######## design 1 ########
Design 1, signal wires on met3:
The bar under the picture is 10 um long.
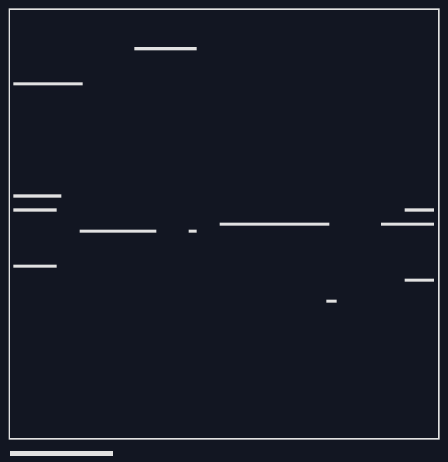
Design 1, signal wires on met2:
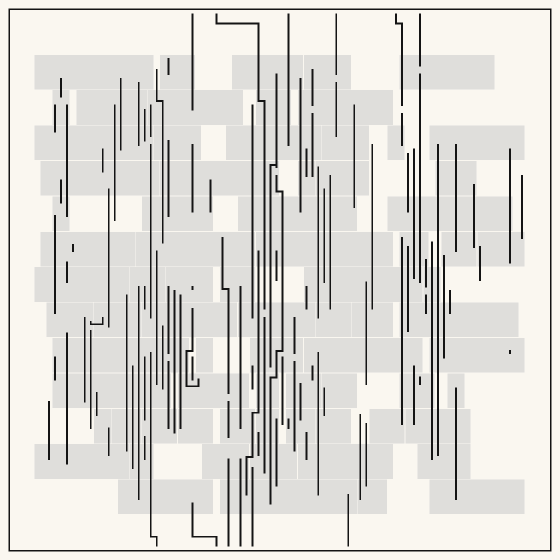
### src/rtl/sipo_pkg.sv
// rtl/sipo_pkg.sv - shared types and sizing helpers for the serial-in parallel-out deserializer
package sipo_pkg;

  typedef enum logic [0:0] {
    ST_EMPTY = 1'b0,
    ST_FULL  = 1'b1
  } sipo_state_t;

  localparam int SIPO_DEFAULT_WIDTH = 4;

  function automatic int cnt_w(input int width);
    return $clog2(width + 1);
  endfunction

endpackage

### src/rtl/sipo_bit_counter.sv
// rtl/sipo_bit_counter.sv - modulo-WIDTH bit counter with enable, sync clear and last-bit flag
module sipo_bit_counter
  import sipo_pkg::*;
#(
  parameter int WIDTH = SIPO_DEFAULT_WIDTH,
  parameter int CW    = cnt_w(WIDTH)
) (
  input  logic          clk,
  input  logic          reset_n,
  input  logic          clear,
  input  logic          en,
  output logic [CW-1:0] count,
  output logic          last
);

  assign last = (count == CW'(WIDTH - 1));

  always_ff @(posedge clk or negedge reset_n) begin
    if (!reset_n) begin
      count <= '0;
    end else if (clear) begin
      count <= '0;
    end else if (en) begin
      count <= last ? '0 : count + CW'(1);
    end
  end

endmodule

### src/rtl/sipo_deser.sv
// rtl/sipo_deser.sv - serial-in parallel-out deserializer with one-deep valid/ready output register
module sipo_deser
  import sipo_pkg::*;
#(
  parameter int WIDTH     = SIPO_DEFAULT_WIDTH,
  parameter bit MSB_FIRST = 1'b1
) (
  input  logic                    clk,
  input  logic                    reset_n,
  input  logic                    clear,
  input  logic                    d_serial,
  input  logic                    d_valid,
  input  logic                    q_ready,
  output logic [WIDTH-1:0]        q_parallel,
  output logic                    q_valid,
  output logic [WIDTH-1:0]        q_shift,
  output logic [cnt_w(WIDTH)-1:0] bit_count,
  output logic                    overrun
);

  localparam int CW = cnt_w(WIDTH);

  sipo_state_t      st;
  logic             last;
  logic             complete;
  logic [WIDTH-1:0] shift_next;

  sipo_bit_counter #(
    .WIDTH (WIDTH),
    .CW    (CW)
  ) u_bit_counter (
    .clk     (clk),
    .reset_n (reset_n),
    .clear   (clear),
    .en      (d_valid),
    .count   (bit_count),
    .last    (last)
  );

  assign shift_next = MSB_FIRST ? {q_shift[WIDTH-2:0], d_serial}
                                : {d_serial, q_shift[WIDTH-1:1]};

  // The completing bit is folded in here so the word lands with zero added latency.
  assign complete = d_valid && last && !clear;

  assign q_valid = (st == ST_FULL);

  always_ff @(posedge clk or negedge reset_n) begin
    if (!reset_n) begin
      q_shift    <= '0;
      q_parallel <= '0;
      overrun    <= 1'b0;
      st         <= ST_EMPTY;
    end else if (clear) begin
      q_shift <= '0;
      overrun <= 1'b0;
      st      <= ST_EMPTY;
    end else begin
      if (d_valid) begin
        q_shift <= shift_next;
      end
      if (complete) begin
        if (st == ST_EMPTY || q_ready) begin
          q_parallel <= shift_next;
          st         <= ST_FULL;
        end else begin
          overrun <= 1'b1;
        end
      end else if (st == ST_FULL && q_ready) begin
        st <= ST_EMPTY;
      end
    end
  end

endmodule

### config.mk
export PLATFORM = sky130hd
export DESIGN_NAME = sipo_deser
export DESIGN_NICKNAME = d
export VERILOG_FILES = /design/src/rtl/sipo_pkg.sv /design/src/rtl/sipo_bit_counter.sv /design/src/rtl/sipo_deser.sv
export SDC_FILE = /design/constraint.sdc
export NUM_CORES = 1
export LEC_CHECK = 0
export CAP_MARGIN = 10
export CORE_MARGIN = 1.5
export CORE_UTILIZATION = 38
export CTS_CLUSTER_SIZE = 16
export DETAILED_ROUTE_END_ITERATION = 16
export PLACE_DENSITY = 0.71
export SLEW_MARGIN = 20
export SYNTH_ARGS = -nofsm -noshare
export SYNTH_HDL_FRONTEND = slang
export SYNTH_HIERARCHICAL = 1
export SYNTH_SLANG_ARGS = --single-unit
export TNS_END_PERCENT = 10
### constraint.sdc
create_clock -name clk -period 1.4 [get_ports clk]
set_clock_uncertainty 0.1 [all_clocks]
set_input_delay 0.28 -clock clk [delete_from_list [all_inputs] [get_ports clk]]
set_output_delay 0.28 -clock clk [all_outputs]
set_load 0.1 [all_outputs]
==> notes.md <==
Implementation numbers.

- The clock tree from TritonCTS is done.
- The final timing report lists a max-slew violation count of 0.
- The checks that failed: negative setup slack.
- The mux cell area share after synthesis is 0.1511.
- The clock transition at the registers of the reported paths is about 0.080 ns.
- Setup total negative slack on the finished layout was measured at -0.7435 ns.
- The area enclosed by the die boundary is 1721 um2.
- The synthesized instance count is around 44.
- Of the total synthesized cell area, the portion taken by full adders, half adders and majority gates is 0.02222.
- The endpoint of the worst register-to-register path is q_parallel[3].
- Counting the buffers created by CTS gives 3.
- Among all cell types in the netlist, the one instantiated most often is sky130_fd_sc_hd__dfrtp_1.
- The number of setup violations in the final report is 7.
- The arrival time of data at the critical path endpoint is approximately 1.6 ns.
- The layout has 4 clock buffers.
- The least setup slack across all paths after layout is -0.1495 ns.
- The placed cell area is about 980 um2.
- In the detailed route, the total length drawn on met3 is about 52 um.
- The sum of net half-perimeters after detailed placement is ~1100 um.
- The number of DRC markers after the initial detailed-route iteration is 2.
- The via total after detailed routing is around 470.
- The sequential cell count is 13.
- The dominant synthesized flop cell is sky130_fd_sc_hd__dfrtp_1.
- The sequential power is about 0.41 mW.
- The post-layout minimum cycle time is between 1.5 and 2 ns.
- The classification of the worst setup path is reg -> reg.
- In this run the count of I/O pins placed on the die edge is 19.
- Of the total synthesized cell area, the portion taken by XOR and XNOR cells is 0.
- The kind of cell adding the most delay to the critical path is flip-flops.
- The count of cells in the finished layout, fillers not included, comes to around 91.
- Per the detail_route report, vias per standard cell equal ~5.1.
- The cell count along the critical path is 6.
- OpenSTA, run right after detailed placement, puts the worst setup slack at -0.2954 ns.
- Entering global routing, the biggest net connects 14 pins.
- No sink is reached through more buffers than the 2 on the longest clock path.
- The congestion estimate from routability-driven global placement came to about 0.75.
- Summed over all cells, the static leakage comes to about 0.47 nW.
- Measured on the finished design, the core utilization comes to 0.7861.
- The residual overflow from global routing is 0.
- The layout contains a multi-input combinational cell count of 28.
- The run finished, with violations left.
- Ranked by instance count, the synthesized netlist is headed by sky130_fd_sc_hd__dfrtp_1 (13), sky130_fd_sc_hd__nor2_1 (6), sky130_fd_sc_hd__mux2_2 (4), sky130_fd_sc_hd__mux2i_1 (4), sky130_fd_sc_hd__a21oi_1 (3).
- The standard cell core area is 1334 um2.
- The launching point of the worst reg2reg path is u_bit_counter/count[2].
- The largest registers in the layout are q_parallel (4), q_shift (4), u_bit_counter/count (3).
- The gate-level netlist out of Yosys references 17 unique cell types.
- The master of the slowest instance on the critical path is sky130_fd_sc_hd__dfrtp_4.
- The clock sink count is 13.
- The area used by multi-input combinational logic is 255.2 um2.
- The fraction of the yosys area taken by sequential cells is 0.5778.
- The number of buffers inserted by port buffering is 18.
- The biggest area consumer among cell classes is non-clock buffers.
- Dividing the synthesized area by the synthesized cell count gives approximately 13 um2.
- The internal power component is 0.6035 mW.
- The floorplan step set the die height to 41.49 um.
- The post-route fraction of the period consumed by the critical path is 1.107.
- The number of max-cap violations is 0.
- The largest fanout on the critical path is 4.
- The share of the final layout cell area in multi-input gates is 0.2434.
- The wire length of the first global-routing pass is ~2500 um.
## Picture notes: 'signal wires on met3' of design 1
wire length on this layer: 52.7 um
main direction: horizontal
share of all routed wire: 3.7%
longest straight run: 10.3 um
nets with wire on the layer: 9

## Picture notes: 'signal wires on met2' of design 1
nets with wire on the layer: 80
share of all routed wire: 52%
main direction: vertical

## per-layer routing
| layer | global-route usage | vias up |
|---|---|---|
| met5 | 0 | - |
| met4 | 0.1484 | 0 |
| met3 | 0.05217 | 6 |
| met2 | 0.3281 | 11 |
| met1 | 0.2266 | 236 |
| li1 | - | 212 |
## worst min path at each step
stage,end,from,slack [ns],depth (start not counted)
floorplan,overrun,reset_n,-0.12,0
global placement,overrun,overrun,0.44,2
detailed placement,overrun,overrun,0.46,2
CTS,u_bit_counter/count[1],reset_n,0.22,2
global route,u_bit_counter/count[1],reset_n,0.23,2
finish,u_bit_counter/count[0],reset_n,0.21,2
## cell usage in the layout (no fill, tap or decap), drive strengths merged
cell type and n:
clkbuf 4, nand3 1, a31oi 1, nor2b 1
a21oi 3, nand3b 1, mux2 4, nor3 1
inv 2, mux2i 4, ha 1, a211oi 1
nand2 1, nor2 6, nand2b 3, clkdlybuf4s50 5
dfrtp 13, buf 24
## what timing repair did
| action | in CTS | in global routing |
|---|---|---|
| buffers inserted | 1 | 0 |
| pin swaps | 1 | 1 |
| gates resized | 7 | 2 |
| cloned | 0 | 0 |
| endpoints found under the setup margin | 7 | 8 |

######## design 2 ########
[config.mk]
export PLATFORM = sky130hd
export DESIGN_NAME = fetch_unit
export DESIGN_NICKNAME = d
export VERILOG_FILES = /design/src/rtl/fetch_pkg.sv /design/src/rtl/op_len_rom.sv /design/src/rtl/fetch_unit.sv
export SDC_FILE = /design/constraint.sdc
export NUM_CORES = 1
export LEC_CHECK = 0
export CORE_ASPECT_RATIO = 0.8
export CORE_MARGIN = 4
export CORE_UTILIZATION = 49
export CTS_BUF_LIST = sky130_fd_sc_hd__clkbuf_16
export CTS_CLUSTER_SIZE = 40
export DETAILED_ROUTE_END_ITERATION = 16
export GPL_ROUTABILITY_DRIVEN = 0
export HOLD_SLACK_MARGIN = 0.12
export PLACE_DENSITY_LB_ADDON = 0.2
export SETUP_SLACK_MARGIN = 0.15
export SKIP_LAST_GASP = 1
export SLEW_MARGIN = 15
export SYNTH_ARGS = -nofsm -noshare
export SYNTH_HDL_FRONTEND = slang
export SYNTH_SLANG_ARGS = --single-unit
[constraint.sdc]
create_clock -name clk -period 2.82 [get_ports clk]
set_input_delay 0.282 -clock clk [delete_from_list [all_inputs] [get_ports clk]]
set_output_delay 0.282 -clock clk [all_outputs]
set_load 0.02 [all_outputs]
[src/rtl/fetch_pkg.sv]
// rtl/fetch_pkg.sv - shared state encoding, address default and MCS-51 opcode length table
package fetch_pkg;

    localparam int FETCH_ADDR_W = 12;

    typedef enum logic [2:0] {
        S_OP,
        S_B1,
        S_B2,
        S_B3,
        S_OUT
    } state_t;

    // Length is decoded per opcode-map column (low nibble), then by row (high nibble).
    function automatic logic [1:0] op_len(input logic [7:0] op);
        logic [3:0] hi;
        logic [3:0] lo;
        logic [1:0] len;
        hi  = op[7:4];
        lo  = op[3:0];
        len = 2'd1;
        case (lo)
            4'h0: begin
                if (hi inside {4'h1, 4'h2, 4'h3, 4'h9})              len = 2'd3;
                else if (hi inside {[4'h4:4'h8], [4'hA:4'hD]})       len = 2'd2;
            end
            4'h1: len = 2'd2;
            4'h2: begin
                if (hi inside {4'h0, 4'h1})                          len = 2'd3;
                else if (hi inside {[4'h4:4'hD]})                    len = 2'd2;
            end
            4'h3: begin
                if (hi inside {[4'h4:4'h6]})                         len = 2'd3;
            end
            4'h4: begin
                if (hi inside {[4'h2:4'h7], 4'h9})                   len = 2'd2;
                else if (hi == 4'hB)                                 len = 2'd3;
            end
            4'h5: begin
                if (hi inside {4'h7, 4'h8, 4'hB, 4'hD})              len = 2'd3;
                else if (hi != 4'hA)                                 len = 2'd2;
            end
            4'h6, 4'h7: begin
                if (hi inside {4'h7, 4'h8, 4'hA})                    len = 2'd2;
                else if (hi == 4'hB)                                 len = 2'd3;
            end
            default: begin
                if (hi inside {4'h7, 4'h8, 4'hA, 4'hD})              len = 2'd2;
                else if (hi == 4'hB)                                 len = 2'd3;
            end
        endcase
        return len;
    endfunction

endpackage

[src/rtl/op_len_rom.sv]
// rtl/op_len_rom.sv - combinational opcode to instruction-length lookup
module op_len_rom
    import fetch_pkg::*;
(
    input  logic [7:0] opcode,
    output logic [1:0] len
);

    assign len = op_len(opcode);

endmodule

[src/rtl/fetch_unit.sv]
// rtl/fetch_unit.sv - 8051 instruction fetch: ROM sequencing, length decode, valid/ready output
module fetch_unit
    import fetch_pkg::*;
#(
    parameter int                ADDR_W   = FETCH_ADDR_W,
    parameter logic [ADDR_W-1:0] RESET_PC = '0
) (
    input  logic              clk,
    input  logic              rst,
    output logic [ADDR_W-1:0] rom_addr,
    output logic              rom_rd,
    input  logic [7:0]        rom_data,
    output logic              instr_valid,
    input  logic              instr_ready,
    output logic [7:0]        instr_opcode,
    output logic [7:0]        instr_op1,
    output logic [7:0]        instr_op2,
    output logic [1:0]        instr_len,
    output logic [ADDR_W-1:0] instr_pc,
    output logic [ADDR_W-1:0] instr_next_pc,
    input  logic              redirect_valid,
    input  logic [ADDR_W-1:0] redirect_pc
);

    state_t            state;
    logic [ADDR_W-1:0] pc;
    logic [1:0]        new_len;
    logic [ADDR_W-1:0] pc_plus1;
    logic [ADDR_W-1:0] pc_plus2;

    op_len_rom u_op_len (
        .opcode (rom_data),
        .len    (new_len)
    );

    assign pc_plus1 = pc + ADDR_W'(1);
    assign pc_plus2 = pc + ADDR_W'(2);

    // The opcode read is gated by rst so nothing is issued while the ROM image loads.
    always_comb begin
        rom_rd   = 1'b0;
        rom_addr = pc;
        case (state)
            S_OP: rom_rd = rst;
            S_B1: begin
                if (new_len != 2'd1) begin
                    rom_rd   = 1'b1;
                    rom_addr = pc_plus1;
                end
            end
            S_B2: begin
                if (instr_len == 2'd3) begin
                    rom_rd   = 1'b1;
                    rom_addr = pc_plus2;
                end
            end
            default: ;
        endcase
    end

    always_ff @(posedge clk or negedge rst) begin
        if (!rst) begin
            state         <= S_OP;
            pc            <= RESET_PC;
            instr_valid   <= 1'b0;
            instr_opcode  <= '0;
            instr_op1     <= '0;
            instr_op2     <= '0;
            instr_len     <= '0;
            instr_pc      <= '0;
            instr_next_pc <= '0;
        end else if (redirect_valid) begin
            state       <= S_OP;
            pc          <= redirect_pc;
            instr_valid <= 1'b0;
        end else begin
            case (state)
                S_OP: state <= S_B1;
                S_B1: begin
                    instr_opcode  <= rom_data;
                    instr_op1     <= '0;
                    instr_op2     <= '0;
                    instr_len     <= new_len;
                    instr_pc      <= pc;
                    instr_next_pc <= pc + ADDR_W'(new_len);
                    if (new_len == 2'd1) begin
                        instr_valid <= 1'b1;
                        state       <= S_OUT;
                    end else begin
                        state <= S_B2;
                    end
                end
                S_B2: begin
                    instr_op1 <= rom_data;
                    if (instr_len == 2'd2) begin
                        instr_valid <= 1'b1;
                        state       <= S_OUT;
                    end else begin
                        state <= S_B3;
                    end
                end
                S_B3: begin
                    instr_op2   <= rom_data;
                    instr_valid <= 1'b1;
                    state       <= S_OUT;
                end
                S_OUT: begin
                    if (instr_ready) begin
                        instr_valid <= 1'b0;
                        pc          <= instr_next_pc;
                        state       <= S_OP;
                    end
                end
                default: state <= S_OP;
            endcase
        end
    end

endmodule

Design 2, wires at chosen ports, followed through buffers:
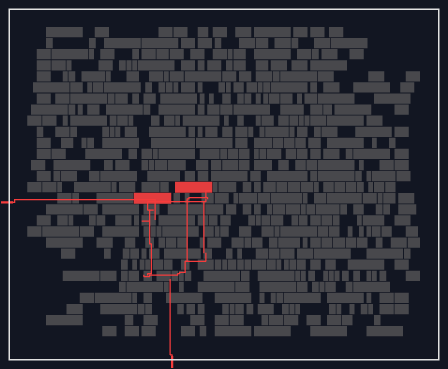
| port | colour | bits | direction | edge | end cells | buffers | wire |
|---|---|---|---|---|---|---|---|
| instr_len | red | 2 | output | 1 left, 1 bottom | 2 | 2 | 157 um |
number of I/O port buffers: 87
Top-Level Pins: 88

==> notes.md <==
Implementation numbers.

- After the first detailed-routing iteration, the DRC count stood at 264.
- The hold violation count in the final report is 0.
- The height of the chip is 85.66 um.
- The synthesized instance count is between 400 and 500.
- Setup repair after global routing left no endpoint under its margin.
- The initial utilization of the core area, before any placement, comes to 0.5020.
- The power share of the sequential group is 0.334.
- The timing startpoint of the critical path is rom_data[7].
- The worst-case IR drop observed on VDD is approximately 0.53 mV.
- The worst-case hold slack is approximately 0.16 ns.
- The top achievable clock speed is around 0.38 GHz.
- The worst setup path is captured at a primary output.
- The TritonCTS buffer count is 9.
- The number of antenna diodes in the final layout is 0.
- The min-delay analysis places its worst path in the category in -> async.
- The clock arrives with about 0.0084 ns of skew.
- The routed design shows a wire length per standard cell of ~18 um.
- The number of routed nets with antenna violations is 0.
- Looking at area per cell type in the netlist, the leader is sky130_fd_sc_hd__dfrtp_1.
- The cell count along the critical path is 11.
- The clock sink count is roughly 66.
- The ratio of cells with drive above 1 in the final layout is 0.2529.
- The endpoint of the worst register-to-register path is instr_valid.
- TritonCTS built the clock tree.
- Per Yosys stat, the portion of area used by sequential elements is 0.4472.
- The transition time recorded at the tightest slew-check pin is 0.8481 ns.
- The synthesis run shows the most used standard cells to be sky130_fd_sc_hd__dfrtp_1 (66), sky130_fd_sc_hd__nand2_1 (63), sky130_fd_sc_hd__o21ai_0 (41).
- The global routing met2 resource utilization is 0.3733.
- The run finished with clean final reports.
- Summed over all layers, the global routing overflow is 0.
- The internal power component is between 3 and 4 mW.
- The design draws 4.813 mW.
- The leakage power figure is 2.310 nW.
Design 2, cell outlines without signal wires:
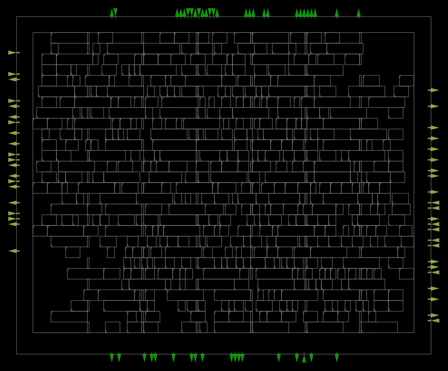
flip-flop and latch share of the layout cell area: 0.3115
registers: 66
Placeable Area: 7357 um2

-- cell families after synthesis --
| logic type | after synthesis | synth area share |
|---|---|---|
| simple gates | 137 | 0.1762 |
| buf+inv | 40 | 0.05352 |
| mux | 33 | 0.09587 |
| xor+xnor | 22 | 0.05217 |
| fa+ha+maj | 5 | 0.01897 |
| compound gates | 98 | 0.1562 |
| flops | 66 | 0.4472 |
-- power by group through the flow --
stage                     Clock (mW)  Sequential (mW)  Combinational, mW
after floorplan                    0             1.89              0.755
after global placement             0             1.60               2.01
after detailed placement           0             1.61               2.06
after CTS                       1.12             1.60               2.08
after global routing            1.16             1.66               2.25
final                           1.11             1.61               2.10
-- worst register-to-register path: cells and delay by family, from the launching register on --
family | cells | cell delay, ns
AND-OR/OR-AND | 2 | 0.52
buffers and inverters | 1 | 0.17
flip-flops | 1 | 0.40
AND/OR/NAND/NOR | 3 | 0.90
-- timing repair --
item,CTS,global route
buffers inserted,5,4
cloned,2,1
setup endpoints to repair,24,22
gates resized,75,27
pin swaps,10,7
-- cell type report --
cell class	count	area [um2]
sequential	66	1652
timing repair buffer	139	1217
fill	546	2056
inverter	7	26.28
tap	90	112.6
clock buffer	9	225.2
multi-input combinational	295	2001
clock inverter	6	67.56

######## design 3 ########
===== src/rtl/mc_control_fsm.sv =====
// Multicycle MIPS-style control unit: a Moore FSM that steps each instruction
// through fetch, decode and the class-specific execute/memory/writeback states.
module mc_control_fsm #(
    parameter int EXT_OPS     = 1,
    parameter int TRAP_STICKY = 1
) (
    input  logic       clk,
    input  logic       rst_n,
    input  logic [5:0] op,
    input  logic       mem_ready,
    output logic       pcwrite,
    output logic       branch,
    output logic       branch_ne,
    output logic       iord,
    output logic       memwrite,
    output logic       irwrite,
    output logic       regdst,
    output logic       memtoreg,
    output logic       regwrite,
    output logic       alusrca,
    output logic [1:0] alusrcb,
    output logic [1:0] aluop,
    output logic [1:0] pcsrc,
    output logic [3:0] state,
    output logic       illegal
);

    typedef enum logic [3:0] {
        FETCH   = 4'd0,
        DECODE  = 4'd1,
        MEMADR  = 4'd2,
        MEMRD   = 4'd3,
        MEMWB   = 4'd4,
        MEMWR   = 4'd5,
        EXECUTE = 4'd6,
        ALUWB   = 4'd7,
        BRANCH  = 4'd8,
        IMMEX   = 4'd9,
        IMMWB   = 4'd10,
        JUMP    = 4'd11,
        TRAP    = 4'd12
    } state_t;

    localparam logic [5:0] OP_LW   = 6'b100011;
    localparam logic [5:0] OP_SW   = 6'b101011;
    localparam logic [5:0] OP_RTYP = 6'b000000;
    localparam logic [5:0] OP_BEQ  = 6'b000100;
    localparam logic [5:0] OP_BNE  = 6'b000101;
    localparam logic [5:0] OP_ADDI = 6'b001000;
    localparam logic [5:0] OP_ORI  = 6'b001101;
    localparam logic [5:0] OP_J    = 6'b000010;

    state_t cur;
    logic   ready;

    assign state = cur;

    // Gating mem_ready with rst_n keeps the FETCH/MEMWR strobes quiet while reset is held.
    assign ready = mem_ready & rst_n;

    always_ff @(posedge clk or negedge rst_n) begin
        if (!rst_n) begin
            cur <= FETCH;
        end else begin
            case (cur)
                FETCH:   if (ready) cur <= DECODE;
                DECODE: begin
                    case (op)
                        OP_LW, OP_SW: cur <= MEMADR;
                        OP_RTYP:      cur <= EXECUTE;
                        OP_BEQ:       cur <= BRANCH;
                        OP_ADDI:      cur <= IMMEX;
                        OP_J:         cur <= JUMP;
                        OP_BNE:       cur <= (EXT_OPS != 0) ? BRANCH : TRAP;
                        OP_ORI:       cur <= (EXT_OPS != 0) ? IMMEX : TRAP;
                        default:      cur <= TRAP;
                    endcase
                end
                MEMADR:  cur <= (op == OP_LW) ? MEMRD : MEMWR;
                MEMRD:   if (ready) cur <= MEMWB;
                MEMWR:   if (ready) cur <= FETCH;
                EXECUTE: cur <= ALUWB;
                IMMEX:   cur <= IMMWB;
                TRAP:    if (TRAP_STICKY == 0) cur <= FETCH;
                default: cur <= FETCH;
            endcase
        end
    end

    // Everything defaults low so each state only names the controls it asserts.
    always_comb begin
        pcwrite   = 1'b0;
        branch    = 1'b0;
        branch_ne = 1'b0;
        iord      = 1'b0;
        memwrite  = 1'b0;
        irwrite   = 1'b0;
        regdst    = 1'b0;
        memtoreg  = 1'b0;
        regwrite  = 1'b0;
        alusrca   = 1'b0;
        alusrcb   = 2'b00;
        aluop     = 2'b00;
        pcsrc     = 2'b00;
        illegal   = 1'b0;
        case (cur)
            FETCH: begin
                alusrcb = 2'b01;
                irwrite = ready;
                pcwrite = ready;
            end
            DECODE:  alusrcb = 2'b11;
            MEMADR: begin
                alusrca = 1'b1;
                alusrcb = 2'b10;
            end
            MEMRD:   iord = 1'b1;
            MEMWR: begin
                iord     = 1'b1;
                memwrite = ready;
            end
            MEMWB: begin
                memtoreg = 1'b1;
                regwrite = 1'b1;
            end
            EXECUTE: begin
                alusrca = 1'b1;
                aluop   = 2'b10;
            end
            ALUWB: begin
                regdst   = 1'b1;
                regwrite = 1'b1;
            end
            BRANCH: begin
                alusrca   = 1'b1;
                aluop     = 2'b01;
                pcsrc     = 2'b01;
                branch    = (op == OP_BEQ);
                branch_ne = (op == OP_BNE);
            end
            IMMEX: begin
                alusrca = 1'b1;
                alusrcb = 2'b10;
                aluop   = (op == OP_ORI) ? 2'b11 : 2'b00;
            end
            IMMWB:   regwrite = 1'b1;
            JUMP: begin
                pcsrc   = 2'b10;
                pcwrite = 1'b1;
            end
            TRAP:    illegal = 1'b1;
            default: ;
        endcase
    end

endmodule


===== config.mk =====
export PLATFORM = sky130hd
export DESIGN_NAME = mc_control_fsm
export DESIGN_NICKNAME = d
export VERILOG_FILES = /design/src/rtl/mc_control_fsm.sv
export SDC_FILE = /design/constraint.sdc
export NUM_CORES = 1
export LEC_CHECK = 0
export CORE_AREA = 10 10 58 60
export CTS_CLUSTER_DIAMETER = 80
export DETAILED_ROUTE_END_ITERATION = 16
export DIE_AREA = 0 0 68 70
export PLACE_DENSITY = 0.66
export SYNTH_ARGS = -nofsm -noshare
export SYNTH_HDL_FRONTEND = slang
export SYNTH_SLANG_ARGS = --single-unit
export TNS_END_PERCENT = 30

===== constraint.sdc =====
create_clock -name clk -period 1.98 [get_ports clk]
set_clock_uncertainty 0.1 [all_clocks]
set_input_delay 0.198 -clock clk [delete_from_list [all_inputs] [get_ports clk]]
set_output_delay 0.198 -clock clk [all_outputs]
set_load 0.05 [all_outputs]

Design 3, wires at chosen ports, followed through buffers:
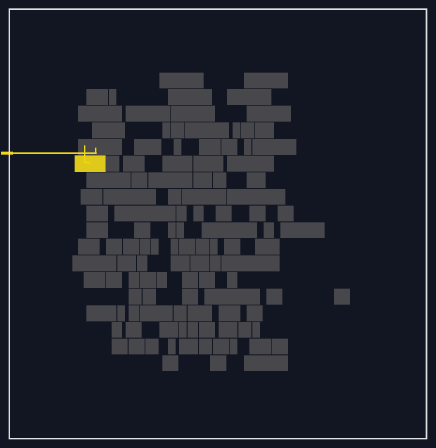
| port | colour | bits | direction | edge | end cells | buffers | wire |
|---|---|---|---|---|---|---|---|
| branch | yellow | 1 | output | left | 1 | 1 | 18.1 um |
number of I/O port buffers: 29
Top-Level Pins: 30

Design 3, signal wires on met3:
The bar under the picture is 20 um long.
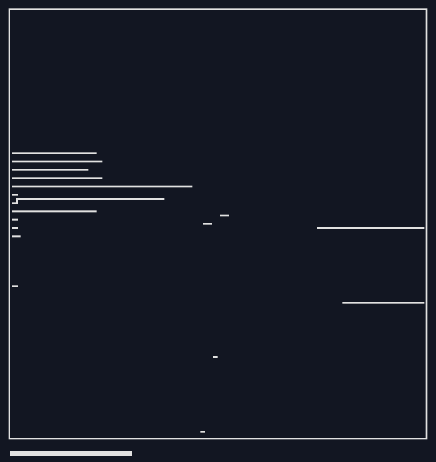
longest straight run: 29.2 um
nets with wire on the layer: 16
main direction: horizontal
share of all routed wire: 7.5%
wire length on this layer: 160 um

==> notes.md <==
Implementation numbers.

- The TritonCTS buffer count is 3.
- The share of total power dissipated in combinational logic is 0.846.
- After synthesis, the design contains 82 cells according to Yosys.
- For this design the total switching power over the nets is 0.9234 mW.
- The tightest slew margin relative to the limit is 0.7741.
- Summing over every cut layer, the via total after detailed routing is about 750.
- The nature of the critical path endpoint is a primary output.
- Per the synthesis report, the adder-cell share of the synthesized area is 0.
- Per the synthesis report, the XOR/XNOR share of the synthesized area is 0.04008.
- Clock tree synthesis found a total of 4 sinks.
- The number of inserted diodes is 0.
- Setup repair after global routing could not meet its margin everywhere.
- The kind of cell adding the most delay to the critical path is simple AND/OR/NAND/NOR gates.
- The row count is 18.
- The routed length on met3 is ~160 um.
- The sum of net half-perimeters after detailed placement is roughly 1700 um.
- Per the OpenROAD floorplan log, the area of the core is approximately 2300 um2.
- The power share of the sequential group is 0.092.
- Entering global routing, the biggest net connects 17 pins.
- Grouping non-sequential cells by family puts the most area in simple AND/OR/NAND/NOR gates.
- Per the gpl log, the routability congestion estimate is 0.7579.
- The number of max-cap violations is 0.
- The number of setup violations in the final report is 0.
- The hold violation count in the final report is 0.
- The count of buffer and inverter cells on the critical path is 1.
- The flow ran to the end, and the final reports show no timing, DRC or antenna violations.
- The met2 routed wirelength is 1122 um.
- The largest fanout on the critical path is 11.
- The number of antenna violations at the first check in global routing was 0.
- Looking at the VDD voltage map, the peak drop is about 0.75 mV.
- Counting only logic cells after layout, the most numerous master is sky130_fd_sc_hd__buf_12.
- The clock network latency to the later pin of the worst-skew pair is roughly 0.24 ns.
- The classification of the worst setup path is reg -> out.
- After detailed routing, the wire length on met1 is slightly below 800 um.
- Power comes to ~1.7 mW.
- The via count of the first global-routing pass is 759.
- The root buffer cell is sky130_fd_sc_hd__clkbuf_4.
- The horizontal extent of the die is a little under 70 um.
- The largest single stage delay on the critical path is just under 0.5 ns.
- The met3 track demand over resource in global routing is 0.03349.
- The share of the core area taken by cells at floorplan is 0.2799.
- The proportion of netlist area held by the largest area contributor is 0.1527.
- Synthesis inferred 4 register bits.
- The count of buffers added by post-CTS timing repair for setup is 0.
- In this build the clock could be raised as far as around 0.52 GHz.
- The total cell area reported by yosys after synthesis is about 660 um2.
- Of the total synthesized cell area, the portion taken by AND, OR, NAND and NOR gates is 0.5000.
- TritonRoute reported its final design rule violation total as 0.
- Per the final layout report, the fraction of cells sized above drive strength 1 comes to 0.4530.
- The top cell types in the final layout, fill and taps aside, are sky130_fd_sc_hd__buf_12 (17), sky130_fd_sc_hd__buf_4 (13), sky130_fd_sc_hd__nor2_1 (9), sky130_fd_sc_hd__clkdlybuf4s50_1 (8), sky130_fd_sc_hd__nand2_1 (6).
- The power share of the clock group is 0.062.
==> final timing paths <==
kind                       depth (start not counted)  slack (ns)     start       end
setup / recovery                                   4        0.04  state[0]   pcwrite
hold / removal                                     2        0.15     rst_n  state[3]
hold reg to reg                                    2        0.59  state[3]  state[0]
min in group clk                                   2        0.59  state[3]  state[0]
setup reg to reg                                   4        0.47  state[1]  state[0]
max in group asynchronous                          2        1.52     rst_n  state[0]
==> through the flow <==
stage          utilization  setup WS, ns  cells  hold slack, ns
2_1_floorplan            -       -0.3545     82         -0.1976
3_3_place_gp        0.5037       0.05403    144          0.3942
3_5_place_dp        0.5037      -0.01786    144          0.4008
4_1_cts             0.5192     -0.007419    147          0.1399
5_1_grt             0.5288      -0.03902    147          0.1372
6_report            0.5288       0.03905    147          0.1452
==> cell type report <==
class                      count  area [um2]
timing repair buffer          38       518.0
sequential                     4       102.6
tap                           30       37.54
clock buffer                   3       22.52
multi-input combinational     72       558.0
fill                         220        1104
==> power by group through the flow <==
stage	logic, mW	registers [mW]	clock network, mW
floorplan	0.784	0.263	0
global placement	1.44	0.161	0
detailed placement	1.45	0.161	0
CTS	1.47	0.159	0.112
global route	1.54	0.165	0.121
finish	1.46	0.159	0.107

######## design 4 ########
--- src/rtl/board_controller.sv ---
// Tic-tac-toe board controller: synchronises move/undo requests, holds the
// nine cells, the player to move and the move count, and locks on a verdict.
// Ports: clk, reset (async active-low), sel[3:0] cell 1..9, place level,
//   undo level (UNDO_EN only), win[1:0] verdict, clear new-game request;
//   pos1..pos9[1:0] cells, turn[1:0], move_cnt[3:0], move_err pulse, locked.
// Optional feature macro: UNDO_EN (one-level undo of the last accepted move).
module board_controller #(
    parameter int SYNC_STAGES = 2
) (
    input  logic       clk,
    input  logic       reset,
    input  logic [3:0] sel,
    input  logic       place,
`ifdef UNDO_EN
    input  logic       undo,
`endif
    input  logic [1:0] win,
    input  logic       clear,
    output logic [1:0] pos1,
    output logic [1:0] pos2,
    output logic [1:0] pos3,
    output logic [1:0] pos4,
    output logic [1:0] pos5,
    output logic [1:0] pos6,
    output logic [1:0] pos7,
    output logic [1:0] pos8,
    output logic [1:0] pos9,
    output logic [1:0] turn,
    output logic [3:0] move_cnt,
    output logic       move_err,
    output logic       locked
);

    typedef enum logic [1:0] {
        S_PLAY,
        S_LOCKED,
        S_CLEAR
    } state_t;

    state_t            state, state_n;
    logic [8:0][1:0]   cells, cells_n;
    logic [1:0]        turn_n;
    logic [3:0]        cnt_n;
    logic              err_n;

    // Settle counter: edges are only armed once the synchronisers hold
    // post-reset samples, so a level already high at release never counts.
    logic [1:0]        settle;
    logic              settled;

    logic [SYNC_STAGES-1:0] place_sync;
    logic              place_prev;
    logic              place_armed;
    logic              place_lvl;
    logic              place_req;

`ifdef UNDO_EN
    logic [SYNC_STAGES-1:0] undo_sync;
    logic              undo_prev;
    logic              undo_armed;
    logic              undo_lvl;
    logic              undo_req;
    logic [8:0]        last_hit, last_hit_n;
    logic              undo_ok, undo_ok_n;
`endif

    logic              sel_ok;
    logic [8:0]        hit;
    logic [8:0]        occ;
    logic              can_place;

    assign settled   = (settle == 2'(SYNC_STAGES));
    assign place_lvl = place_sync[SYNC_STAGES-1];
    assign place_req = place_lvl & ~place_prev & place_armed;

    always_ff @(posedge clk or negedge reset) begin
        if (!reset) begin
            settle      <= '0;
            place_sync  <= '0;
            place_prev  <= 1'b0;
            place_armed <= 1'b0;
        end else begin
            if (!settled) settle <= settle + 2'd1;
            place_sync <= {place_sync[SYNC_STAGES-2:0], place};
            place_prev <= place_lvl;
            if (settled && !place_lvl) place_armed <= 1'b1;
        end
    end

`ifdef UNDO_EN
    assign undo_lvl = undo_sync[SYNC_STAGES-1];
    assign undo_req = undo_lvl & ~undo_prev & undo_armed;

    always_ff @(posedge clk or negedge reset) begin
        if (!reset) begin
            undo_sync  <= '0;
            undo_prev  <= 1'b0;
            undo_armed <= 1'b0;
        end else begin
            undo_sync <= {undo_sync[SYNC_STAGES-2:0], undo};
            undo_prev <= undo_lvl;
            if (settled && !undo_lvl) undo_armed <= 1'b1;
        end
    end
`endif

    assign sel_ok = (sel != 4'd0) && (sel <= 4'd9);
    assign hit    = sel_ok ? (9'd1 << (sel - 4'd1)) : 9'd0;

    always_comb begin
        occ = '0;
        for (int i = 0; i < 9; i++) occ[i] = |cells[i];
    end

    assign can_place = sel_ok && ((hit & occ) == 9'd0)
                       && (move_cnt != 4'd9);

    always_comb begin
        state_n = state;
        cells_n = cells;
        turn_n  = turn;
        cnt_n   = move_cnt;
        err_n   = 1'b0;
`ifdef UNDO_EN
        last_hit_n = last_hit;
        undo_ok_n  = undo_ok;
`endif
        unique case (state)
            S_PLAY: begin
                if (win != 2'b00) begin
                    state_n = S_LOCKED;
                end else if (place_req) begin
                    if (can_place) begin
                        for (int i = 0; i < 9; i++)
                            if (hit[i]) cells_n[i] = turn;
                        turn_n = ~turn;
                        cnt_n  = move_cnt + 4'd1;
`ifdef UNDO_EN
                        last_hit_n = hit;
                        undo_ok_n  = 1'b1;
`endif
                    end else begin
                        err_n = 1'b1;
                    end
`ifdef UNDO_EN
                end else if (undo_req) begin
                    if (undo_ok && move_cnt != 4'd0) begin
                        for (int i = 0; i < 9; i++)
                            if (last_hit[i]) cells_n[i] = 2'b00;
                        turn_n    = ~turn;
                        cnt_n     = move_cnt - 4'd1;
                        undo_ok_n = 1'b0;
                    end else begin
                        err_n = 1'b1;
                    end
`endif
                end
            end
            S_LOCKED: begin
`ifdef UNDO_EN
                if (undo_req) err_n = 1'b1;
`endif
            end
            S_CLEAR: begin
                state_n = S_PLAY;
                cells_n = '0;
                turn_n  = 2'b01;
                cnt_n   = 4'd0;
`ifdef UNDO_EN
                undo_ok_n = 1'b0;
`endif
            end
            default: state_n = S_PLAY;
        endcase
        // New-game request overrides anything decided above.
        if (clear) begin
            state_n = S_CLEAR;
            cells_n = '0;
            turn_n  = 2'b01;
            cnt_n   = 4'd0;
            err_n   = 1'b0;
`ifdef UNDO_EN
            undo_ok_n = 1'b0;
`endif
        end
    end

    always_ff @(posedge clk or negedge reset) begin
        if (!reset) begin
            state    <= S_PLAY;
            cells    <= '0;
            turn     <= 2'b01;
            move_cnt <= 4'd0;
            move_err <= 1'b0;
        end else begin
            state    <= state_n;
            cells    <= cells_n;
            turn     <= turn_n;
            move_cnt <= cnt_n;
            move_err <= err_n;
        end
    end

`ifdef UNDO_EN
    always_ff @(posedge clk or negedge reset) begin
        if (!reset) begin
            last_hit <= '0;
            undo_ok  <= 1'b0;
        end else begin
            last_hit <= last_hit_n;
            undo_ok  <= undo_ok_n;
        end
    end
`endif

    assign locked = (state == S_LOCKED);

    assign pos1 = cells[0];
    assign pos2 = cells[1];
    assign pos3 = cells[2];
    assign pos4 = cells[3];
    assign pos5 = cells[4];
    assign pos6 = cells[5];
    assign pos7 = cells[6];
    assign pos8 = cells[7];
    assign pos9 = cells[8];

endmodule

--- config.mk ---
export PLATFORM = sky130hd
export DESIGN_NAME = board_controller
export DESIGN_NICKNAME = d
export VERILOG_FILES = /design/src/rtl/board_controller.sv
export SDC_FILE = /design/constraint.sdc
export NUM_CORES = 1
export LEC_CHECK = 0
export ABC_AREA = 1
export CORE_MARGIN = 10
export CORE_UTILIZATION = 40
export CTS_BUF_LIST = sky130_fd_sc_hd__clkbuf_16
export CTS_CLUSTER_DIAMETER = 80
export DETAILED_ROUTE_END_ITERATION = 8
export PLACE_DENSITY = 0.67
export SLEW_MARGIN = 20
export SYNTH_ARGS = -nofsm -noshare
export SYNTH_HDL_FRONTEND = slang
export SYNTH_SLANG_ARGS = --single-unit
export TNS_END_PERCENT = 20
--- constraint.sdc ---
create_clock -name clk -period 1.7 [get_ports clk]
set_clock_uncertainty 0.05 [all_clocks]
set_input_delay 0.17 -clock clk [delete_from_list [all_inputs] [get_ports clk]]
set_output_delay 0.17 -clock clk [all_outputs]
set_load 0.05 [all_outputs]
Design 4, signal wires on met2:
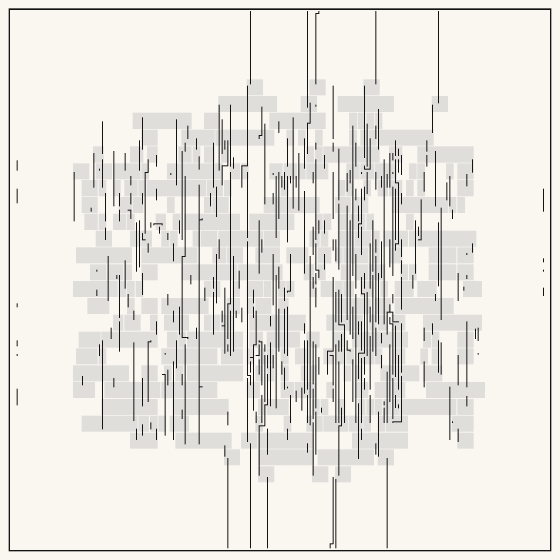
nets with wire on the layer: 234
share of all routed wire: 45%
main direction: vertical
longest straight run: 41.8 um
wire length on this layer: 1910 um

==> notes.md <==
Implementation numbers.

- TritonRoute output was used to compute an average wire per cell of around 12 um.
- The number of max-cap violations is 0.
- The worst VDD IR drop from the latest analysis is around 0.5 mV.
- The leakage power figure is 1.356 nW.
- Clock latency on the worst-skew pair, taken at its later pin, is ~0.28 ns.
- The signal on the critical path passes through or2_4 > nand3_2 > nand2_2 > nor2_4 > nand3_2 > nand2_4 > buf_12 > buf_8 > nand4_1 > nand2_1.
- The fraction of the yosys area taken by sequential cells is 0.4568.
- The launching point of the worst reg2reg path is pos6[1].
- During placement, the flow inserted port buffers numbering 35.
- The post-route non-filler standard cell count is ~340.
- The clock sink count is 33.
- By instance count, the cell type seen most on the critical path is sky130_fd_sc_hd__nand3_2.
- Global routing finished with a remaining overflow of 0.
- The kind of cell adding the most delay to the critical path is simple AND/OR/NAND/NOR gates.
- In the finished design the tool counted flip-flops and latches totalling 33.
- Yosys instantiated no cell more often than sky130_fd_sc_hd__nand2_1.
- The number of nets in the finished design is 300.
- The arrival time of data at the critical path endpoint is roughly 1.8 ns.
- The layout contains a multi-input combinational cell count of about 160.
- The layout report lists the clock-cell share of area as 0.05395.
- Looking at the setup timing report, the critical path kind is reg -> reg.
- Nets still carrying antenna violations after routing amount to 0.
- By area the synthesized netlist is led by sky130_fd_sc_hd__dfrtp_1 (44%), sky130_fd_sc_hd__nand2_1 (16%), sky130_fd_sc_hd__nand4_1 (6.9%).
- The count of buffers added by post-CTS timing repair for setup is 0.
- After legalization and detailed placement, the total HPWL measured 3064 um.
- The first global-routing pass estimated between 7000 and 8000 um of wire.
- The hold violation count in the final report is 0.
- The register-to-register setup slack is approximately 0.063 ns.
- STA classifies the critical path startpoint as a flip-flop.
- The via total after detailed routing is between 1500 and 2000.
- The filler cells instantiated in the layout total about 420.
- The final report lists the setup-violating endpoint count as 0.
- The endpoint of the worst register-to-register path is pos7[1].
- In this run the power density over the cells is between 900 and 1000 nW/um2.
- Post-route period utilization is reported as 0.9632.
- The average vias per placed instance is around 4.9.
- The fraction of area in registers is 0.3276.
- Per the final report, the share of cell area in non-clock buffers is 0.2060.
- The switching part of the total power is 0.3404.
- The area of all placed cells without fillers is ~2600 um2.
- The share of total power dissipated in combinational logic is 0.297.
- The top cell type in the final layout, fill and taps aside, is sky130_fd_sc_hd__nand2_1.
- The number of cells in the yosys synthesis report is around 230.
- The CTS report gives the tree buffer count as 5.
- The core utilization at floorplan is 0.4158.
- The delay contributed by the slowest stage of the critical path is around 0.41 ns.
- The placed cell area is about 2300 um2.
- The area enclosed by the die boundary is about 7600 um2.
- The fraction of cell area in multi-input combinational cells is reported as 0.3487.
- The top power consumer group is sequential cells.
- Clock buffers in the final layout number 5.
- The total cell area reported by yosys after synthesis is between 1500 and 2000 um2.
- The async set or reset register ratio after synthesis is 1.000.
- The timing report shows that the slowest cell on the worst path is sky130_fd_sc_hd__dfrtp_2.
- Leaving out the clock tree, the finished layout contains a buffer count of approximately 59.
- The run finished with clean final reports.
- The pre-CTS setup check shows a worst slack of -0.2918 ns.
- The post-synthesis cell area is ~1800 um2.
- Setup slack on the critical path of the routed design comes to about 0.063 ns.
- Summing over the stages, the warning tally comes to 28.
- The number of register bits inferred by synthesis is 33.
- The mean post-synth cell area is approximately 8 um2.
- The standard cell core area is between 4000 and 5000 um2.
Design 4, wires at chosen ports, followed through buffers:
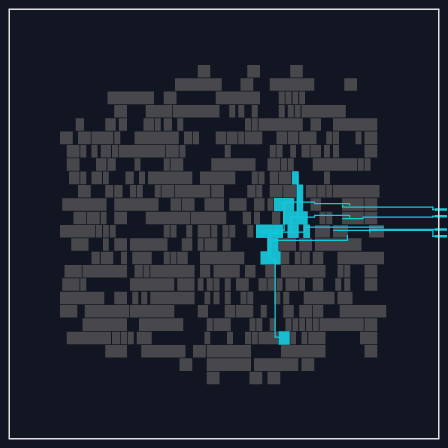
| port | colour | bits | direction | edge | end cells | buffers | wire |
|---|---|---|---|---|---|---|---|
| sel | cyan | 4 | input | right | 14 | 4 | 200 um |

==> kinds of logic after synthesis <==
| logic type | synth area share |
|---|---|
| simple gates | 0.3808 |
| buf+inv | 0.08915 |
| flops | 0.4568 |
| compound gates | 0.04768 |
| fa+ha+maj | 0.02073 |
| xor+xnor | 0.004838 |
==> worst max-delay path by stage <==
stage	start	slack (ns)	depth (start not counted)	endpoint
finish	pos6[1]	0.06	10	pos7[1]
global route	move_cnt[0]	-0.03	10	pos9[1]
CTS	pos6[1]	0.02	10	move_cnt[0]
detailed placement	sel[3]	-0.29	13	move_cnt[1]
global placement	sel[3]	-0.25	13	move_cnt[1]
floorplan	pos7[0]	0.0003	11	pos7[0]
==> metrics by stage <==
step / TNS, ns / util / total power [mW]
2_1_floorplan: 0 / - / 1.395
3_3_place_gp: -5.590 / 0.5330 / 1.651
3_5_place_dp: -6.412 / 0.5330 / 1.658
4_1_cts: 0 / 0.5641 / 2.514
5_1_grt: -0.2028 / 0.5859 / 2.662
6_report: 0 / 0.5859 / 2.509
==> per-layer routing <==
layer	part of all wire	vias to the layer above	GRT usage
li1	-	856	-
met1	0.46	753	0.1471
met2	0.45	46	0.1759
met3	0.077	6	0.05712
met4	0.015	0	0.04783
met5	0	-	0

######## design 5 ########
Design 5, wires at chosen ports, followed through buffers:
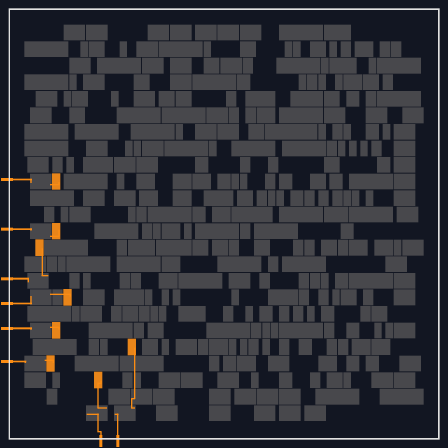
## config.mk

```make
export PLATFORM = sky130hd
export DESIGN_NAME = mem_master
export DESIGN_NICKNAME = d
export VERILOG_FILES = /design/src/rtl/mem_master.sv
export SDC_FILE = /design/constraint.sdc
export NUM_CORES = 1
export LEC_CHECK = 0
export CORE_MARGIN = 2
export CORE_UTILIZATION = 49
export DETAILED_ROUTE_END_ITERATION = 6
export PLACE_DENSITY_LB_ADDON = 0.08
export SKIP_CTS_REPAIR_TIMING = 1
export SYNTH_ARGS = -nofsm -noshare
export SYNTH_HDL_FRONTEND = slang
export SYNTH_SLANG_ARGS = --single-unit
```

## constraint.sdc

```tcl
create_clock -name clk -period 3.67 [get_ports clk]
set_input_delay 0.734 -clock clk [delete_from_list [all_inputs] [get_ports clk]]
set_output_delay 0.734 -clock clk [all_outputs]
set_load 0.01 [all_outputs]
```

## src/rtl/mem_master.sv

```systemverilog
// rtl/mem_master.sv - burst master sequencing host read/write bursts onto a two-bank byte RAM
module mem_master #(
   parameter int WAIT_CYCLES = 1
) (
   input  logic        clk,
   input  logic        rst,
   input  logic        req_valid,
   output logic        req_ready,
   input  logic        req_rw,
   input  logic [10:0] req_addr,
   input  logic [3:0]  req_len,
   input  logic        wr_valid,
   output logic        wr_ready,
   input  logic [7:0]  wr_data,
   output logic        rsp_valid,
   input  logic        rsp_ready,
   output logic [7:0]  rsp_data,
   output logic        rsp_last,
   output logic [10:0] mem_addr,
   output logic        mem_en,
   output logic        mem_rw,
   output logic [7:0]  mem_wdata,
   input  logic [7:0]  mem_rdata
);

   typedef enum logic [2:0] {
      IDLE, RADDR, RHOLD, WSETUP, WSTROBE, WRECOV, WRESP
   } state_t;

   // Settle counter value on the final read-address cycle of a beat.
   localparam logic [3:0] WAIT_LAST = 4'(WAIT_CYCLES - 1);

   state_t      state, state_nxt;
   logic [10:0] addr;
   logic [3:0]  len;
   logic [3:0]  beat;
   logic [3:0]  wait_cnt;
   logic        last_beat;

   assign last_beat = (beat == len);
   assign mem_addr  = addr;

   // State register; reset lands in IDLE so mem_rw returns high even mid-strobe.
   always_ff @(posedge clk) begin
      if (rst) state <= IDLE;
      else     state <= state_nxt;
   end

   // Next-state and handshake/strobe outputs, all decoded from the current state.
   always_comb begin
      state_nxt = state;
      req_ready = 1'b0;
      wr_ready  = 1'b0;
      rsp_valid = 1'b0;
      mem_en    = 1'b1;
      mem_rw    = 1'b1;
      case (state)
         IDLE: begin
            req_ready = 1'b1;
            mem_en    = 1'b0;
            if (req_valid) state_nxt = req_rw ? RADDR : WSETUP;
         end
         RADDR: begin
            if (wait_cnt == WAIT_LAST) state_nxt = RHOLD;
         end
         RHOLD: begin
            rsp_valid = 1'b1;
            if (rsp_ready) state_nxt = last_beat ? IDLE : RADDR;
         end
         WSETUP: begin
            wr_ready = 1'b1;
            if (wr_valid) state_nxt = WSTROBE;
         end
         WSTROBE: begin
            mem_rw    = 1'b0;
            state_nxt = WRECOV;
         end
         WRECOV: begin
            state_nxt = last_beat ? WRESP : WSETUP;
         end
         WRESP: begin
            rsp_valid = 1'b1;
            if (rsp_ready) state_nxt = IDLE;
         end
         default: begin
            mem_en    = 1'b0;
            state_nxt = IDLE;
         end
      endcase
   end

   // Burst datapath: request capture, settle count, read capture, address/beat advance.
   always_ff @(posedge clk) begin
      if (rst) begin
         addr      <= 11'd0;
         len       <= 4'd0;
         beat      <= 4'd0;
         wait_cnt  <= 4'd0;
         rsp_data  <= 8'd0;
         rsp_last  <= 1'b0;
         mem_wdata <= 8'd0;
      end else begin
         case (state)
            IDLE: begin
               if (req_valid) begin
                  addr     <= req_addr;
                  len      <= req_len;
                  beat     <= 4'd0;
                  wait_cnt <= 4'd0;
               end
            end
            RADDR: begin
               if (wait_cnt == WAIT_LAST) begin
                  wait_cnt <= 4'd0;
                  rsp_data <= mem_rdata;
                  rsp_last <= last_beat;
               end else begin
                  wait_cnt <= wait_cnt + 4'd1;
               end
            end
            RHOLD: begin
               // The address only moves once the byte has been taken, so the
               // RAM keeps presenting the same location during a stall.
               if (rsp_ready && !last_beat) begin
                  addr <= addr + 11'd1;
                  beat <= beat + 4'd1;
               end
            end
            WSETUP: begin
               if (wr_valid) mem_wdata <= wr_data;
            end
            WRECOV: begin
               if (last_beat) begin
                  rsp_data <= 8'd0;
                  rsp_last <= 1'b1;
               end else begin
                  addr <= addr + 11'd1;
                  beat <= beat + 4'd1;
               end
            end
            default: ;
         endcase
      end
   end

endmodule

```

==> notes.md <==
Implementation numbers.

- The run finished with clean final reports.
- The share of the final layout cell area in multi-input gates is 0.4119.
- The number of routed nets with antenna violations is 0.
- The dominant synthesized flop cell is sky130_fd_sc_hd__dfxtp_1.
- The average vias per placed instance is 5.518.
- Of the total synthesized cell area, the portion taken by AND, OR, NAND and NOR gates is 0.2581.
- The wire length of the first global-routing pass is about 8600 um.
- The fraction of area in non-clock buffers is 0.2413.
- Of the available clock period, the critical path in the final layout requires 0.7680.
- On the worst path, the slowest cell contributes a delay of about 0.73 ns.
- The number of pins with negative max-slew slack in the final report is 0.
- Per the placement log, port buffering inserted slightly below 70 buffers.
- The count of plain and timing-repair buffers is 72.
- Once layout is complete, the cells apart from fillers number about 380.
- The multi-input combinational cells in the finished layout cover a total of 1217 um2.
- The number of antenna violations at the first check in global routing is 0.
- According to the timing report, the data required time at the worst endpoint equals between 2 and 3 ns.
- In this run, synthesis produced a sequential element count of roughly 43.
- Entering global routing, the biggest net connects 27 pins.
- Of the synthesized area, sequential elements account for 0.3991.
- The clock sink count is roughly 43.
- For this configuration, the core starts out at a cell density of 0.5023.
- The main logic family after synthesis is simple AND/OR/NAND/NOR gates.
- The clock distribution power is just under 0.3 mW.
- The flow inserted between 50 and 60 tap cells.
- The placed cell area is ~2900 um2.
- For reference, the clock transition at the flip-flops on the worst setup and hold paths is around 0.09 ns.
- STA classifies the critical path endpoint as a primary output.
- After synthesis, the share of flip-flops with an asynchronous set or reset is 0.
- The classification of the worst-slack hold path is reg -> reg.
- Row generation in the floorplan step produced 24 rows.
- Across the whole layout, storage elements account for approximately 860 um2.
- Leaving out the clock tree, the finished layout contains an inverter count of 4.
- For flop-to-flop paths, the worst setup slack is roughly 1.1 ns.
- The tightest slew margin relative to the limit is 0.3712.
- The number of inserted diodes is 0.
- The total of fill cells in the finished design is approximately 380.
- In this run, the synthesized area fraction spent on AND-OR/OR-AND gates is recorded as 0.2361.
- Summing over every cut layer, the via total after detailed routing is around 2100.
- The ratio of cells with drive above 1 in the final layout is 0.06667.
- Summing every instance area after synthesis gives around 2200 um2.
- The internal power component is between 0.9 and 1 mW.
- The total area inside the core boundary comes to 4294 um2.
- The number of nets in the finished design is 370.
Notes on 'wires at chosen ports, followed through buffers' of design 5 above:
| port | colour | bits | direction | edge | end cells | buffers | wire |
|---|---|---|---|---|---|---|---|
| wr_data | orange | 8 | input | 6 left, 2 bottom | 8 | 8 | 62.7 um |

[synthesized netlist by cell type (all sizes together) (2+ instances only)]
cell | n | share of area
or2 | 2 | 0.0058
nor2b | 3 | 0.0087
a21o | 4 | 0.014
a21oi | 30 | 0.070
o31a | 3 | 0.012
inv | 4 | 0.0070
ha | 4 | 0.023
nand3 | 8 | 0.019
clkbuf | 8 | 0.014
and3 | 2 | 0.0058
nor4b | 2 | 0.015
buf | 7 | 0.019
nand2 | 36 | 0.064
o21ai | 17 | 0.041
nand4 | 3 | 0.0087
o32ai | 3 | 0.012
a22oi | 9 | 0.031
nand3b | 2 | 0.0070
and2 | 3 | 0.0087
or4 | 2 | 0.0070
nand2b | 4 | 0.012
nor3 | 4 | 0.0093
mux2i | 6 | 0.028
dfxtp | 43 | 0.40
nor2 | 33 | 0.057
nand4b | 3 | 0.012
xnor2 | 4 | 0.016
[routing by layer]
layer | vias to the layer above | part of all wire | GRT usage
met2 | 55 | 0.46 | 0.3260
met4 | 0 | 0.0096 | 0.05769
met5 | - | 0 | 0
met1 | 970 | 0.47 | 0.2976
met3 | 8 | 0.062 | 0.06349
li1 | 1075 | - | -

######## design 6 ########
Design 6, cells coloured by class:
Fill, decap, tap and diode cells in grey.
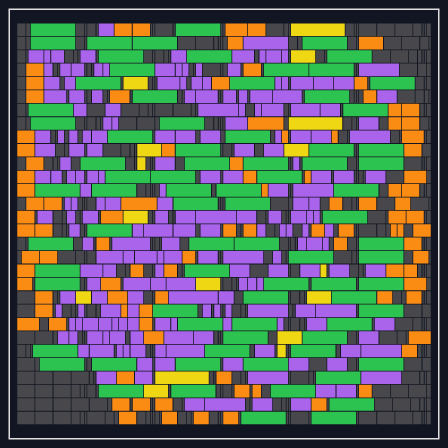
Design 6, wires at chosen ports, followed through buffers:
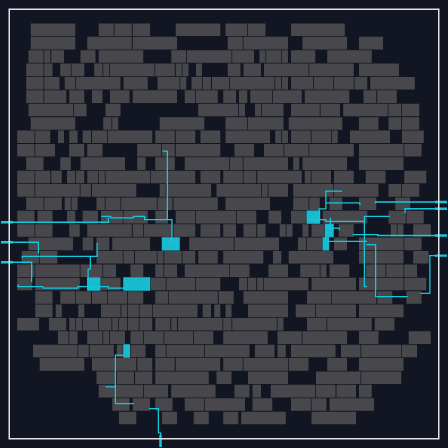
$ cat src/rtl/program_sequencer_pkg.sv
// Shared definitions for the fetch-stage program sequencer.
package defs;
  localparam int unsigned PC_W        = 8;
  localparam int unsigned TRACE_DEPTH = 4;

  typedef enum logic [1:0] {
    RUN   = 2'd0,
    STALL = 2'd1,
    HALT  = 2'd2
  } seq_state_t;
endpackage

$ cat src/rtl/program_sequencer_trace.sv
// Circular taken-branch trace buffer; newest entry is selected by sel = 0.
module branch_trace_buffer #(
  parameter int unsigned PC_W  = 8,
  parameter int unsigned DEPTH = 4
) (
  input  logic                     clk,
  input  logic                     reset,
  input  logic                     wr_en,
  input  logic [PC_W-1:0]          wr_src,
  input  logic [PC_W-1:0]          wr_dst,
  input  logic [$clog2(DEPTH)-1:0] sel,
  output logic [PC_W-1:0]          rd_src,
  output logic [PC_W-1:0]          rd_dst,
  output logic                     rd_valid
);
  import defs::*;

  localparam int unsigned PW = $clog2(DEPTH);

  logic [PC_W-1:0] r_src [DEPTH];
  logic [PC_W-1:0] r_dst [DEPTH];
  logic [PW-1:0]   r_wptr;
  logic [PW:0]     r_fill;
  logic [PW-1:0]   w_rd_idx;

  // Read is purely combinational from the registered state, so a same-cycle
  // write is not visible until the following cycle.
  assign w_rd_idx = r_wptr - PW'(1) - sel;
  assign rd_src   = r_src[w_rd_idx];
  assign rd_dst   = r_dst[w_rd_idx];
  assign rd_valid = ({1'b0, sel} < r_fill);

  always_ff @(posedge clk or posedge reset) begin
    if (reset) begin
      r_wptr <= '0;
      r_fill <= '0;
      for (int unsigned i = 0; i < DEPTH; i++) begin
        r_src[i] <= '0;
        r_dst[i] <= '0;
      end
    end else if (wr_en) begin
      r_src[r_wptr] <= wr_src;
      r_dst[r_wptr] <= wr_dst;
      r_wptr        <= r_wptr + PW'(1);
      if (r_fill != (PW+1)'(DEPTH)) r_fill <= r_fill + (PW+1)'(1);
    end
  end
endmodule

$ cat src/rtl/program_sequencer.sv
// Fetch-stage program sequencer: next-address mux, PC, stall/halt FSM,
// retired-fetch counter and taken-branch trace.
module program_sequencer #(
  parameter int unsigned PC_W        = defs::PC_W,
  parameter int unsigned TRACE_DEPTH = defs::TRACE_DEPTH
) (
  input  logic                           clk,
  input  logic                           reset,
  input  logic                           jmp,
  input  logic                           jmp_nz,
  input  logic [3:0]                     jmp_addr,
  input  logic                           dont_jmp,
  input  logic                           hold,
  output logic [PC_W-1:0]                pm_addr,
  output logic [PC_W-1:0]                pc,
  output logic                           halted,
  output logic [15:0]                    fetch_count,
  input  logic [$clog2(TRACE_DEPTH)-1:0] trace_sel,
  output logic [PC_W-1:0]                trace_src,
  output logic [PC_W-1:0]                trace_dst,
  output logic                           trace_valid
);
  import defs::*;

  seq_state_t      r_state;
  seq_state_t      w_state_nxt;
  logic [PC_W-1:0] r_pc;
  logic [PC_W-1:0] w_tgt;
  logic [PC_W-1:0] w_pm_addr;
  logic [15:0]     r_fetch_count;
  logic            w_take;
  logic            w_trace_wr;
  logic            w_adv;

  assign w_tgt  = {r_pc[PC_W-1:4], jmp_addr};
  assign w_take = jmp | (jmp_nz & ~dont_jmp);

  // STALL with hold low takes the RUN path, so both share the default arm.
  always_comb begin
    w_pm_addr   = r_pc + PC_W'(1);
    w_state_nxt = RUN;
    w_trace_wr  = 1'b0;
    case (r_state)
      HALT: begin
        w_pm_addr   = r_pc;
        w_state_nxt = HALT;
      end
      default: begin
        if (hold) begin
          w_pm_addr   = r_pc;
          w_state_nxt = STALL;
        end else if (w_take && (w_tgt == r_pc)) begin
          w_pm_addr   = r_pc;
          w_state_nxt = HALT;
        end else if (w_take) begin
          w_pm_addr  = w_tgt;
          w_trace_wr = 1'b1;
        end
      end
    endcase
    if (reset) w_pm_addr = '0;
  end

  assign w_adv = (w_pm_addr != r_pc);

  always_ff @(posedge clk or posedge reset) begin
    if (reset) begin
      r_pc          <= '0;
      r_state       <= RUN;
      r_fetch_count <= '0;
    end else begin
      r_pc    <= w_pm_addr;
      r_state <= w_state_nxt;
      if (w_adv) r_fetch_count <= r_fetch_count + 16'd1;
    end
  end

  assign pm_addr     = w_pm_addr;
  assign pc          = r_pc;
  assign halted      = (r_state == HALT);
  assign fetch_count = r_fetch_count;

  branch_trace_buffer #(
    .PC_W  (PC_W),
    .DEPTH (TRACE_DEPTH)
  ) u_trace (
    .clk      (clk),
    .reset    (reset),
    .wr_en    (w_trace_wr),
    .wr_src   (r_pc),
    .wr_dst   (w_tgt),
    .sel      (trace_sel),
    .rd_src   (trace_src),
    .rd_dst   (trace_dst),
    .rd_valid (trace_valid)
  );
endmodule

$ cat config.mk
export PLATFORM = sky130hd
export DESIGN_NAME = program_sequencer
export DESIGN_NICKNAME = d
export VERILOG_FILES = /design/src/rtl/program_sequencer_pkg.sv /design/src/rtl/program_sequencer_trace.sv /design/src/rtl/program_sequencer.sv
export SDC_FILE = /design/constraint.sdc
export NUM_CORES = 1
export LEC_CHECK = 0
export CORE_MARGIN = 1
export CORE_UTILIZATION = 54
export DETAILED_ROUTE_END_ITERATION = 8
export GPL_TIMING_DRIVEN = 0
export MAX_ROUTING_LAYER = met4
export PLACE_DENSITY = 0.79
export SYNTH_ARGS = -nofsm -noshare
export SYNTH_HDL_FRONTEND = slang
export SYNTH_SLANG_ARGS = --single-unit
$ cat constraint.sdc
create_clock -name clk -period 3 [get_ports clk]
set_input_delay 0.45 -clock clk [delete_from_list [all_inputs] [get_ports clk]]
set_output_delay 0.45 -clock clk [all_outputs]
set_load 0.005 [all_outputs]
==> notes.md <==
Implementation numbers.

- The area fraction of clock buffers and clock inverters is 0.04582.
- The average vias per placed instance is about 5.7.
- The detail route stage leaves a number of antenna-violating nets equal to 0.
- The floorplan step set the die width to ~87 um.
- The cell-mix breakdown from Yosys lists the XOR/XNOR area share as 0.06258.
- The run finished with clean final reports.
- Of the total power, the share spent switching nets is 0.2197.
- Ranked by instance count, the synthesized netlist is headed by sky130_fd_sc_hd__dfrtp_1 (79), sky130_fd_sc_hd__mux2_2 (45), sky130_fd_sc_hd__nand2_1 (18), sky130_fd_sc_hd__xor2_1 (18), sky130_fd_sc_hd__nor2_1 (14).
- The fraction of area in registers is 0.3830.
- On the worst setup and hold paths after CTS, the clock-pin slew comes to 0.08 ns.
- The number of enable-type register cells in the synthesized netlist is 0.
- The synthesized netlist contains 48 unique library cells.
- Averaged over all synthesized cells, the footprint is 12.70 um2.
- The number of DRC markers after the initial detailed-route iteration is approximately 140.
- The main logic family after synthesis is multiplexers.
- The async set or reset register ratio after synthesis is 1.000.
- Routing resource usage on met3 recorded by global route was 0.03412.
- Hold is met by ~0.43 ns.
- In this run the core area contains 30 standard-cell rows.
- The post-route non-filler standard cell count is roughly 500.
- No sink is reached through more buffers than the 2 on the longest clock path.
- The clock buffer count is 10.
- The internal power component is 1.697 mW.
- The Yosys step of the flow raised 0 warnings.
- In this run the tools logged warnings totalling 30.
- The power report attributes to the sequential group a share of 0.497.
- The post-synthesis share of cell area spent on and-or and or-and gates is 0.04974.
- The sequential cell count is ~79.
- The tightest min-delay check is of the in -> reg type.
- The post-route fraction of the period consumed by the critical path is 0.9953.
- Total global-route track usage over all layers is 0.2595.
- Looking at area per cell type in the netlist, the leader is sky130_fd_sc_hd__dfrtp_1.
- The DRC violations left is 0.
- The placement stage leaves a total instance area of ~4700 um2.
- Before antenna repair, the detailed router went through 4 iterations.
- Of the cells placed in the final design, the portion with a size suffix greater than 1 is 0.3092.
- The synthesis stat section lists a flop and latch total of between 70 and 80.
- In the final timing run, aggregate negative setup slack is 0 ns.
- The launch point of the worst register-to-register path is recorded as pc[1].
- On the critical path, the stage with the largest delay is an instance of sky130_fd_sc_hd__dfrtp_1.
- Non-clock inverters in the final layout number 11.
- The number of antenna violations at the first check in global routing is 0.
- During tapcell insertion the tool placed roughly 96 well taps.
- The detailed router reports a met2 wire length of ~4200 um.
## Picture notes: 'cells coloured by class' of design 6
| class | colour | cells |
|---|---|---|
| remaining logic cells | purple | 209 |
| registers | green | 79 |
| remaining buffers and delay cells | orange | 97 |
| clock drivers and dummy loads | yellow | 16 |

## Picture notes: 'wires at chosen ports, followed through buffers' of design 6
| port | colour | bits | direction | edge | end cells | buffers | wire |
|---|---|---|---|---|---|---|---|
| pm_addr | cyan | 8 | output | 4 right, 3 left, 1 bottom | 8 | 8 | 274 um |
number of I/O port buffers: 61
Top-Level Pins: 62

[worst register-to-register path: cells and delay by family, from the launching register on]
family,cells,cell delay [ns]
mux,1,0.32
buf+inv,4,0.64
xor+xnor,1,0.32
flops,1,0.54
simple gates,4,1.06
[power groups by stage]
stage	sequential [mW]	combinational [mW]	clock, mW
finish	1.08	0.152	0.942
global route	1.08	0.165	0.994
CTS	1.08	0.145	0.947
detailed placement	1.10	0.121	0
global placement	1.10	0.114	0
floorplan	1.10	0.0607	0
[timing repair]
action,CTS,global route
pin swaps,6,5
buffers inserted,10,7
resized,47,19
gates cloned,0,0
hold buffers,0,0
setup endpoints to repair,42,30
[kinds of logic after synthesis]
group,Yosys count
multiplexers,60
adder cells (fa/ha/maj),10
XOR/XNOR,27
buffers and inverters,30
AND-OR/OR-AND,28
AND/OR/NAND/NOR,73
flip-flops,79
[registers in the layout (all words and copies together), names as in the netlist]
signal / count
u_trace.r_fill: 3
fetch_count: 16
u_trace.r_wptr: 2
r_state: 2
u_trace.r_src: 28
pc: 8
u_trace.r_dst: 20

######## design 7 ########
Design 7, signal wires on met3:
The bar under the picture is 20 um long.
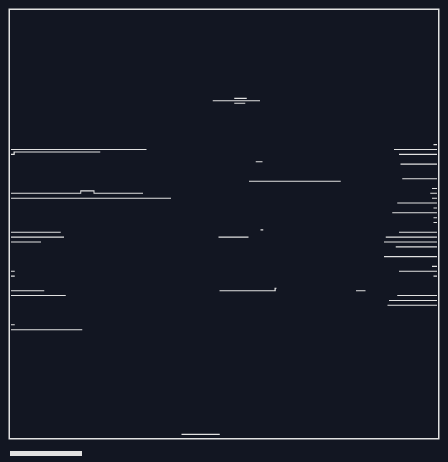
Design 7, cell outlines without signal wires:
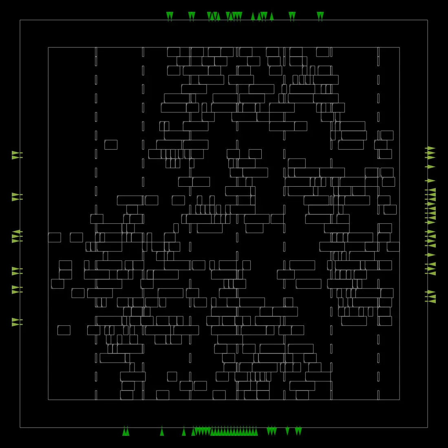
## src/rtl/sync_adder.sv

```systemverilog
// Registered N-bit unsigned adder built as a carry-select chain of ripple-carry blocks.
// Sum and carry are captured on the rising clock edge; synchronous active-high reset.

module sync_adder_ripple #(
    parameter int W = 8
) (
    input  logic [W-1:0] a,
    input  logic [W-1:0] b,
    input  logic         cin,
    output logic [W-1:0] s,
    output logic         cout
);

    logic carry;

    // NOTE: blocking assignments in always_comb let the loop carry ripple bit to bit
    // within one evaluation; non-blocking here would read stale values.
    always_comb begin
        carry = cin;
        s     = '0;
        for (int i = 0; i < W; i++) begin
            s[i]  = a[i] ^ b[i] ^ carry;
            carry = (a[i] & b[i]) | (carry & (a[i] ^ b[i]));
        end
        cout = carry;
    end

endmodule

module sync_adder #(
    parameter int N     = 29,
    parameter int BLOCK = 8
) (
    input  logic         clk,
    input  logic         rst,
    input  logic [N-1:0] input1,
    input  logic [N-1:0] input2,
    output logic [N-1:0] sum,
    output logic         carry_out
);

    localparam int NB = (N + BLOCK - 1) / BLOCK;

    logic [N-1:0] sel_sum;
    logic         sel_carry;

    for (genvar g = 0; g < NB; g++) begin : g_blk
        localparam int LO = g * BLOCK;
        localparam int W  = (N - LO < BLOCK) ? (N - LO) : BLOCK;

        // Carry leaving this block after selection; each block keeps its own so the
        // chain stays a plain wire path rather than a self-referencing vector.
        logic c_sel;

        if (g == 0) begin : g_plain
            logic [W-1:0] s;
            logic         c;

            sync_adder_ripple #(.W(W)) u_rca (
                .a    (input1[LO +: W]),
                .b    (input2[LO +: W]),
                .cin  (1'b0),
                .s    (s),
                .cout (c)
            );

            assign sel_sum[LO +: W] = s;
            assign c_sel            = c;
        end else begin : g_select
            logic [W-1:0] s0, s1;
            logic         c0, c1;

            sync_adder_ripple #(.W(W)) u_rca0 (
                .a    (input1[LO +: W]),
                .b    (input2[LO +: W]),
                .cin  (1'b0),
                .s    (s0),
                .cout (c0)
            );

            sync_adder_ripple #(.W(W)) u_rca1 (
                .a    (input1[LO +: W]),
                .b    (input2[LO +: W]),
                .cin  (1'b1),
                .s    (s1),
                .cout (c1)
            );

            assign sel_sum[LO +: W] = g_blk[g-1].c_sel ? s1 : s0;
            assign c_sel            = g_blk[g-1].c_sel ? c1 : c0;
        end
    end

    assign sel_carry = g_blk[NB-1].c_sel;

    // NOTE: registered state uses non-blocking assignments so every flop samples
    // the pre-edge values regardless of process ordering.
    always_ff @(posedge clk) begin
        if (rst) begin
            sum       <= '0;
            carry_out <= 1'b0;
        end else begin
            sum       <= sel_sum;
            carry_out <= sel_carry;
        end
    end

endmodule

```

## config.mk

```make
export PLATFORM = sky130hd
export DESIGN_NAME = sync_adder
export DESIGN_NICKNAME = d
export VERILOG_FILES = /design/src/rtl/sync_adder.sv
export SDC_FILE = /design/constraint.sdc
export NUM_CORES = 1
export LEC_CHECK = 0
export CAP_MARGIN = 20
export CORE_MARGIN = 8
export CORE_UTILIZATION = 23
export DETAILED_ROUTE_END_ITERATION = 12
export PLACE_DENSITY = 0.51
export SLEW_MARGIN = 15
export SYNTH_ARGS = -nofsm -noshare
export SYNTH_HDL_FRONTEND = slang
export SYNTH_HIERARCHICAL = 1
export SYNTH_SLANG_ARGS = --single-unit
```

## constraint.sdc

```tcl
create_clock -name clk -period 7.05 [get_ports clk]
set_input_delay 1.41 -clock clk [delete_from_list [all_inputs] [get_ports clk]]
set_output_delay 1.41 -clock clk [all_outputs]
set_load 0.02 [all_outputs]
```

==> notes.md <==
Implementation numbers.

- The power report attributes to the combinational group a share of 0.437.
- The flow ran to the end, and the final reports show no timing, DRC or antenna violations.
- The number of enable-type register cells in the synthesized netlist is 0.
- The clock sink count is 30.
- Subtracting the final worst setup slack from the clock period gives 5.696 ns.
- The power share of the sequential group is 0.332.
- The wire length of the first global-routing pass is between 9000 and 10000 um.
- Counting instances, the worst hold path has a depth of 3.
- The via total after detailed routing is 1846.
- The final report gives the standard cell area, fillers excluded, as between 3000 and 4000 um2.
- The timing report notes that buffer and inverter cells on the critical path total 5.
- Synthesis produced 248 cells.
- The total cell area reported by yosys after synthesis is approximately 2500 um2.
- The arrival time of data at the critical path endpoint is 5.86 ns.
- Hold timing on the final database bottoms out at a slack of between 1.5 and 2 ns.
- The maximum number of pins on one net before global-route repair is 43.
- The largest part of the power goes to combinational cells.
- The mean post-synth cell area is between 9 and 10 um2.
- The number of pins with negative max-slew slack in the final report is 0.
- The classification of the worst setup path is in -> reg.
- The hold violation count in the final report is 0.
- The kind of start point of the critical path is an input pin.
Notes on 'signal wires on met3' of design 7 above:
share of all routed wire: 8.6%
main direction: horizontal
wire length on this layer: 495 um
nets with wire on the layer: 44

Notes on 'cell outlines without signal wires' of design 7 above:
Tapcells: 140
count of non-filler cells in the finished layout: 481
Placeable Area: 10650 um2

-- tightest hold or removal path, cell delays in order --
cell                              delay (ns)
sky130_fd_sc_hd__clkdlybuf4s50_1        0.48
sky130_fd_sc_hd__fa_1                   0.15
sky130_fd_sc_hd__nor2b_1                0.11
-- state kept, by name, indices dropped and copies added, names as in the netlist --
register   cells
carry_out      1
sum           29
-- per-stage QoR --
step	utilization	setup WS, ns	total power [mW]
after global placement	0.3291	1.063	0.4767
final	0.3376	1.354	0.6123
after floorplan	-	1.850	0.3573
after global routing	0.3376	1.085	0.6647
after CTS	0.3376	1.300	0.6287
after detailed placement	0.3291	1.001	0.4807
-- per-layer routing --
metal | vias to the layer above | share of wire | track usage
met2 | 55 | 0.54 | 0.1561
met4 | 0 | 0.013 | 0.03279
met3 | 4 | 0.086 | 0.03053
met5 | - | 0 | 0
li1 | 899 | - | -
met1 | 888 | 0.37 | 0.08458
-- cell type report --
class | count | area, um2
inverters | 70 | 262.8
flip-flops and latches | 30 | 600.6
multi-input cells | 143 | 1568
clock buffers | 7 | 86.33
well taps | 140 | 175.2
fillers | 1130 | 7054
repair buffers | 90 | 898.4
clock inverters | 1 | 5.005

######## design 8 ########
Design 8, cells coloured by class:
Fill, decap, tap and diode cells in grey.
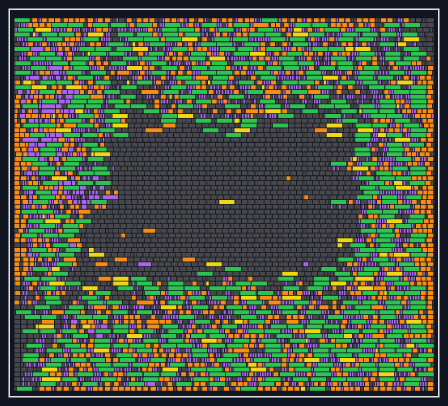
Design 8, cell outlines without signal wires:
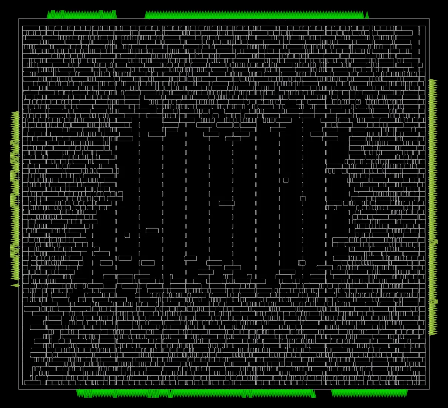
File: config.mk
export PLATFORM = sky130hd
export DESIGN_NAME = config_word_receiver
export DESIGN_NICKNAME = d
export VERILOG_FILES = /design/src/rtl/config_word_receiver.sv
export SDC_FILE = /design/constraint.sdc
export NUM_CORES = 1
export LEC_CHECK = 0
export ABC_CLOCK_PERIOD_IN_PS = 1900
export CAP_MARGIN = 10
export CORE_ASPECT_RATIO = 0.9
export CORE_MARGIN = 2
export CORE_UTILIZATION = 40
export DETAILED_ROUTE_END_ITERATION = 7
export PLACE_DENSITY = 0.82
export REMOVE_ABC_BUFFERS = 1
export SLEW_MARGIN = 20
export SYNTH_ARGS = -nofsm -noshare
export SYNTH_HDL_FRONTEND = slang
export SYNTH_SLANG_ARGS = --single-unit
File: constraint.sdc
create_clock -name CLK -period 1.9 [get_ports CLK]
set_clock_uncertainty 0.15 [all_clocks]
set_input_delay 0.38 -clock CLK [delete_from_list [all_inputs] [get_ports CLK]]
set_output_delay 0.38 -clock CLK [all_outputs]
set_load 0.005 [all_outputs]
File: src/rtl/config_word_receiver.sv
// config_word_receiver: hunts for the sync word on the self-write port, then
// decodes header/data words into complete frames. Each complete frame is
// presented with its column address and a one-cycle FrameStrobe.
module config_word_receiver #(
    parameter int unsigned NUM_ROWS     = 16,
    parameter int unsigned FRAME_ADDR_W = 5,
    parameter logic [31:0] SYNC_WORD    = 32'hFAB0_FAB1
) (
    input  logic                       CLK,
    input  logic                       resetn,
    input  logic                       SelfWriteStrobe,
    input  logic [31:0]                SelfWriteData,
    output logic [FRAME_ADDR_W-1:0]    FrameAddress,
    output logic [NUM_ROWS*32-1:0]     FrameData,
    output logic                       FrameStrobe,
    output logic                       ConfigActive,
    output logic                       ConfigError,
    output logic [15:0]                FrameCount
);

    localparam int unsigned WORD_W  = 32;
    localparam int unsigned FRAME_W = NUM_ROWS * WORD_W;
    localparam int unsigned CNT_W   = (NUM_ROWS > 1) ? $clog2(NUM_ROWS) : 1;
    localparam int unsigned COUNT_W = 16;

    localparam logic [CNT_W-1:0]   LAST_CNT   = CNT_W'(NUM_ROWS - 1);
    localparam logic [3:0]         OP_WRITE   = 4'h0;
    localparam logic [3:0]         OP_DESYNC  = 4'hF;
    localparam logic [COUNT_W-1:0] COUNT_MAX  = 16'hFFFF;

    typedef enum logic [1:0] {
        HUNT   = 2'd0,
        HEADER = 2'd1,
        DATA   = 2'd2
    } state_t;

    state_t                  state_q, state_d;
    logic [CNT_W-1:0]        cnt_q, cnt_d;
    logic [FRAME_ADDR_W-1:0] addr_q, addr_d;
    logic [FRAME_W-1:0]      data_q, data_d;
    logic                    strobe_q, strobe_d;
    logic                    err_q, err_d;
    logic [COUNT_W-1:0]      count_q, count_d;
    logic                    active_q;
    logic [3:0]              opcode;

    assign opcode = SelfWriteData[31:28];

    // State register
    always_ff @(posedge CLK or negedge resetn) begin
        if (!resetn) begin
            state_q <= HUNT;
        end else begin
            state_q <= state_d;
        end
    end

    // Next-state and next-output decode; only strobed words cause changes
    always_comb begin
        state_d  = state_q;
        cnt_d    = cnt_q;
        addr_d   = addr_q;
        data_d   = data_q;
        strobe_d = 1'b0;
        err_d    = err_q;
        count_d  = count_q;

        if (SelfWriteStrobe) begin
            case (state_q)
                HUNT: begin
                    if (SelfWriteData == SYNC_WORD) begin
                        state_d = HEADER;
                    end
                end
                HEADER: begin
                    // Sync is checked before the opcode: its top nibble aliases desync
                    if (SelfWriteData == SYNC_WORD) begin
                        state_d = HEADER;
                    end else if (opcode == OP_WRITE) begin
                        addr_d  = SelfWriteData[FRAME_ADDR_W-1:0];
                        cnt_d   = '0;
                        state_d = DATA;
                    end else if (opcode == OP_DESYNC) begin
                        state_d = HUNT;
                    end else begin
                        err_d   = 1'b1;
                        state_d = HUNT;
                    end
                end
                DATA: begin
                    data_d = FRAME_W'({data_q, SelfWriteData});
                    if (cnt_q == LAST_CNT) begin
                        cnt_d    = '0;
                        strobe_d = 1'b1;
                        state_d  = HEADER;
                        if (count_q != COUNT_MAX) begin
                            count_d = count_q + COUNT_W'(1);
                        end
                    end else begin
                        cnt_d = cnt_q + CNT_W'(1);
                    end
                end
                default: begin
                    state_d = HUNT;
                end
            endcase
        end
    end

    // Datapath and output registers
    always_ff @(posedge CLK or negedge resetn) begin
        if (!resetn) begin
            cnt_q    <= '0;
            addr_q   <= '0;
            data_q   <= '0;
            strobe_q <= 1'b0;
            err_q    <= 1'b0;
            count_q  <= '0;
            active_q <= 1'b0;
        end else begin
            cnt_q    <= cnt_d;
            addr_q   <= addr_d;
            data_q   <= data_d;
            strobe_q <= strobe_d;
            err_q    <= err_d;
            count_q  <= count_d;
            active_q <= (state_d != HUNT);
        end
    end

    assign FrameAddress = addr_q;
    assign FrameData    = data_q;
    assign FrameStrobe  = strobe_q;
    assign ConfigActive = active_q;
    assign ConfigError  = err_q;
    assign FrameCount   = count_q;

endmodule
==> notes.md <==
Implementation numbers.

- The count of buffer and inverter cells on the critical path is 0.
- Entering global routing, the biggest net connects around 97 pins.
- Counting along the longest clock path gives a buffer depth of 3.
- The number of setup violations in the final report is 2.
- Per STA, the worst path accumulates the most delay in the family simple AND/OR/NAND/NOR gates.
- The flow reports power dissipated in the clock network as about 11 mW.
- Once placement completed, the tool counted placed cells totaling approximately 3600.
- The top power consumer group is sequential cells.
- By area the synthesized netlist is led by sky130_fd_sc_hd__dfrtp_1 (66%), sky130_fd_sc_hd__nand2_1 (28%), sky130_fd_sc_hd__clkbuf_1 (1.7%).
- The data required time at the worst endpoint is about 2.3 ns.
- The flow reports power dissipated in sequential cells as between 10 and 15 mW.
- The height of the chip is between 200 and 250 um.
- The number of flip-flops in the largest register is a little over 500.
- The xor and xnor fraction of the mapped netlist area is 0.005526.
- The fraction of area in non-clock buffers is 0.2619.
- The run finished, with violations left.
- In this run the core area contains between 70 and 80 standard-cell rows.
- Relative to the synthesized area, the layout overhead comes to 50.91%.
- The via count of the first global-routing pass was about 19000.
- The number of register bits inferred by synthesis is 542.
- The checks that failed: negative setup slack.
- The design has about 540 sequential cells.
- Setup repair after global routing could not meet its margin everywhere.
- The ratio of cells with drive above 1 in the final layout is 0.1514.
- The launching point of the worst reg2reg path is state_q[0].
- The adder-cell share of the synthesized area is 0.001214.
- On the worst path, the slowest cell contributes a delay of 0.64 ns.
- In this run the register-to-register setup slack is -0.08 ns.
- In this run the clock root is driven by a sky130_fd_sc_hd__clkbuf_16.
- Per the summary, power density relative to cell area is approximately 740 nW/um2.
- Yosys printed 0 warnings.
- The basic-gate share of the synthesized area counting and, or, nand and nor cells is 0.3041.
- The kind of start point of the critical path is a flip-flop.
- The total chip power is between 20 and 25 mW.
- The classification of the worst setup path is reg -> reg.
- Per the detail_route report, routed wire per instance is approximately 18 um.
- The count of buffers added on input and output ports is 570.
- The storage element area is 13570 um2.
- For this run, the script counts the antenna cells in the layout as 1.
- The number of logged tool warnings is 27.
- The largest fanout on the critical path is 5.
- The final timing report gives a worst setup slack of -0.08482 ns.
- The biggest area consumer among cell classes is registers.
- The number of search-and-repair iterations in the first detailed-routing pass is 6.
- The number of clock buffers added by TritonCTS is approximately 54.
- The synthesis run shows the most used standard cells to be sky130_fd_sc_hd__nand2_1 (1542), sky130_fd_sc_hd__dfrtp_1 (542), sky130_fd_sc_hd__clkbuf_1 (95).
- The post-synthesis cell area is between 20000 and 25000 um2.
About 'cells coloured by class' of design 8:
| class | colour | cells |
|---|---|---|
| registers | green | 542 |
| clock drivers and dummy loads | yellow | 97 |
| remaining logic cells | purple | 1642 |
| remaining buffers and delay cells | orange | 923 |

About 'cell outlines without signal wires' of design 8:
fill count: 4000
post-layout util: 0.6139
Tapcells: 680
flip-flop and latch share of the layout cell area: 0.4364
Placeable Area: 50650 um2

metal layers:
metal,vias to the layer above,share of wire,track usage
met5,-,0,0
met4,0,0.054,0.1399
met1,9294,0.39,0.3263
met3,241,0.067,0.04268
met2,920,0.49,0.4243
li1,8770,-,-
repair_timing:
action                                  4_1_cts  5_1_grt
resized                                     559       25
hold endpoints to repair                    304        0
cloned                                        0        3
hold buffers                                  1        0
pin swaps                                     3       13
endpoints found under the setup margin      547      151
setup buffers                               225        8
cell usage in the layout (no fill, tap or decap), drive strengths merged, types with 3 or more instances in the layout:
master / count
a21oi: 4
xor2: 11
and4b: 3
nor4: 6
nor3: 8
dfrtp: 542
nand2: 1542
nand3: 8
clkdlybuf4s50: 33
and3: 3
nor2: 3
clkinv: 14
nand2b: 3
dlygate4sd2: 528
nand4b: 4
mux2: 6
bufinv: 3
a22o: 4
nand4: 8
nor2b: 3
buf: 351
clkbuf: 86
or4b: 3
cells by family after synthesis:
family,after synthesis
and+or+nand+nor,1603
DFF,542
buffers and inverters,119
AOI/OAI and AO/OA,16
xor gates and xnor gates,13
muxes,6
adders and majority gates,2

######## design 9 ########
Design 9, cells coloured by class:
Fill, decap, tap and diode cells in grey.
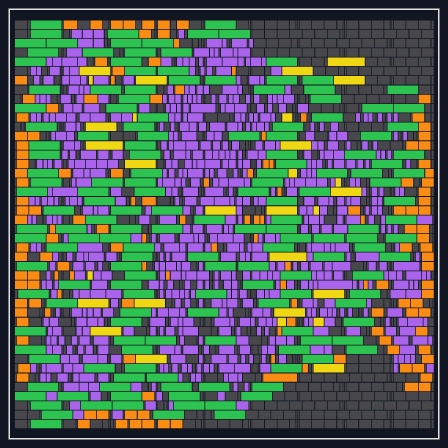
Design 9, signal wires on met2:
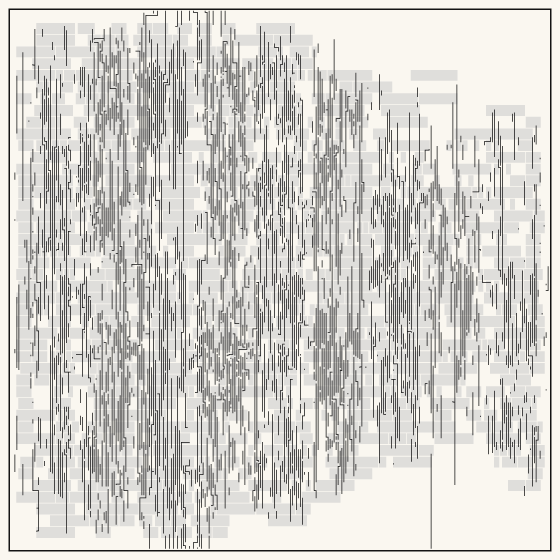
==> src/rtl/pupil_locator.sv <==
// pupil_locator
//   Finds the bounding box, centre and size of the dark region in one video
//   frame. A pixel is dark when its intensity is strictly below iTHRESH.
//   Results are registered once per complete frame and announced with a
//   single-cycle oVALID pulse; they hold their value until the next report.
//
// Ports
//   iCLK                 clock, rising edge
//   iRST                 asynchronous reset, active low
//   iDVAL                pixel valid
//   iDATA[9:0]           pixel intensity
//   iSOF                 start of frame; coincident or next valid pixel is (0,0)
//   iTHRESH[9:0]         dark threshold, sampled with every pixel
//   oX_MIN/oX_MAX[9:0]   horizontal extent of the dark pixels
//   oY_MIN/oY_MAX[9:0]   vertical extent of the dark pixels
//   oX_CENTER/oY_CENTER  bounding-box centre
//   oPIX_COUNT[18:0]     number of dark pixels in the last frame
//   oFOUND               oPIX_COUNT >= MIN_COUNT
//   oVALID               one-cycle pulse, results just updated
module pupil_locator #(
    parameter int H_ACTIVE  = 640,
    parameter int V_ACTIVE  = 480,
    parameter int MIN_COUNT = 16
) (
    input  logic        iCLK,
    input  logic        iRST,
    input  logic        iDVAL,
    input  logic [9:0]  iDATA,
    input  logic        iSOF,
    input  logic [9:0]  iTHRESH,
    output logic [9:0]  oX_MIN,
    output logic [9:0]  oX_MAX,
    output logic [9:0]  oY_MIN,
    output logic [9:0]  oY_MAX,
    output logic [9:0]  oX_CENTER,
    output logic [9:0]  oY_CENTER,
    output logic [18:0] oPIX_COUNT,
    output logic        oFOUND,
    output logic        oVALID
);

    typedef enum logic [1:0] {
        WAIT_SOF = 2'd0,
        ACCUM    = 2'd1,
        REPORT   = 2'd2
    } state_t;

    localparam logic [9:0]  X_LAST = 10'(H_ACTIVE - 1);
    localparam logic [9:0]  Y_LAST = 10'(V_ACTIVE - 1);
    localparam logic [18:0] CNT_MIN = 19'(MIN_COUNT);

    state_t      state_q, state_d;
    logic [9:0]  x_q, x_d, y_q, y_d;
    logic [9:0]  xmin_q, xmin_d, xmax_q, xmax_d;
    logic [9:0]  ymin_q, ymin_d, ymax_q, ymax_d;
    logic [18:0] cnt_q, cnt_d;

    logic [9:0]  res_xmin_q, res_xmax_q, res_ymin_q, res_ymax_q;
    logic [9:0]  res_xc_q, res_yc_q;
    logic [18:0] res_cnt_q;
    logic        res_found_q, res_vld_q;

    // Accumulator values the current pixel is applied to: iSOF restarts the
    // frame in the same cycle so a coincident pixel lands on (0,0).
    logic [9:0]  x_b, y_b, xmin_b, xmax_b, ymin_b, ymax_b;
    logic [18:0] cnt_b;
    logic        take, dark, last, found_d;
    logic [10:0] xsum, ysum;
    logic [9:0]  xc_d, yc_d;

    always_comb begin
        x_b    = x_q;
        y_b    = y_q;
        cnt_b  = cnt_q;
        xmin_b = xmin_q;
        xmax_b = xmax_q;
        ymin_b = ymin_q;
        ymax_b = ymax_q;
        if (iSOF) begin
            x_b    = '0;
            y_b    = '0;
            cnt_b  = '0;
            xmin_b = '1;
            xmax_b = '0;
            ymin_b = '1;
            ymax_b = '0;
        end

        take = iDVAL && (iSOF || (state_q == ACCUM));
        dark = iDATA < iTHRESH;
        last = take && (x_b == X_LAST) && (y_b == Y_LAST);

        x_d    = x_b;
        y_d    = y_b;
        cnt_d  = cnt_b;
        xmin_d = xmin_b;
        xmax_d = xmax_b;
        ymin_d = ymin_b;
        ymax_d = ymax_b;
        if (take) begin
            if (x_b == X_LAST) begin
                x_d = '0;
                y_d = y_b + 10'd1;
            end else begin
                x_d = x_b + 10'd1;
            end
            if (dark) begin
                cnt_d = cnt_b + 19'd1;
                if (x_b < xmin_b) xmin_d = x_b;
                if (x_b > xmax_b) xmax_d = x_b;
                if (y_b < ymin_b) ymin_d = y_b;
                if (y_b > ymax_b) ymax_d = y_b;
            end
        end

        state_d = state_q;
        case (state_q)
            WAIT_SOF: if (iSOF) state_d = ACCUM;
            ACCUM:    state_d = ACCUM;
            REPORT:   state_d = iSOF ? ACCUM : WAIT_SOF;
            default:  state_d = WAIT_SOF;
        endcase
        if (last) state_d = REPORT;

        // 11-bit sums keep the carry so the centre never wraps.
        xsum    = {1'b0, xmin_d} + {1'b0, xmax_d};
        ysum    = {1'b0, ymin_d} + {1'b0, ymax_d};
        xc_d    = 10'(xsum >> 1);
        yc_d    = 10'(ysum >> 1);
        found_d = cnt_d >= CNT_MIN;
    end

    always_ff @(posedge iCLK or negedge iRST) begin
        if (!iRST) begin
            state_q     <= WAIT_SOF;
            x_q         <= '0;
            y_q         <= '0;
            cnt_q       <= '0;
            xmin_q      <= '0;
            xmax_q      <= '0;
            ymin_q      <= '0;
            ymax_q      <= '0;
            res_xmin_q  <= '0;
            res_xmax_q  <= '0;
            res_ymin_q  <= '0;
            res_ymax_q  <= '0;
            res_xc_q    <= '0;
            res_yc_q    <= '0;
            res_cnt_q   <= '0;
            res_found_q <= 1'b0;
            res_vld_q   <= 1'b0;
        end else begin
            state_q   <= state_d;
            x_q       <= x_d;
            y_q       <= y_d;
            cnt_q     <= cnt_d;
            xmin_q    <= xmin_d;
            xmax_q    <= xmax_d;
            ymin_q    <= ymin_d;
            ymax_q    <= ymax_d;
            res_vld_q <= last;
            if (last) begin
                res_cnt_q   <= cnt_d;
                res_found_q <= found_d;
                // Coordinates are only meaningful for a confirmed detection.
                res_xmin_q  <= found_d ? xmin_d : '0;
                res_xmax_q  <= found_d ? xmax_d : '0;
                res_ymin_q  <= found_d ? ymin_d : '0;
                res_ymax_q  <= found_d ? ymax_d : '0;
                res_xc_q    <= found_d ? xc_d   : '0;
                res_yc_q    <= found_d ? yc_d   : '0;
            end
        end
    end

    assign oX_MIN     = res_xmin_q;
    assign oX_MAX     = res_xmax_q;
    assign oY_MIN     = res_ymin_q;
    assign oY_MAX     = res_ymax_q;
    assign oX_CENTER  = res_xc_q;
    assign oY_CENTER  = res_yc_q;
    assign oPIX_COUNT = res_cnt_q;
    assign oFOUND     = res_found_q;
    assign oVALID     = res_vld_q;

endmodule

==> config.mk <==
export PLATFORM = sky130hd
export DESIGN_NAME = pupil_locator
export DESIGN_NICKNAME = d
export VERILOG_FILES = /design/src/rtl/pupil_locator.sv
export SDC_FILE = /design/constraint.sdc
export NUM_CORES = 1
export LEC_CHECK = 0
export ABC_AREA = 0
export CORE_UTILIZATION = 56
export CTS_CLUSTER_SIZE = 8
export DETAILED_ROUTE_END_ITERATION = 8
export GPL_ROUTABILITY_DRIVEN = 0
export GPL_TIMING_DRIVEN = 0
export PLACE_DENSITY = 0.87
export SYNTH_ARGS = -nofsm -noshare
export SYNTH_HDL_FRONTEND = slang
export SYNTH_SLANG_ARGS = --single-unit
==> constraint.sdc <==
create_clock -name iCLK -period 6.3 [get_ports iCLK]
set_clock_uncertainty 0.15 [all_clocks]
set_input_delay 0.63 -clock iCLK [delete_from_list [all_inputs] [get_ports iCLK]]
set_output_delay 0.63 -clock iCLK [all_outputs]
set_load 0.1 [all_outputs]
==> notes.md <==
Implementation numbers.

- The die covers about 16000 um2.
- The classification of the worst setup path is in -> reg.
- Looking at the worst setup and hold paths, the clock pins of their registers show a slew of ~0.060 ns.
- The checks that failed: design-rule violations.
- The share of the core area taken by cells at floorplan is 0.5794.
- The TritonCTS buffer count is 17.
- The post-synthesis share of cell area spent on and-or and or-and gates is 0.1582.
- Looking at the clock tree report, the root buffer type is sky130_fd_sc_hd__clkbuf_16.
- The report shows a maximum critical-path fanout of 10.
- Across all layers, the routed design uses 7027 vias.
- Of the total synthesized cell area, the portion taken by AND, OR, NAND and NOR gates is 0.1585.
- The synthesized net count is 948.
- The maximum number of pins on one net before global-route repair is approximately 94.
- According to the hold report, the worst path is of the in -> async type.
- The routed length on met3 is 1485 um.
- The routed wirelength on the met1 layer is recorded as between 9000 and 10000 um.
- The most heavily used metal layer in global routing is met2.
- After synthesis the cells add up to approximately 8500 um2.
- Wire segments on met2 add up to 10260 um in the final route.
- The internal power component is approximately 1.8 mW.
- The later pin in the worst-skew pair is clocked with a latency of ~0.42 ns.
- The least setup slack across all paths after layout is about 0.32 ns.
- The count of buffers added by post-CTS timing repair for setup is 1.
- The wire length of the first global-routing pass is 36220 um.
- The number of DRC markers after the initial detailed-route iteration is 560.
- The commonest cells after synthesis are sky130_fd_sc_hd__dfrtp_1 (162), sky130_fd_sc_hd__nand2_1 (127), sky130_fd_sc_hd__nor2_1 (61).
- Per the cell usage report, the commonest logic cell in the layout is sky130_fd_sc_hd__dfrtp_1.
- The delay contributed by the slowest stage of the critical path is between 0.5 and 0.6 ns.
- The area recorded from the Yosys report for this design is around 8500 um2.
- The kind of cell adding the most delay to the critical path is AND-OR/OR-AND gates.
- The number of cells in the yosys synthesis report is between 800 and 900.
- The fraction of the yosys area taken by sequential cells is 0.4760.
- The quantity of hold-fixing buffers added after cts is 0.
- The nature of the critical path endpoint is a flip-flop.
- The power report attributes to the sequential group a share of 0.466.
- The kind of start point of the critical path is an input pin.
- Summed over all failing endpoints, the final setup total negative slack is 0 ns.
- The number of buffers inserted by port buffering is 103.
- The DRC violations left is 13.
- The area of all placed cells without fillers is 10420 um2.
- The synthesized design contains 0 enable-type register cells.
- At the worst endpoint, the arrival time is slightly above 6 ns.
- The post-placement cell area is ~9800 um2.
- The average vias per placed instance is about 6.
- In the synthesized netlist, the dominant kind of combinational cell is simple AND/OR/NAND/NOR gates.
- In this run, placement finished with an instance count of approximately 1200.
- For met3 alone, demand over resource in global routing was 0.05691.
- Power attributed to the clock group is ~1 mW.
- The number of register bits inferred by synthesis is about 160.
- The via count of the first global-routing pass is between 7000 and 8000.
- The power report attributes to the clock group a share of 0.444.
- At the worst endpoint, the required time is 6.44 ns.
- Across all hold checks on the routed design, the worst slack comes to around 0.15 ns.
- The adder-cell share of the synthesized area is 0.09402.
- The synthesis stats list as the most numerous cell sky130_fd_sc_hd__dfrtp_1.
- The number of pins with negative max-slew slack in the final report is 0.
- The leakage power figure is 5.026 nW.
- Per the detailed-route log, wirelength across all metal layers totals around 22000 um.
- The depth of the most critical reg-to-reg path is 22.
- The critical path's slowest stage uses the library cell sky130_fd_sc_hd__a2111oi_1.
- Overall power consumption after layout is estimated at between 2 and 2.5 mW.
- The peak ir drop on the vdd network is 0.2004 mV.
- The library cell appearing most often on the critical path is sky130_fd_sc_hd__a21o_1.
- The tree built by TritonCTS fans out to ~160 sinks.
- The flow ran to the end, but the final reports show violations.
- Of the post-synthesis cell area, the part taken by muxes is 0.02336.
- The last timing report of the flow puts the setup violation total at 0.
- In this run the layout overhead on the synthesized area is reported as 22.30%.
About 'cells coloured by class' of design 9:
| class | colour | cells |
|---|---|---|
| registers | green | 162 |
| remaining buffers and delay cells | orange | 143 |
| clock drivers and dummy loads | yellow | 29 |
| remaining logic cells | purple | 662 |
post-layout util: 0.7086
count of standard-cell rows: 44
Placeable Area: 14700 um2

About 'signal wires on met2' of design 9:
wire length on this layer: 10300 um
share of all routed wire: 47%

[final cells by class]
| cell class | instances | area, um2 |
|---|---|---|
| clock buffer | 19 | 432.9 |
| inverter | 46 | 172.7 |
| fill | 1054 | 4283 |
| sequential | 162 | 4054 |
| tap | 184 | 230.2 |
| buffer | 38 | 191.4 |
| timing repair buffer | 105 | 1067 |
| multi-input combinational | 616 | 4130 |
| clock inverter | 10 | 137.6 |
[sequential cells by signal, indices dropped and copies added (netlist names)]
name and count:
oX_MAX 10, oVALID 1, y_q 10, oX_CENTER 10
ymax_q 10, oY_MAX 10, oY_MIN 10, xmin_q 10
oX_MIN 10, oPIX_COUNT 19, x_q 10, oY_CENTER 10
oFOUND 1, xmax_q 10, cnt_q 19, state_q 2
ymin_q 10
[worst paths after layout]
check | from | endpoint | slack (ns)
setup / recovery | iSOF | oY_CENTER[9] | 0.32
hold / removal | iRST | oPIX_COUNT[0] | 0.15
setup reg to reg | y_q[7] | oY_CENTER[9] | 1.16
hold reg to reg | oPIX_COUNT[3] | oPIX_COUNT[3] | 0.32
max in group asynchronous | iRST | oX_CENTER[3] | 5.04
min in group iCLK | oPIX_COUNT[3] | oPIX_COUNT[3] | 0.32

######## design 10 ########
Design 10, cells coloured by class:
Fill, decap, tap and diode cells in grey.
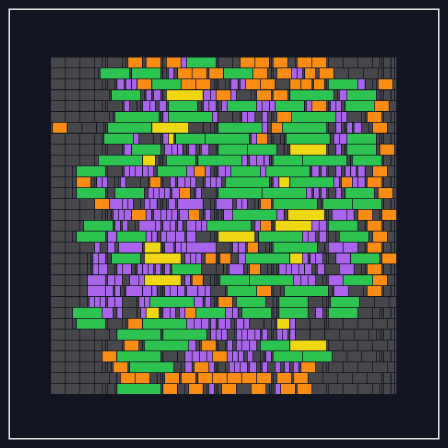
Design 10, cell outlines without signal wires:
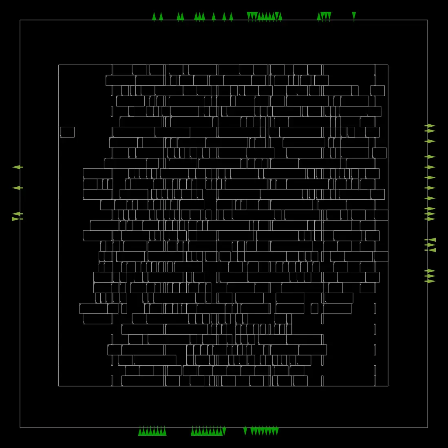
File: config.mk
export PLATFORM = sky130hd
export DESIGN_NAME = lbus_byte_slave
export DESIGN_NICKNAME = d
export VERILOG_FILES = /design/src/rtl/lbus_byte_slave.sv
export SDC_FILE = /design/constraint.sdc
export NUM_CORES = 1
export LEC_CHECK = 0
export ABC_AREA = 1
export ABC_CLOCK_PERIOD_IN_PS = 1800
export CAP_MARGIN = 5
export CORE_MARGIN = 10
export CORE_UTILIZATION = 45
export CTS_BUF_LIST = sky130_fd_sc_hd__clkbuf_16
export DETAILED_ROUTE_END_ITERATION = 7
export PLACE_DENSITY = 0.78
export REMOVE_ABC_BUFFERS = 1
export SLEW_MARGIN = 20
export SYNTH_ARGS = -nofsm -noshare
export SYNTH_HDL_FRONTEND = slang
export SYNTH_SLANG_ARGS = --single-unit
File: constraint.sdc
create_clock -name CLK -period 1.8 [get_ports CLK]
set_input_delay 0.36 -clock CLK [delete_from_list [all_inputs] [get_ports CLK]]
set_output_delay 0.36 -clock CLK [all_outputs]
set_load 0.02 [all_outputs]
File: src/rtl/lbus_byte_slave.sv
// Main-FPGA byte-link slave: decodes command byte frames into 16-bit local-bus cycles and returns read data.
// Optional macro LBUS_FRAME_TIMEOUT_EN drops partial frames after TIMEOUT_CYC idle cycles.
module lbus_byte_slave #(
    parameter int RD_LAT      = 1,
    parameter int TIMEOUT_CYC = 4096
) (
    input  logic        CLK,
    input  logic        RST,
    output logic        WRDYn,
    input  logic        DWE,
    input  logic [7:0]  DIN,
    output logic        RRDYn,
    input  logic        DRE,
    output logic [7:0]  DOUT,
    output logic [15:0] BUS_ADDR,
    output logic [15:0] BUS_WDATA,
    output logic        BUS_WR,
    output logic        BUS_RD,
    input  logic [15:0] BUS_RDATA,
    output logic        BAD_CMD
);

    typedef enum logic [3:0] {
        S_CMD, S_AH, S_AL, S_DH, S_DL, S_WR, S_RD, S_RWAIT, S_TXH, S_TXL
    } state_t;

    state_t      state_q, state_d;
    logic        cmd_wr_q, cmd_wr_d;
    logic [15:0] addr_q, addr_d;
    logic [7:0]  wdata_hi_q, wdata_hi_d;
    logic [7:0]  rdata_lo_q, rdata_lo_d;
    logic [3:0]  lat_q, lat_d;

    logic        wrdy_n_d, rrdy_n_d, bus_wr_d, bus_rd_d, bad_d;
    logic [7:0]  dout_d;
    logic [15:0] bus_addr_d, bus_wdata_d;

`ifdef LBUS_FRAME_TIMEOUT_EN
    localparam int TO_W = ($clog2(TIMEOUT_CYC + 1) > 12) ? $clog2(TIMEOUT_CYC + 1) : 12;
    logic [TO_W-1:0] to_cnt_q, to_cnt_d;
`endif

    always_comb begin
        state_d     = state_q;
        cmd_wr_d    = cmd_wr_q;
        addr_d      = addr_q;
        wdata_hi_d  = wdata_hi_q;
        rdata_lo_d  = rdata_lo_q;
        lat_d       = lat_q;
        rrdy_n_d    = RRDYn;
        dout_d      = DOUT;
        bus_addr_d  = BUS_ADDR;
        bus_wdata_d = BUS_WDATA;
        bus_wr_d    = 1'b0;
        bus_rd_d    = 1'b0;
        bad_d       = BAD_CMD;

        case (state_q)
            S_CMD: if (DWE) begin
                if (DIN == 8'h01) begin
                    cmd_wr_d = 1'b1;
                    state_d  = S_AH;
                end else if (DIN == 8'h00) begin
                    cmd_wr_d = 1'b0;
                    state_d  = S_AH;
                end else begin
                    bad_d = 1'b1;
                end
            end
            S_AH: if (DWE) begin
                addr_d[15:8] = DIN;
                state_d      = S_AL;
            end
            S_AL: if (DWE) begin
                addr_d[7:0] = DIN;
                if (cmd_wr_q) begin
                    state_d = S_DH;
                end else begin
                    bus_addr_d = {addr_q[15:8], DIN};
                    bus_rd_d   = 1'b1;
                    state_d    = S_RD;
                end
            end
            S_DH: if (DWE) begin
                wdata_hi_d = DIN;
                state_d    = S_DL;
            end
            S_DL: if (DWE) begin
                bus_addr_d  = addr_q;
                bus_wdata_d = {wdata_hi_q, DIN};
                bus_wr_d    = 1'b1;
                state_d     = S_WR;
            end
            S_WR: state_d = S_CMD;
            S_RD: begin
                lat_d   = 4'd1;
                state_d = S_RWAIT;
            end
            // lat_q counts cycles since the BUS_RD pulse; capture when it equals RD_LAT
            S_RWAIT: begin
                if (lat_q == 4'(RD_LAT)) begin
                    rdata_lo_d = BUS_RDATA[7:0];
                    dout_d     = BUS_RDATA[15:8];
                    rrdy_n_d   = 1'b0;
                    state_d    = S_TXH;
                end else begin
                    lat_d = lat_q + 4'd1;
                end
            end
            S_TXH: if (DRE) begin
                dout_d  = rdata_lo_q;
                state_d = S_TXL;
            end
            S_TXL: if (DRE) begin
                rrdy_n_d = 1'b1;
                state_d  = S_CMD;
            end
            default: state_d = S_CMD;
        endcase

`ifdef LBUS_FRAME_TIMEOUT_EN
        to_cnt_d = '0;
        if ((state_q == S_AH || state_q == S_AL || state_q == S_DH || state_q == S_DL) && !DWE) begin
            if (to_cnt_q == TO_W'(TIMEOUT_CYC - 1)) begin
                state_d = S_CMD;
                bad_d   = 1'b1;
            end else begin
                to_cnt_d = to_cnt_q + 1'b1;
            end
        end
`endif

        wrdy_n_d = !(state_d == S_CMD || state_d == S_AH || state_d == S_AL ||
                     state_d == S_DH  || state_d == S_DL);
    end

    always_ff @(posedge CLK) begin
        if (RST) begin
            state_q   <= S_CMD;
            WRDYn     <= 1'b1;
            RRDYn     <= 1'b1;
            DOUT      <= 8'h00;
            BUS_ADDR  <= 16'h0000;
            BUS_WDATA <= 16'h0000;
            BUS_WR    <= 1'b0;
            BUS_RD    <= 1'b0;
            BAD_CMD   <= 1'b0;
            lat_q     <= 4'd0;
        end else begin
            state_q   <= state_d;
            WRDYn     <= wrdy_n_d;
            RRDYn     <= rrdy_n_d;
            DOUT      <= dout_d;
            BUS_ADDR  <= bus_addr_d;
            BUS_WDATA <= bus_wdata_d;
            BUS_WR    <= bus_wr_d;
            BUS_RD    <= bus_rd_d;
            BAD_CMD   <= bad_d;
            lat_q     <= lat_d;
        end
    end

    // Frame shadow registers carry data only; the FSM decides when they are meaningful
    always_ff @(posedge CLK) begin
        cmd_wr_q   <= cmd_wr_d;
        addr_q     <= addr_d;
        wdata_hi_q <= wdata_hi_d;
        rdata_lo_q <= rdata_lo_d;
    end

`ifdef LBUS_FRAME_TIMEOUT_EN
    always_ff @(posedge CLK) begin
        if (RST) to_cnt_q <= '0;
        else     to_cnt_q <= to_cnt_d;
    end
`endif

endmodule
==> notes.md <==
Implementation numbers.

- The run finished with clean final reports.
- Post-CTS repair changed the size of 0 cells.
- The number of DRC markers after the initial detailed-route iteration is 158.
- The sum of net half-perimeters after detailed placement is around 6100 um.
- The area growth from synthesis to layout is 35.18%.
- The main logic family after synthesis is simple AND/OR/NAND/NOR gates.
- The number of logged tool warnings is 26.
- Per the layout area report, the register area comes to about 2100 um2.
- ~240 cells are multi-input combinational gates.
- A synthesized cell averages 9.299 um2.
- The adder-cell share of the synthesized area is 0.007353.
- The residual overflow from global routing is 0.
- The met1 routed wirelength after detailed routing is between 3000 and 4000 um.
- The area fraction of the largest cell type after synthesis is 0.3118.
- For this run, the detailed router's first-pass iteration total came to 5.
- Looking at hold timing, the worst path starts from BUS_WDATA[7].
- The average vias per placed instance is roughly 4.9.
- In this run the count of I/O pins placed on the die edge is ~73.
- By area the synthesized netlist is led by sky130_fd_sc_hd__dfxtp_1 (31%), sky130_fd_sc_hd__edfxtp_1 (29%), sky130_fd_sc_hd__nand2_1 (8.5%).
- The cell sitting at the root of the clock tree is a sky130_fd_sc_hd__clkbuf_16.
- The maximum root-to-sink buffer count is 2.
- The max-slew check reports its worst relative slack as 0.7878.
- The highest routing layer actually used is met4.
- The top achievable clock speed is 0.5971 GHz.
- The global routing report lists met1 layer usage as 0.1694.
- Per the run summary, max-cap violations total 0.
- The clock distribution power is 1.72 mW.
- The post-synthesis cell area is roughly 3400 um2.
- The delay contributed by the slowest stage of the critical path is around 0.63 ns.
- The worst setup path is captured at a primary output.
- The number of different library cells used by synthesis comes to 31.
- The most common logic cells in the final layout are sky130_fd_sc_hd__nand2_1 (77), sky130_fd_sc_hd__clkdlybuf4s50_1 (72), sky130_fd_sc_hd__nor2_1 (56), sky130_fd_sc_hd__dfxtp_1 (53), sky130_fd_sc_hd__nand3_1 (36).
- The share of the final layout cell area in multi-input gates is 0.2559.
- The wire length of the first global-routing pass is about 14000 um.
- For met2 alone, demand over resource in global routing was 0.2568.
- The peak ir drop on the vdd network is around 0.53 mV.
- The TritonCTS buffer count is 9.
- The met3 track demand over resource in global routing is 0.03413.
Notes on 'cells coloured by class' of design 10 above:
| class | colour | cells |
|---|---|---|
| remaining buffers and delay cells | orange | 91 |
| registers | green | 86 |
| remaining logic cells | purple | 268 |
| clock drivers and dummy loads | yellow | 16 |

Notes on 'cell outlines without signal wires' of design 10 above:
Placeable Area: 7292 um2
Tapcells: 99
fill count: 623
flip-flop and latch share of the layout cell area: 0.4460

-- registers in the layout, indices dropped and copies added (netlist names) --
name	count
DOUT	8
lat_q	4
BUS_RD	1
wdata_hi_q	8
addr_q	16
BUS_WR	1
BUS_WDATA	16
rdata_lo_q	8
RRDYn	1
WRDYn	1
cmd_wr_q	1
BAD_CMD	1
state_q	4
BUS_ADDR	16
-- logic make-up after synthesis --
kind of cell               Yosys count
buffers and inverters               39
adders and majority gates            2
and+or+nand+nor                    189
AOI/OAI and AO/OA                   50
DFF                                 86
-- through the flow --
step | power, mW | hold slack, ns | instance area (um2) | utilization
3_5_place_dp | 2.238 | 0.4566 | 4318 | 0.5921
3_3_place_gp | 2.235 | 0.4552 | 4318 | 0.5921
2_1_floorplan | 2.110 | 0.4283 | 3331 | -
6_report | 3.920 | 0.4644 | 4601 | 0.6309
5_1_grt | 4.049 | 0.4969 | 4601 | 0.6309
4_1_cts | 3.954 | 0.4666 | 4601 | 0.6309

######## design 11 ########
Design 11, cell outlines without signal wires:
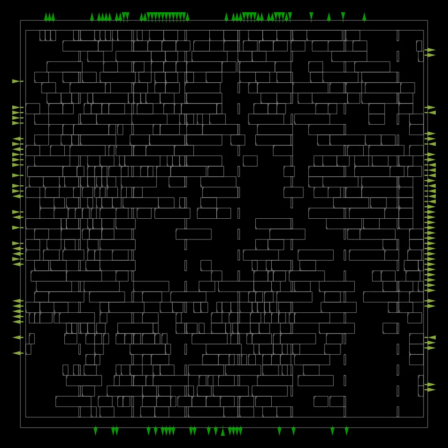
File: config.mk
export PLATFORM = sky130hd
export DESIGN_NAME = mips_instr_encoder
export DESIGN_NICKNAME = d
export VERILOG_FILES = /design/src/rtl/mips_instr_encoder.sv
export SDC_FILE = /design/constraint.sdc
export NUM_CORES = 1
export LEC_CHECK = 0
export CORE_UTILIZATION = 43
export CTS_CLUSTER_DIAMETER = 60
export CTS_CLUSTER_SIZE = 25
export DETAILED_ROUTE_END_ITERATION = 8
export HOLD_SLACK_MARGIN = 0.1
export PLACE_DENSITY = 0.82
export SLEW_MARGIN = 0
export SYNTH_ARGS = -nofsm -noshare
export SYNTH_HDL_FRONTEND = slang
export SYNTH_SLANG_ARGS = --single-unit
export TNS_END_PERCENT = 100
File: constraint.sdc
create_clock -name clk -period 2.99 [get_ports clk]
set_input_delay 0.299 -clock clk [delete_from_list [all_inputs] [get_ports clk]]
set_output_delay 0.299 -clock clk [all_outputs]
set_load 0.01 [all_outputs]
File: src/rtl/mips_instr_encoder.sv
// rtl/mips_instr_encoder.sv - symbolic instruction to MIPS word encoder that loads IM
//
// Accepts one symbolic instruction per valid/ready transfer, encodes it into a
// 32-bit MIPS machine word, and writes it to the next sequential IM slot.
// Ports:
//   clk, reset (async, active-high), restart (sync pulse)
//   in_valid/in_ready handshake; in_op, in_rs, in_rt, in_rd, in_imm, in_last fields
//   im_we/im_addr/im_wdata/im_pc synchronous IM write port (registered)
//   count, done, full, err status (registered, sticky until restart/reset)
module mips_instr_encoder #(
    parameter int unsigned IM_DEPTH = 1024,
    parameter int unsigned ADDR_W   = 10,
    parameter logic [31:0] PC_BASE  = 32'h0000_3000
) (
    input  logic              clk,
    input  logic              reset,
    input  logic              restart,
    input  logic              in_valid,
    output logic              in_ready,
    input  logic [3:0]        in_op,
    input  logic [4:0]        in_rs,
    input  logic [4:0]        in_rt,
    input  logic [4:0]        in_rd,
    input  logic [25:0]       in_imm,
    input  logic              in_last,
    output logic              im_we,
    output logic [ADDR_W-1:0] im_addr,
    output logic [31:0]       im_wdata,
    output logic [31:0]       im_pc,
    output logic [ADDR_W:0]   count,
    output logic              done,
    output logic              full,
    output logic              err
);

    typedef enum logic [1:0] {ST_IDLE, ST_WRITE, ST_HALT} state_t;

    state_t            state_q, state_d;
    logic [31:0]       word_q, word_d;
    logic              last_q, last_d;
    logic [ADDR_W-1:0] wptr_q, wptr_d;
    logic [ADDR_W:0]   count_q, count_d;
    logic              we_q, we_d;
    logic [ADDR_W-1:0] addr_q, addr_d;
    logic [31:0]       wdata_q, wdata_d;
    logic [31:0]       pc_q, pc_d;
    logic              done_q, done_d;
    logic              full_q, full_d;
    logic              err_q, err_d;

    logic [31:0]       enc_word;
    logic              enc_legal;

    // Unused fields of each format are hard-wired to zero.
    always_comb begin
        enc_legal = 1'b1;
        enc_word  = 32'h0000_0000;
        case (in_op)
            4'd0:    enc_word = 32'h0000_0000;
            4'd1:    enc_word = {6'b000000, in_rs, in_rt, in_rd, 5'b00000, 6'b100001};
            4'd2:    enc_word = {6'b000000, in_rs, in_rt, in_rd, 5'b00000, 6'b100011};
            4'd3:    enc_word = {6'b001101, in_rs, in_rt, in_imm[15:0]};
            4'd4:    enc_word = {6'b001111, 5'b00000, in_rt, in_imm[15:0]};
            4'd5:    enc_word = {6'b100011, in_rs, in_rt, in_imm[15:0]};
            4'd6:    enc_word = {6'b101011, in_rs, in_rt, in_imm[15:0]};
            4'd7:    enc_word = {6'b000100, in_rs, in_rt, in_imm[15:0]};
            4'd8:    enc_word = {6'b000010, in_imm};
            4'd9:    enc_word = {6'b000011, in_imm};
            4'd10:   enc_word = {6'b000000, in_rs, 15'b0, 6'b001000};
            default: enc_legal = 1'b0;
        endcase
    end

    always_comb begin
        state_d = state_q;
        word_d  = word_q;
        last_d  = last_q;
        wptr_d  = wptr_q;
        count_d = count_q;
        we_d    = 1'b0;
        addr_d  = addr_q;
        wdata_d = wdata_q;
        pc_d    = pc_q;
        done_d  = done_q;
        full_d  = full_q;
        err_d   = err_q;
        if (restart) begin
            // Dropping straight to IDLE here is what aborts a pending WRITE.
            state_d = ST_IDLE;
            wptr_d  = '0;
            count_d = '0;
            done_d  = 1'b0;
            full_d  = 1'b0;
            err_d   = 1'b0;
        end else begin
            case (state_q)
                ST_IDLE: begin
                    if (in_valid) begin
                        if (enc_legal) begin
                            word_d  = enc_word;
                            last_d  = in_last;
                            state_d = ST_WRITE;
                        end else begin
                            err_d   = 1'b1;
                            state_d = ST_HALT;
                        end
                    end
                end
                ST_WRITE: begin
                    we_d    = 1'b1;
                    addr_d  = wptr_q;
                    wdata_d = word_q;
                    pc_d    = PC_BASE + (32'(wptr_q) << 2);
                    count_d = count_q + {{ADDR_W{1'b0}}, 1'b1};
                    if (wptr_q == ADDR_W'(IM_DEPTH - 1)) begin
                        // Pointer is parked on the last slot rather than wrapped.
                        full_d  = 1'b1;
                        done_d  = 1'b1;
                        state_d = ST_HALT;
                    end else begin
                        wptr_d = wptr_q + {{(ADDR_W-1){1'b0}}, 1'b1};
                        if (last_q) begin
                            done_d  = 1'b1;
                            state_d = ST_HALT;
                        end else begin
                            state_d = ST_IDLE;
                        end
                    end
                end
                default: begin
                    state_d = ST_HALT;
                end
            endcase
        end
    end

    always_ff @(posedge clk or posedge reset) begin
        if (reset) begin
            state_q <= ST_IDLE;
            word_q  <= '0;
            last_q  <= 1'b0;
            wptr_q  <= '0;
            count_q <= '0;
            we_q    <= 1'b0;
            addr_q  <= '0;
            wdata_q <= '0;
            pc_q    <= '0;
            done_q  <= 1'b0;
            full_q  <= 1'b0;
            err_q   <= 1'b0;
        end else begin
            state_q <= state_d;
            word_q  <= word_d;
            last_q  <= last_d;
            wptr_q  <= wptr_d;
            count_q <= count_d;
            we_q    <= we_d;
            addr_q  <= addr_d;
            wdata_q <= wdata_d;
            pc_q    <= pc_d;
            done_q  <= done_d;
            full_q  <= full_d;
            err_q   <= err_d;
        end
    end

    assign in_ready = (state_q == ST_IDLE);
    assign im_we    = we_q;
    assign im_addr  = addr_q;
    assign im_wdata = wdata_q;
    assign im_pc    = pc_q;
    assign count    = count_q;
    assign done     = done_q;
    assign full     = full_q;
    assign err      = err_q;

endmodule
==> notes.md <==
Implementation numbers.

- The flow ran to the end, and the final reports show no timing, DRC or antenna violations.
- Following the worst setup path forward leads to its endpoint at word_q[15].
- The global-route total usage across every layer is 0.1924.
- The total cell area reported by yosys after synthesis is around 4600 um2.
- According to the timing report, the arrival time at the worst endpoint equals approximately 2.3 ns.
- The area of all placed cells without fillers is 5996 um2.
- The library cell used most frequently in the layout, excluding fill and tap cells, is sky130_fd_sc_hd__clkdlybuf4s50_1.
- The leakage component of the power was reported as between 2 and 3 nW.
- After layout, the minimum clock period comes to about 2 ns.
- The root buffer cell is sky130_fd_sc_hd__clkbuf_8.
- The depth of the most critical reg-to-reg path is 5.
- For this design, Yosys synthesis ends with a cell count of slightly above 400.
- The synthesis run identifies the leading combinational cell family as AND-OR/OR-AND gates.
- TritonCTS built the clock tree.
- The post-route non-filler standard cell count is 651.
- The tree built by TritonCTS fans out to 101 sinks.
- Looking at the post-CTS report, the setup buffer insertion count equals 0.
- For this design, the slowest cell found on the critical path is sky130_fd_sc_hd__nor4b_2.
- For this design the top-level I/O count stands at roughly 140.
- The adder-cell share of the synthesized area is 0.005386.
- Measured along the y axis, the die boundary spans about 110 um.
- The final max-slew violation count recorded for this run is 0.
- The via count of the first global-routing pass was ~3400.
- The share of synthesized area in the top cell type comes to 0.5440.
- The classification of the worst setup path is reg -> reg.
- The xor and xnor fraction of the mapped netlist area is 0.02074.
- For this run, the top clock speed supported by timing is 0.4881 GHz.
- STA classifies the critical path endpoint as a flip-flop.
- The data required time at the worst endpoint is 3.25 ns.
- In the post-synthesis netlist, the biggest area contributors are sky130_fd_sc_hd__dfrtp_1 (54%), sky130_fd_sc_hd__mux2_2 (9.9%), sky130_fd_sc_hd__buf_4 (5.5%).
- The routed wire length per instance is about 16 um.
- The global routing report lists met3 layer usage as 0.04169.
- The floorplan step defined a core boundary enclosing around 10000 um2.
- The violation tally recorded at the end of detailed-routing iteration 0 is 158.
- The routed length on met3 is 537 um.
- Of the synthesized area, sequential elements account for 0.5440.
- According to the dpl log, the detail-placed design has an HPWL of between 7000 and 8000 um.
- The number of inserted diodes is 0.
- Per the placement report, the placed cell count is around 640.
- Routing resource usage on met2 recorded by global route was 0.3193.
- The most numerous cell in the Yosys netlist is sky130_fd_sc_hd__dfrtp_1.
- On the final layout, the worst clock skew is 0.009241 ns.
- According to the floorplan log, the row count is 37.
- The dominant synthesized flop cell is sky130_fd_sc_hd__dfrtp_1.
- The least setup slack across all paths after layout is 0.9414 ns.
- The quantity of hold-fixing buffers added after cts is 0.
- In this run the register-to-register setup slack is 0.94 ns.
- The number of routed nets with antenna violations is 0.
- For the pin with the worst max-slew slack, the measured transition is approximately 0.62 ns.
- Per the synthesis report, the number of distinct cell types is ~57.
- Summing every instance area after synthesis gives 4646 um2.
- The worst-case hold slack is 0.3695 ns.
- The clock network latency to the later pin of the worst-skew pair is approximately 0.36 ns.
- Setup repair after global routing left no endpoint under its margin.
- Max-cap violations in this run came to 0.
- The library cells used most frequently in the layout, excluding fill and tap cells, are sky130_fd_sc_hd__clkdlybuf4s50_1 (118), sky130_fd_sc_hd__dfrtp_1 (101), sky130_fd_sc_hd__mux2_2 (41), sky130_fd_sc_hd__nor2_1 (26), sky130_fd_sc_hd__nand2_1 (24).
- The ratio of cells with drive above 1 in the final layout is 0.1437.
- In the detailed route, the total length drawn on met2 is 5079 um.
- The number of warning messages in the yosys log is 0.
- For this block, wires on met1 add up to 4540 um.
- The delay contributed by the slowest stage of the critical path is between 0.5 and 0.6 ns.
- In this run the power density over the cells is around 590 nW/um2.
- The final timing summary puts the cycle share of the worst path at 0.6851.
- Yosys mapped a number of flops with a built-in enable equal to 0.
- For reference, the post-synthesis area per instance comes to ~11 um2.
- The total of fill cells in the finished design is between 800 and 900.
## Picture notes: 'cell outlines without signal wires' of design 11
post-layout util: 0.5756
registers: 101

[report_power, final]
| group | internal, mW | switching [mW] | leakage [nW] | total (mW) |
|---|---|---|---|---|
| logic | 0.574 | 0.367 | 1.17 | 0.941 |
| clock network | 0.340 | 0.489 | 0.0954 | 0.829 |
| registers | 1.63 | 0.160 | 1.34 | 1.79 |
[sequential cells by signal (all words and copies together) (netlist names), 2 cells and up]
name	flops
im_pc	2
word_q	31
state_q	2
wptr_q	10
count	11
im_wdata	31
im_addr	9
[layout make-up]
class                   count  share of cell area
clock buffers              10             0.02295
clock inverters             6            0.008973
inverters                  11            0.007304
multi-input cells         262              0.3030
flip-flops and latches    101              0.4215
well taps                 136             0.02838
repair buffers            125              0.2078
[worst max-delay path: cells and delay by family, from the launching register on]
family	cells	cell delay, ns
buffers and inverters	1	0.26
AOI/OAI and AO/OA	2	0.40
and+or+nand+nor	2	0.78
DFF	1	0.49


==> layout pictures side by side <==
Wires at chosen ports, followed through buffers.
shot_01.png
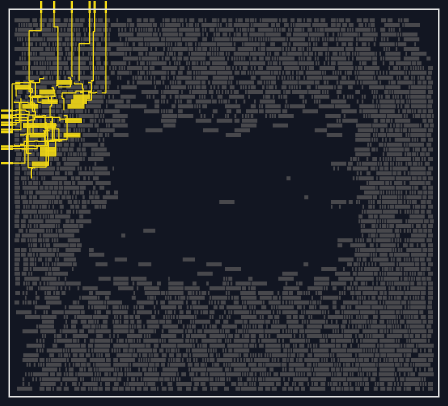
shot_02.png
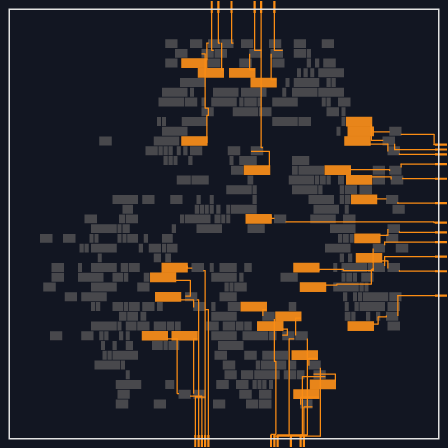
shot_03.png
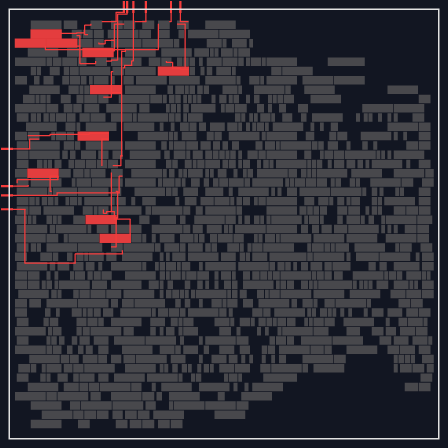
shot_04.png
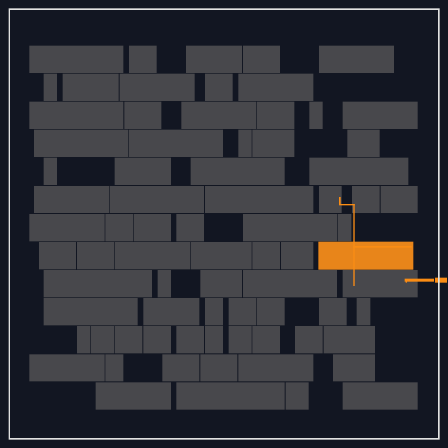
shot_05.png
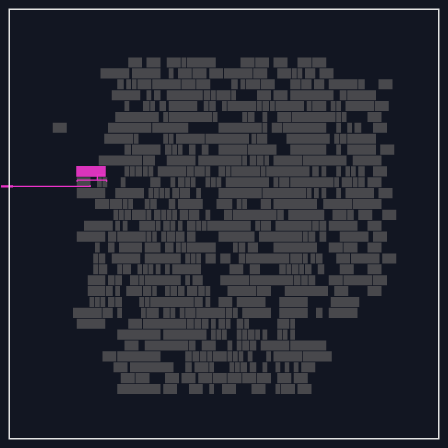
shot_06.png
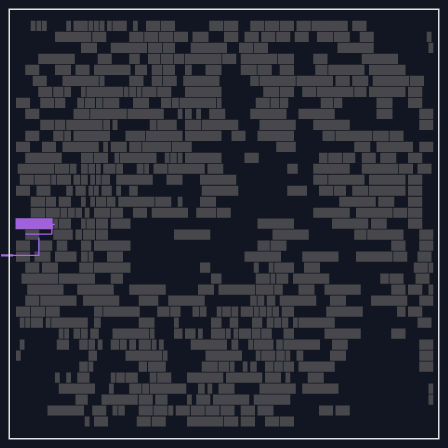
design 8 -> shot_01.png
design 1 -> shot_04.png
design 7 -> shot_02.png
design 9 -> shot_03.png
design 11 -> shot_06.png
design 10 -> shot_05.png
- fewest cells: shot_04.png
- most cells: shot_01.png


==> screenshots <==
Signal wires on met2.
Plate I
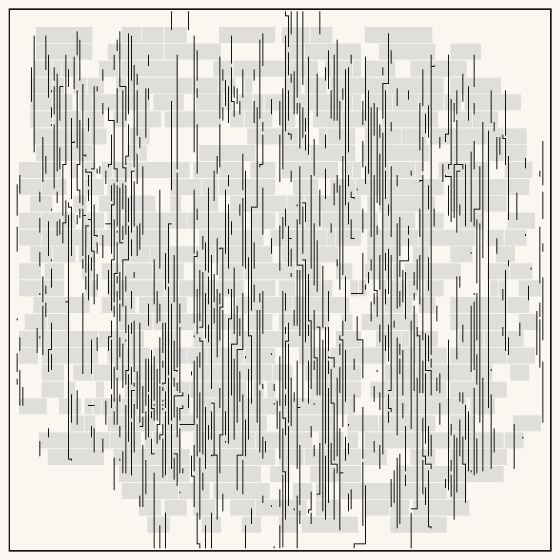
Plate II
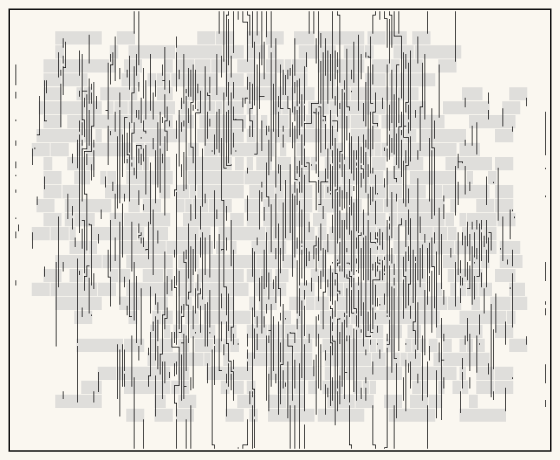
Plate III
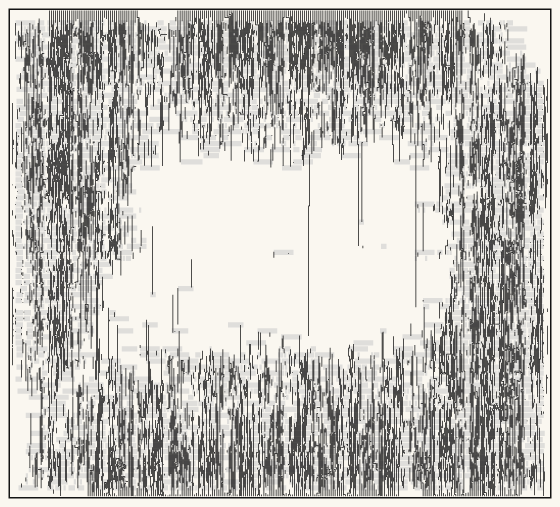
Plate IV
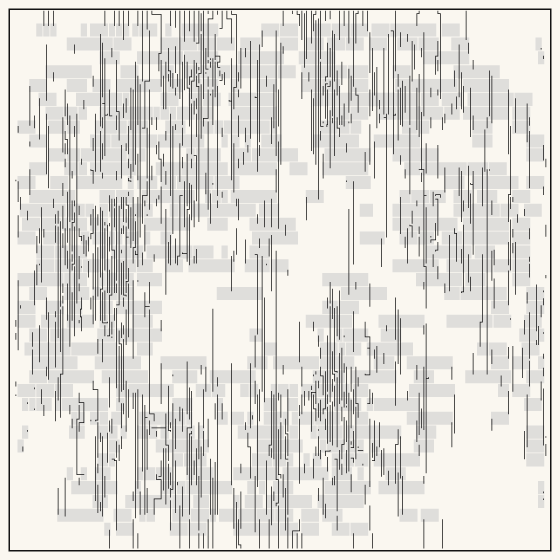
Plate V
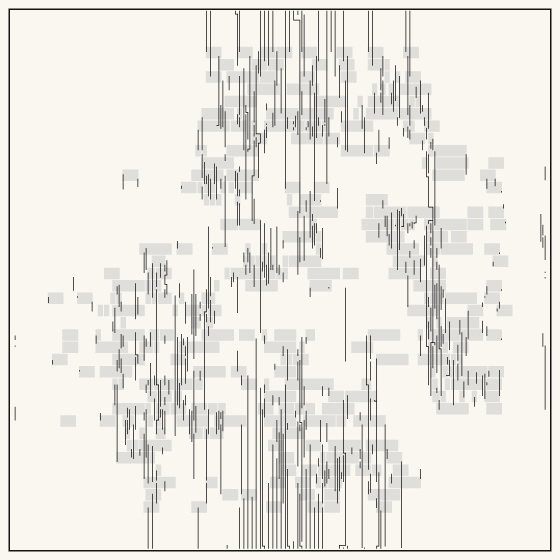
Plate VI
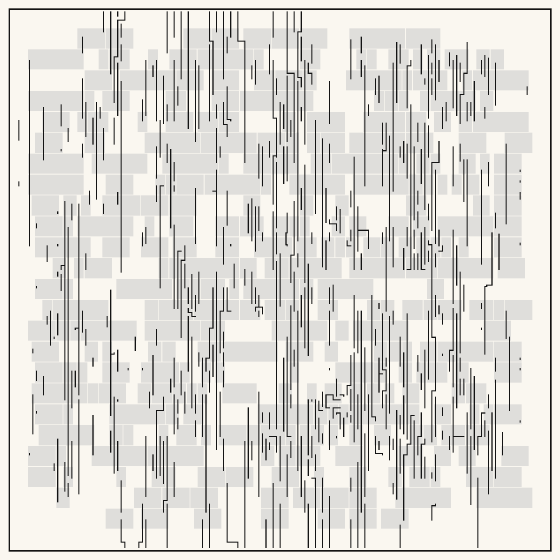
For design 2, see Plate II.
For design 11, see Plate IV.
For design 8, see Plate III.
For design 5, see Plate VI.
For design 7, see Plate V.
For design 6, see Plate I.

Power figures rest on the tool's default switching activity, not on a simulated workload.
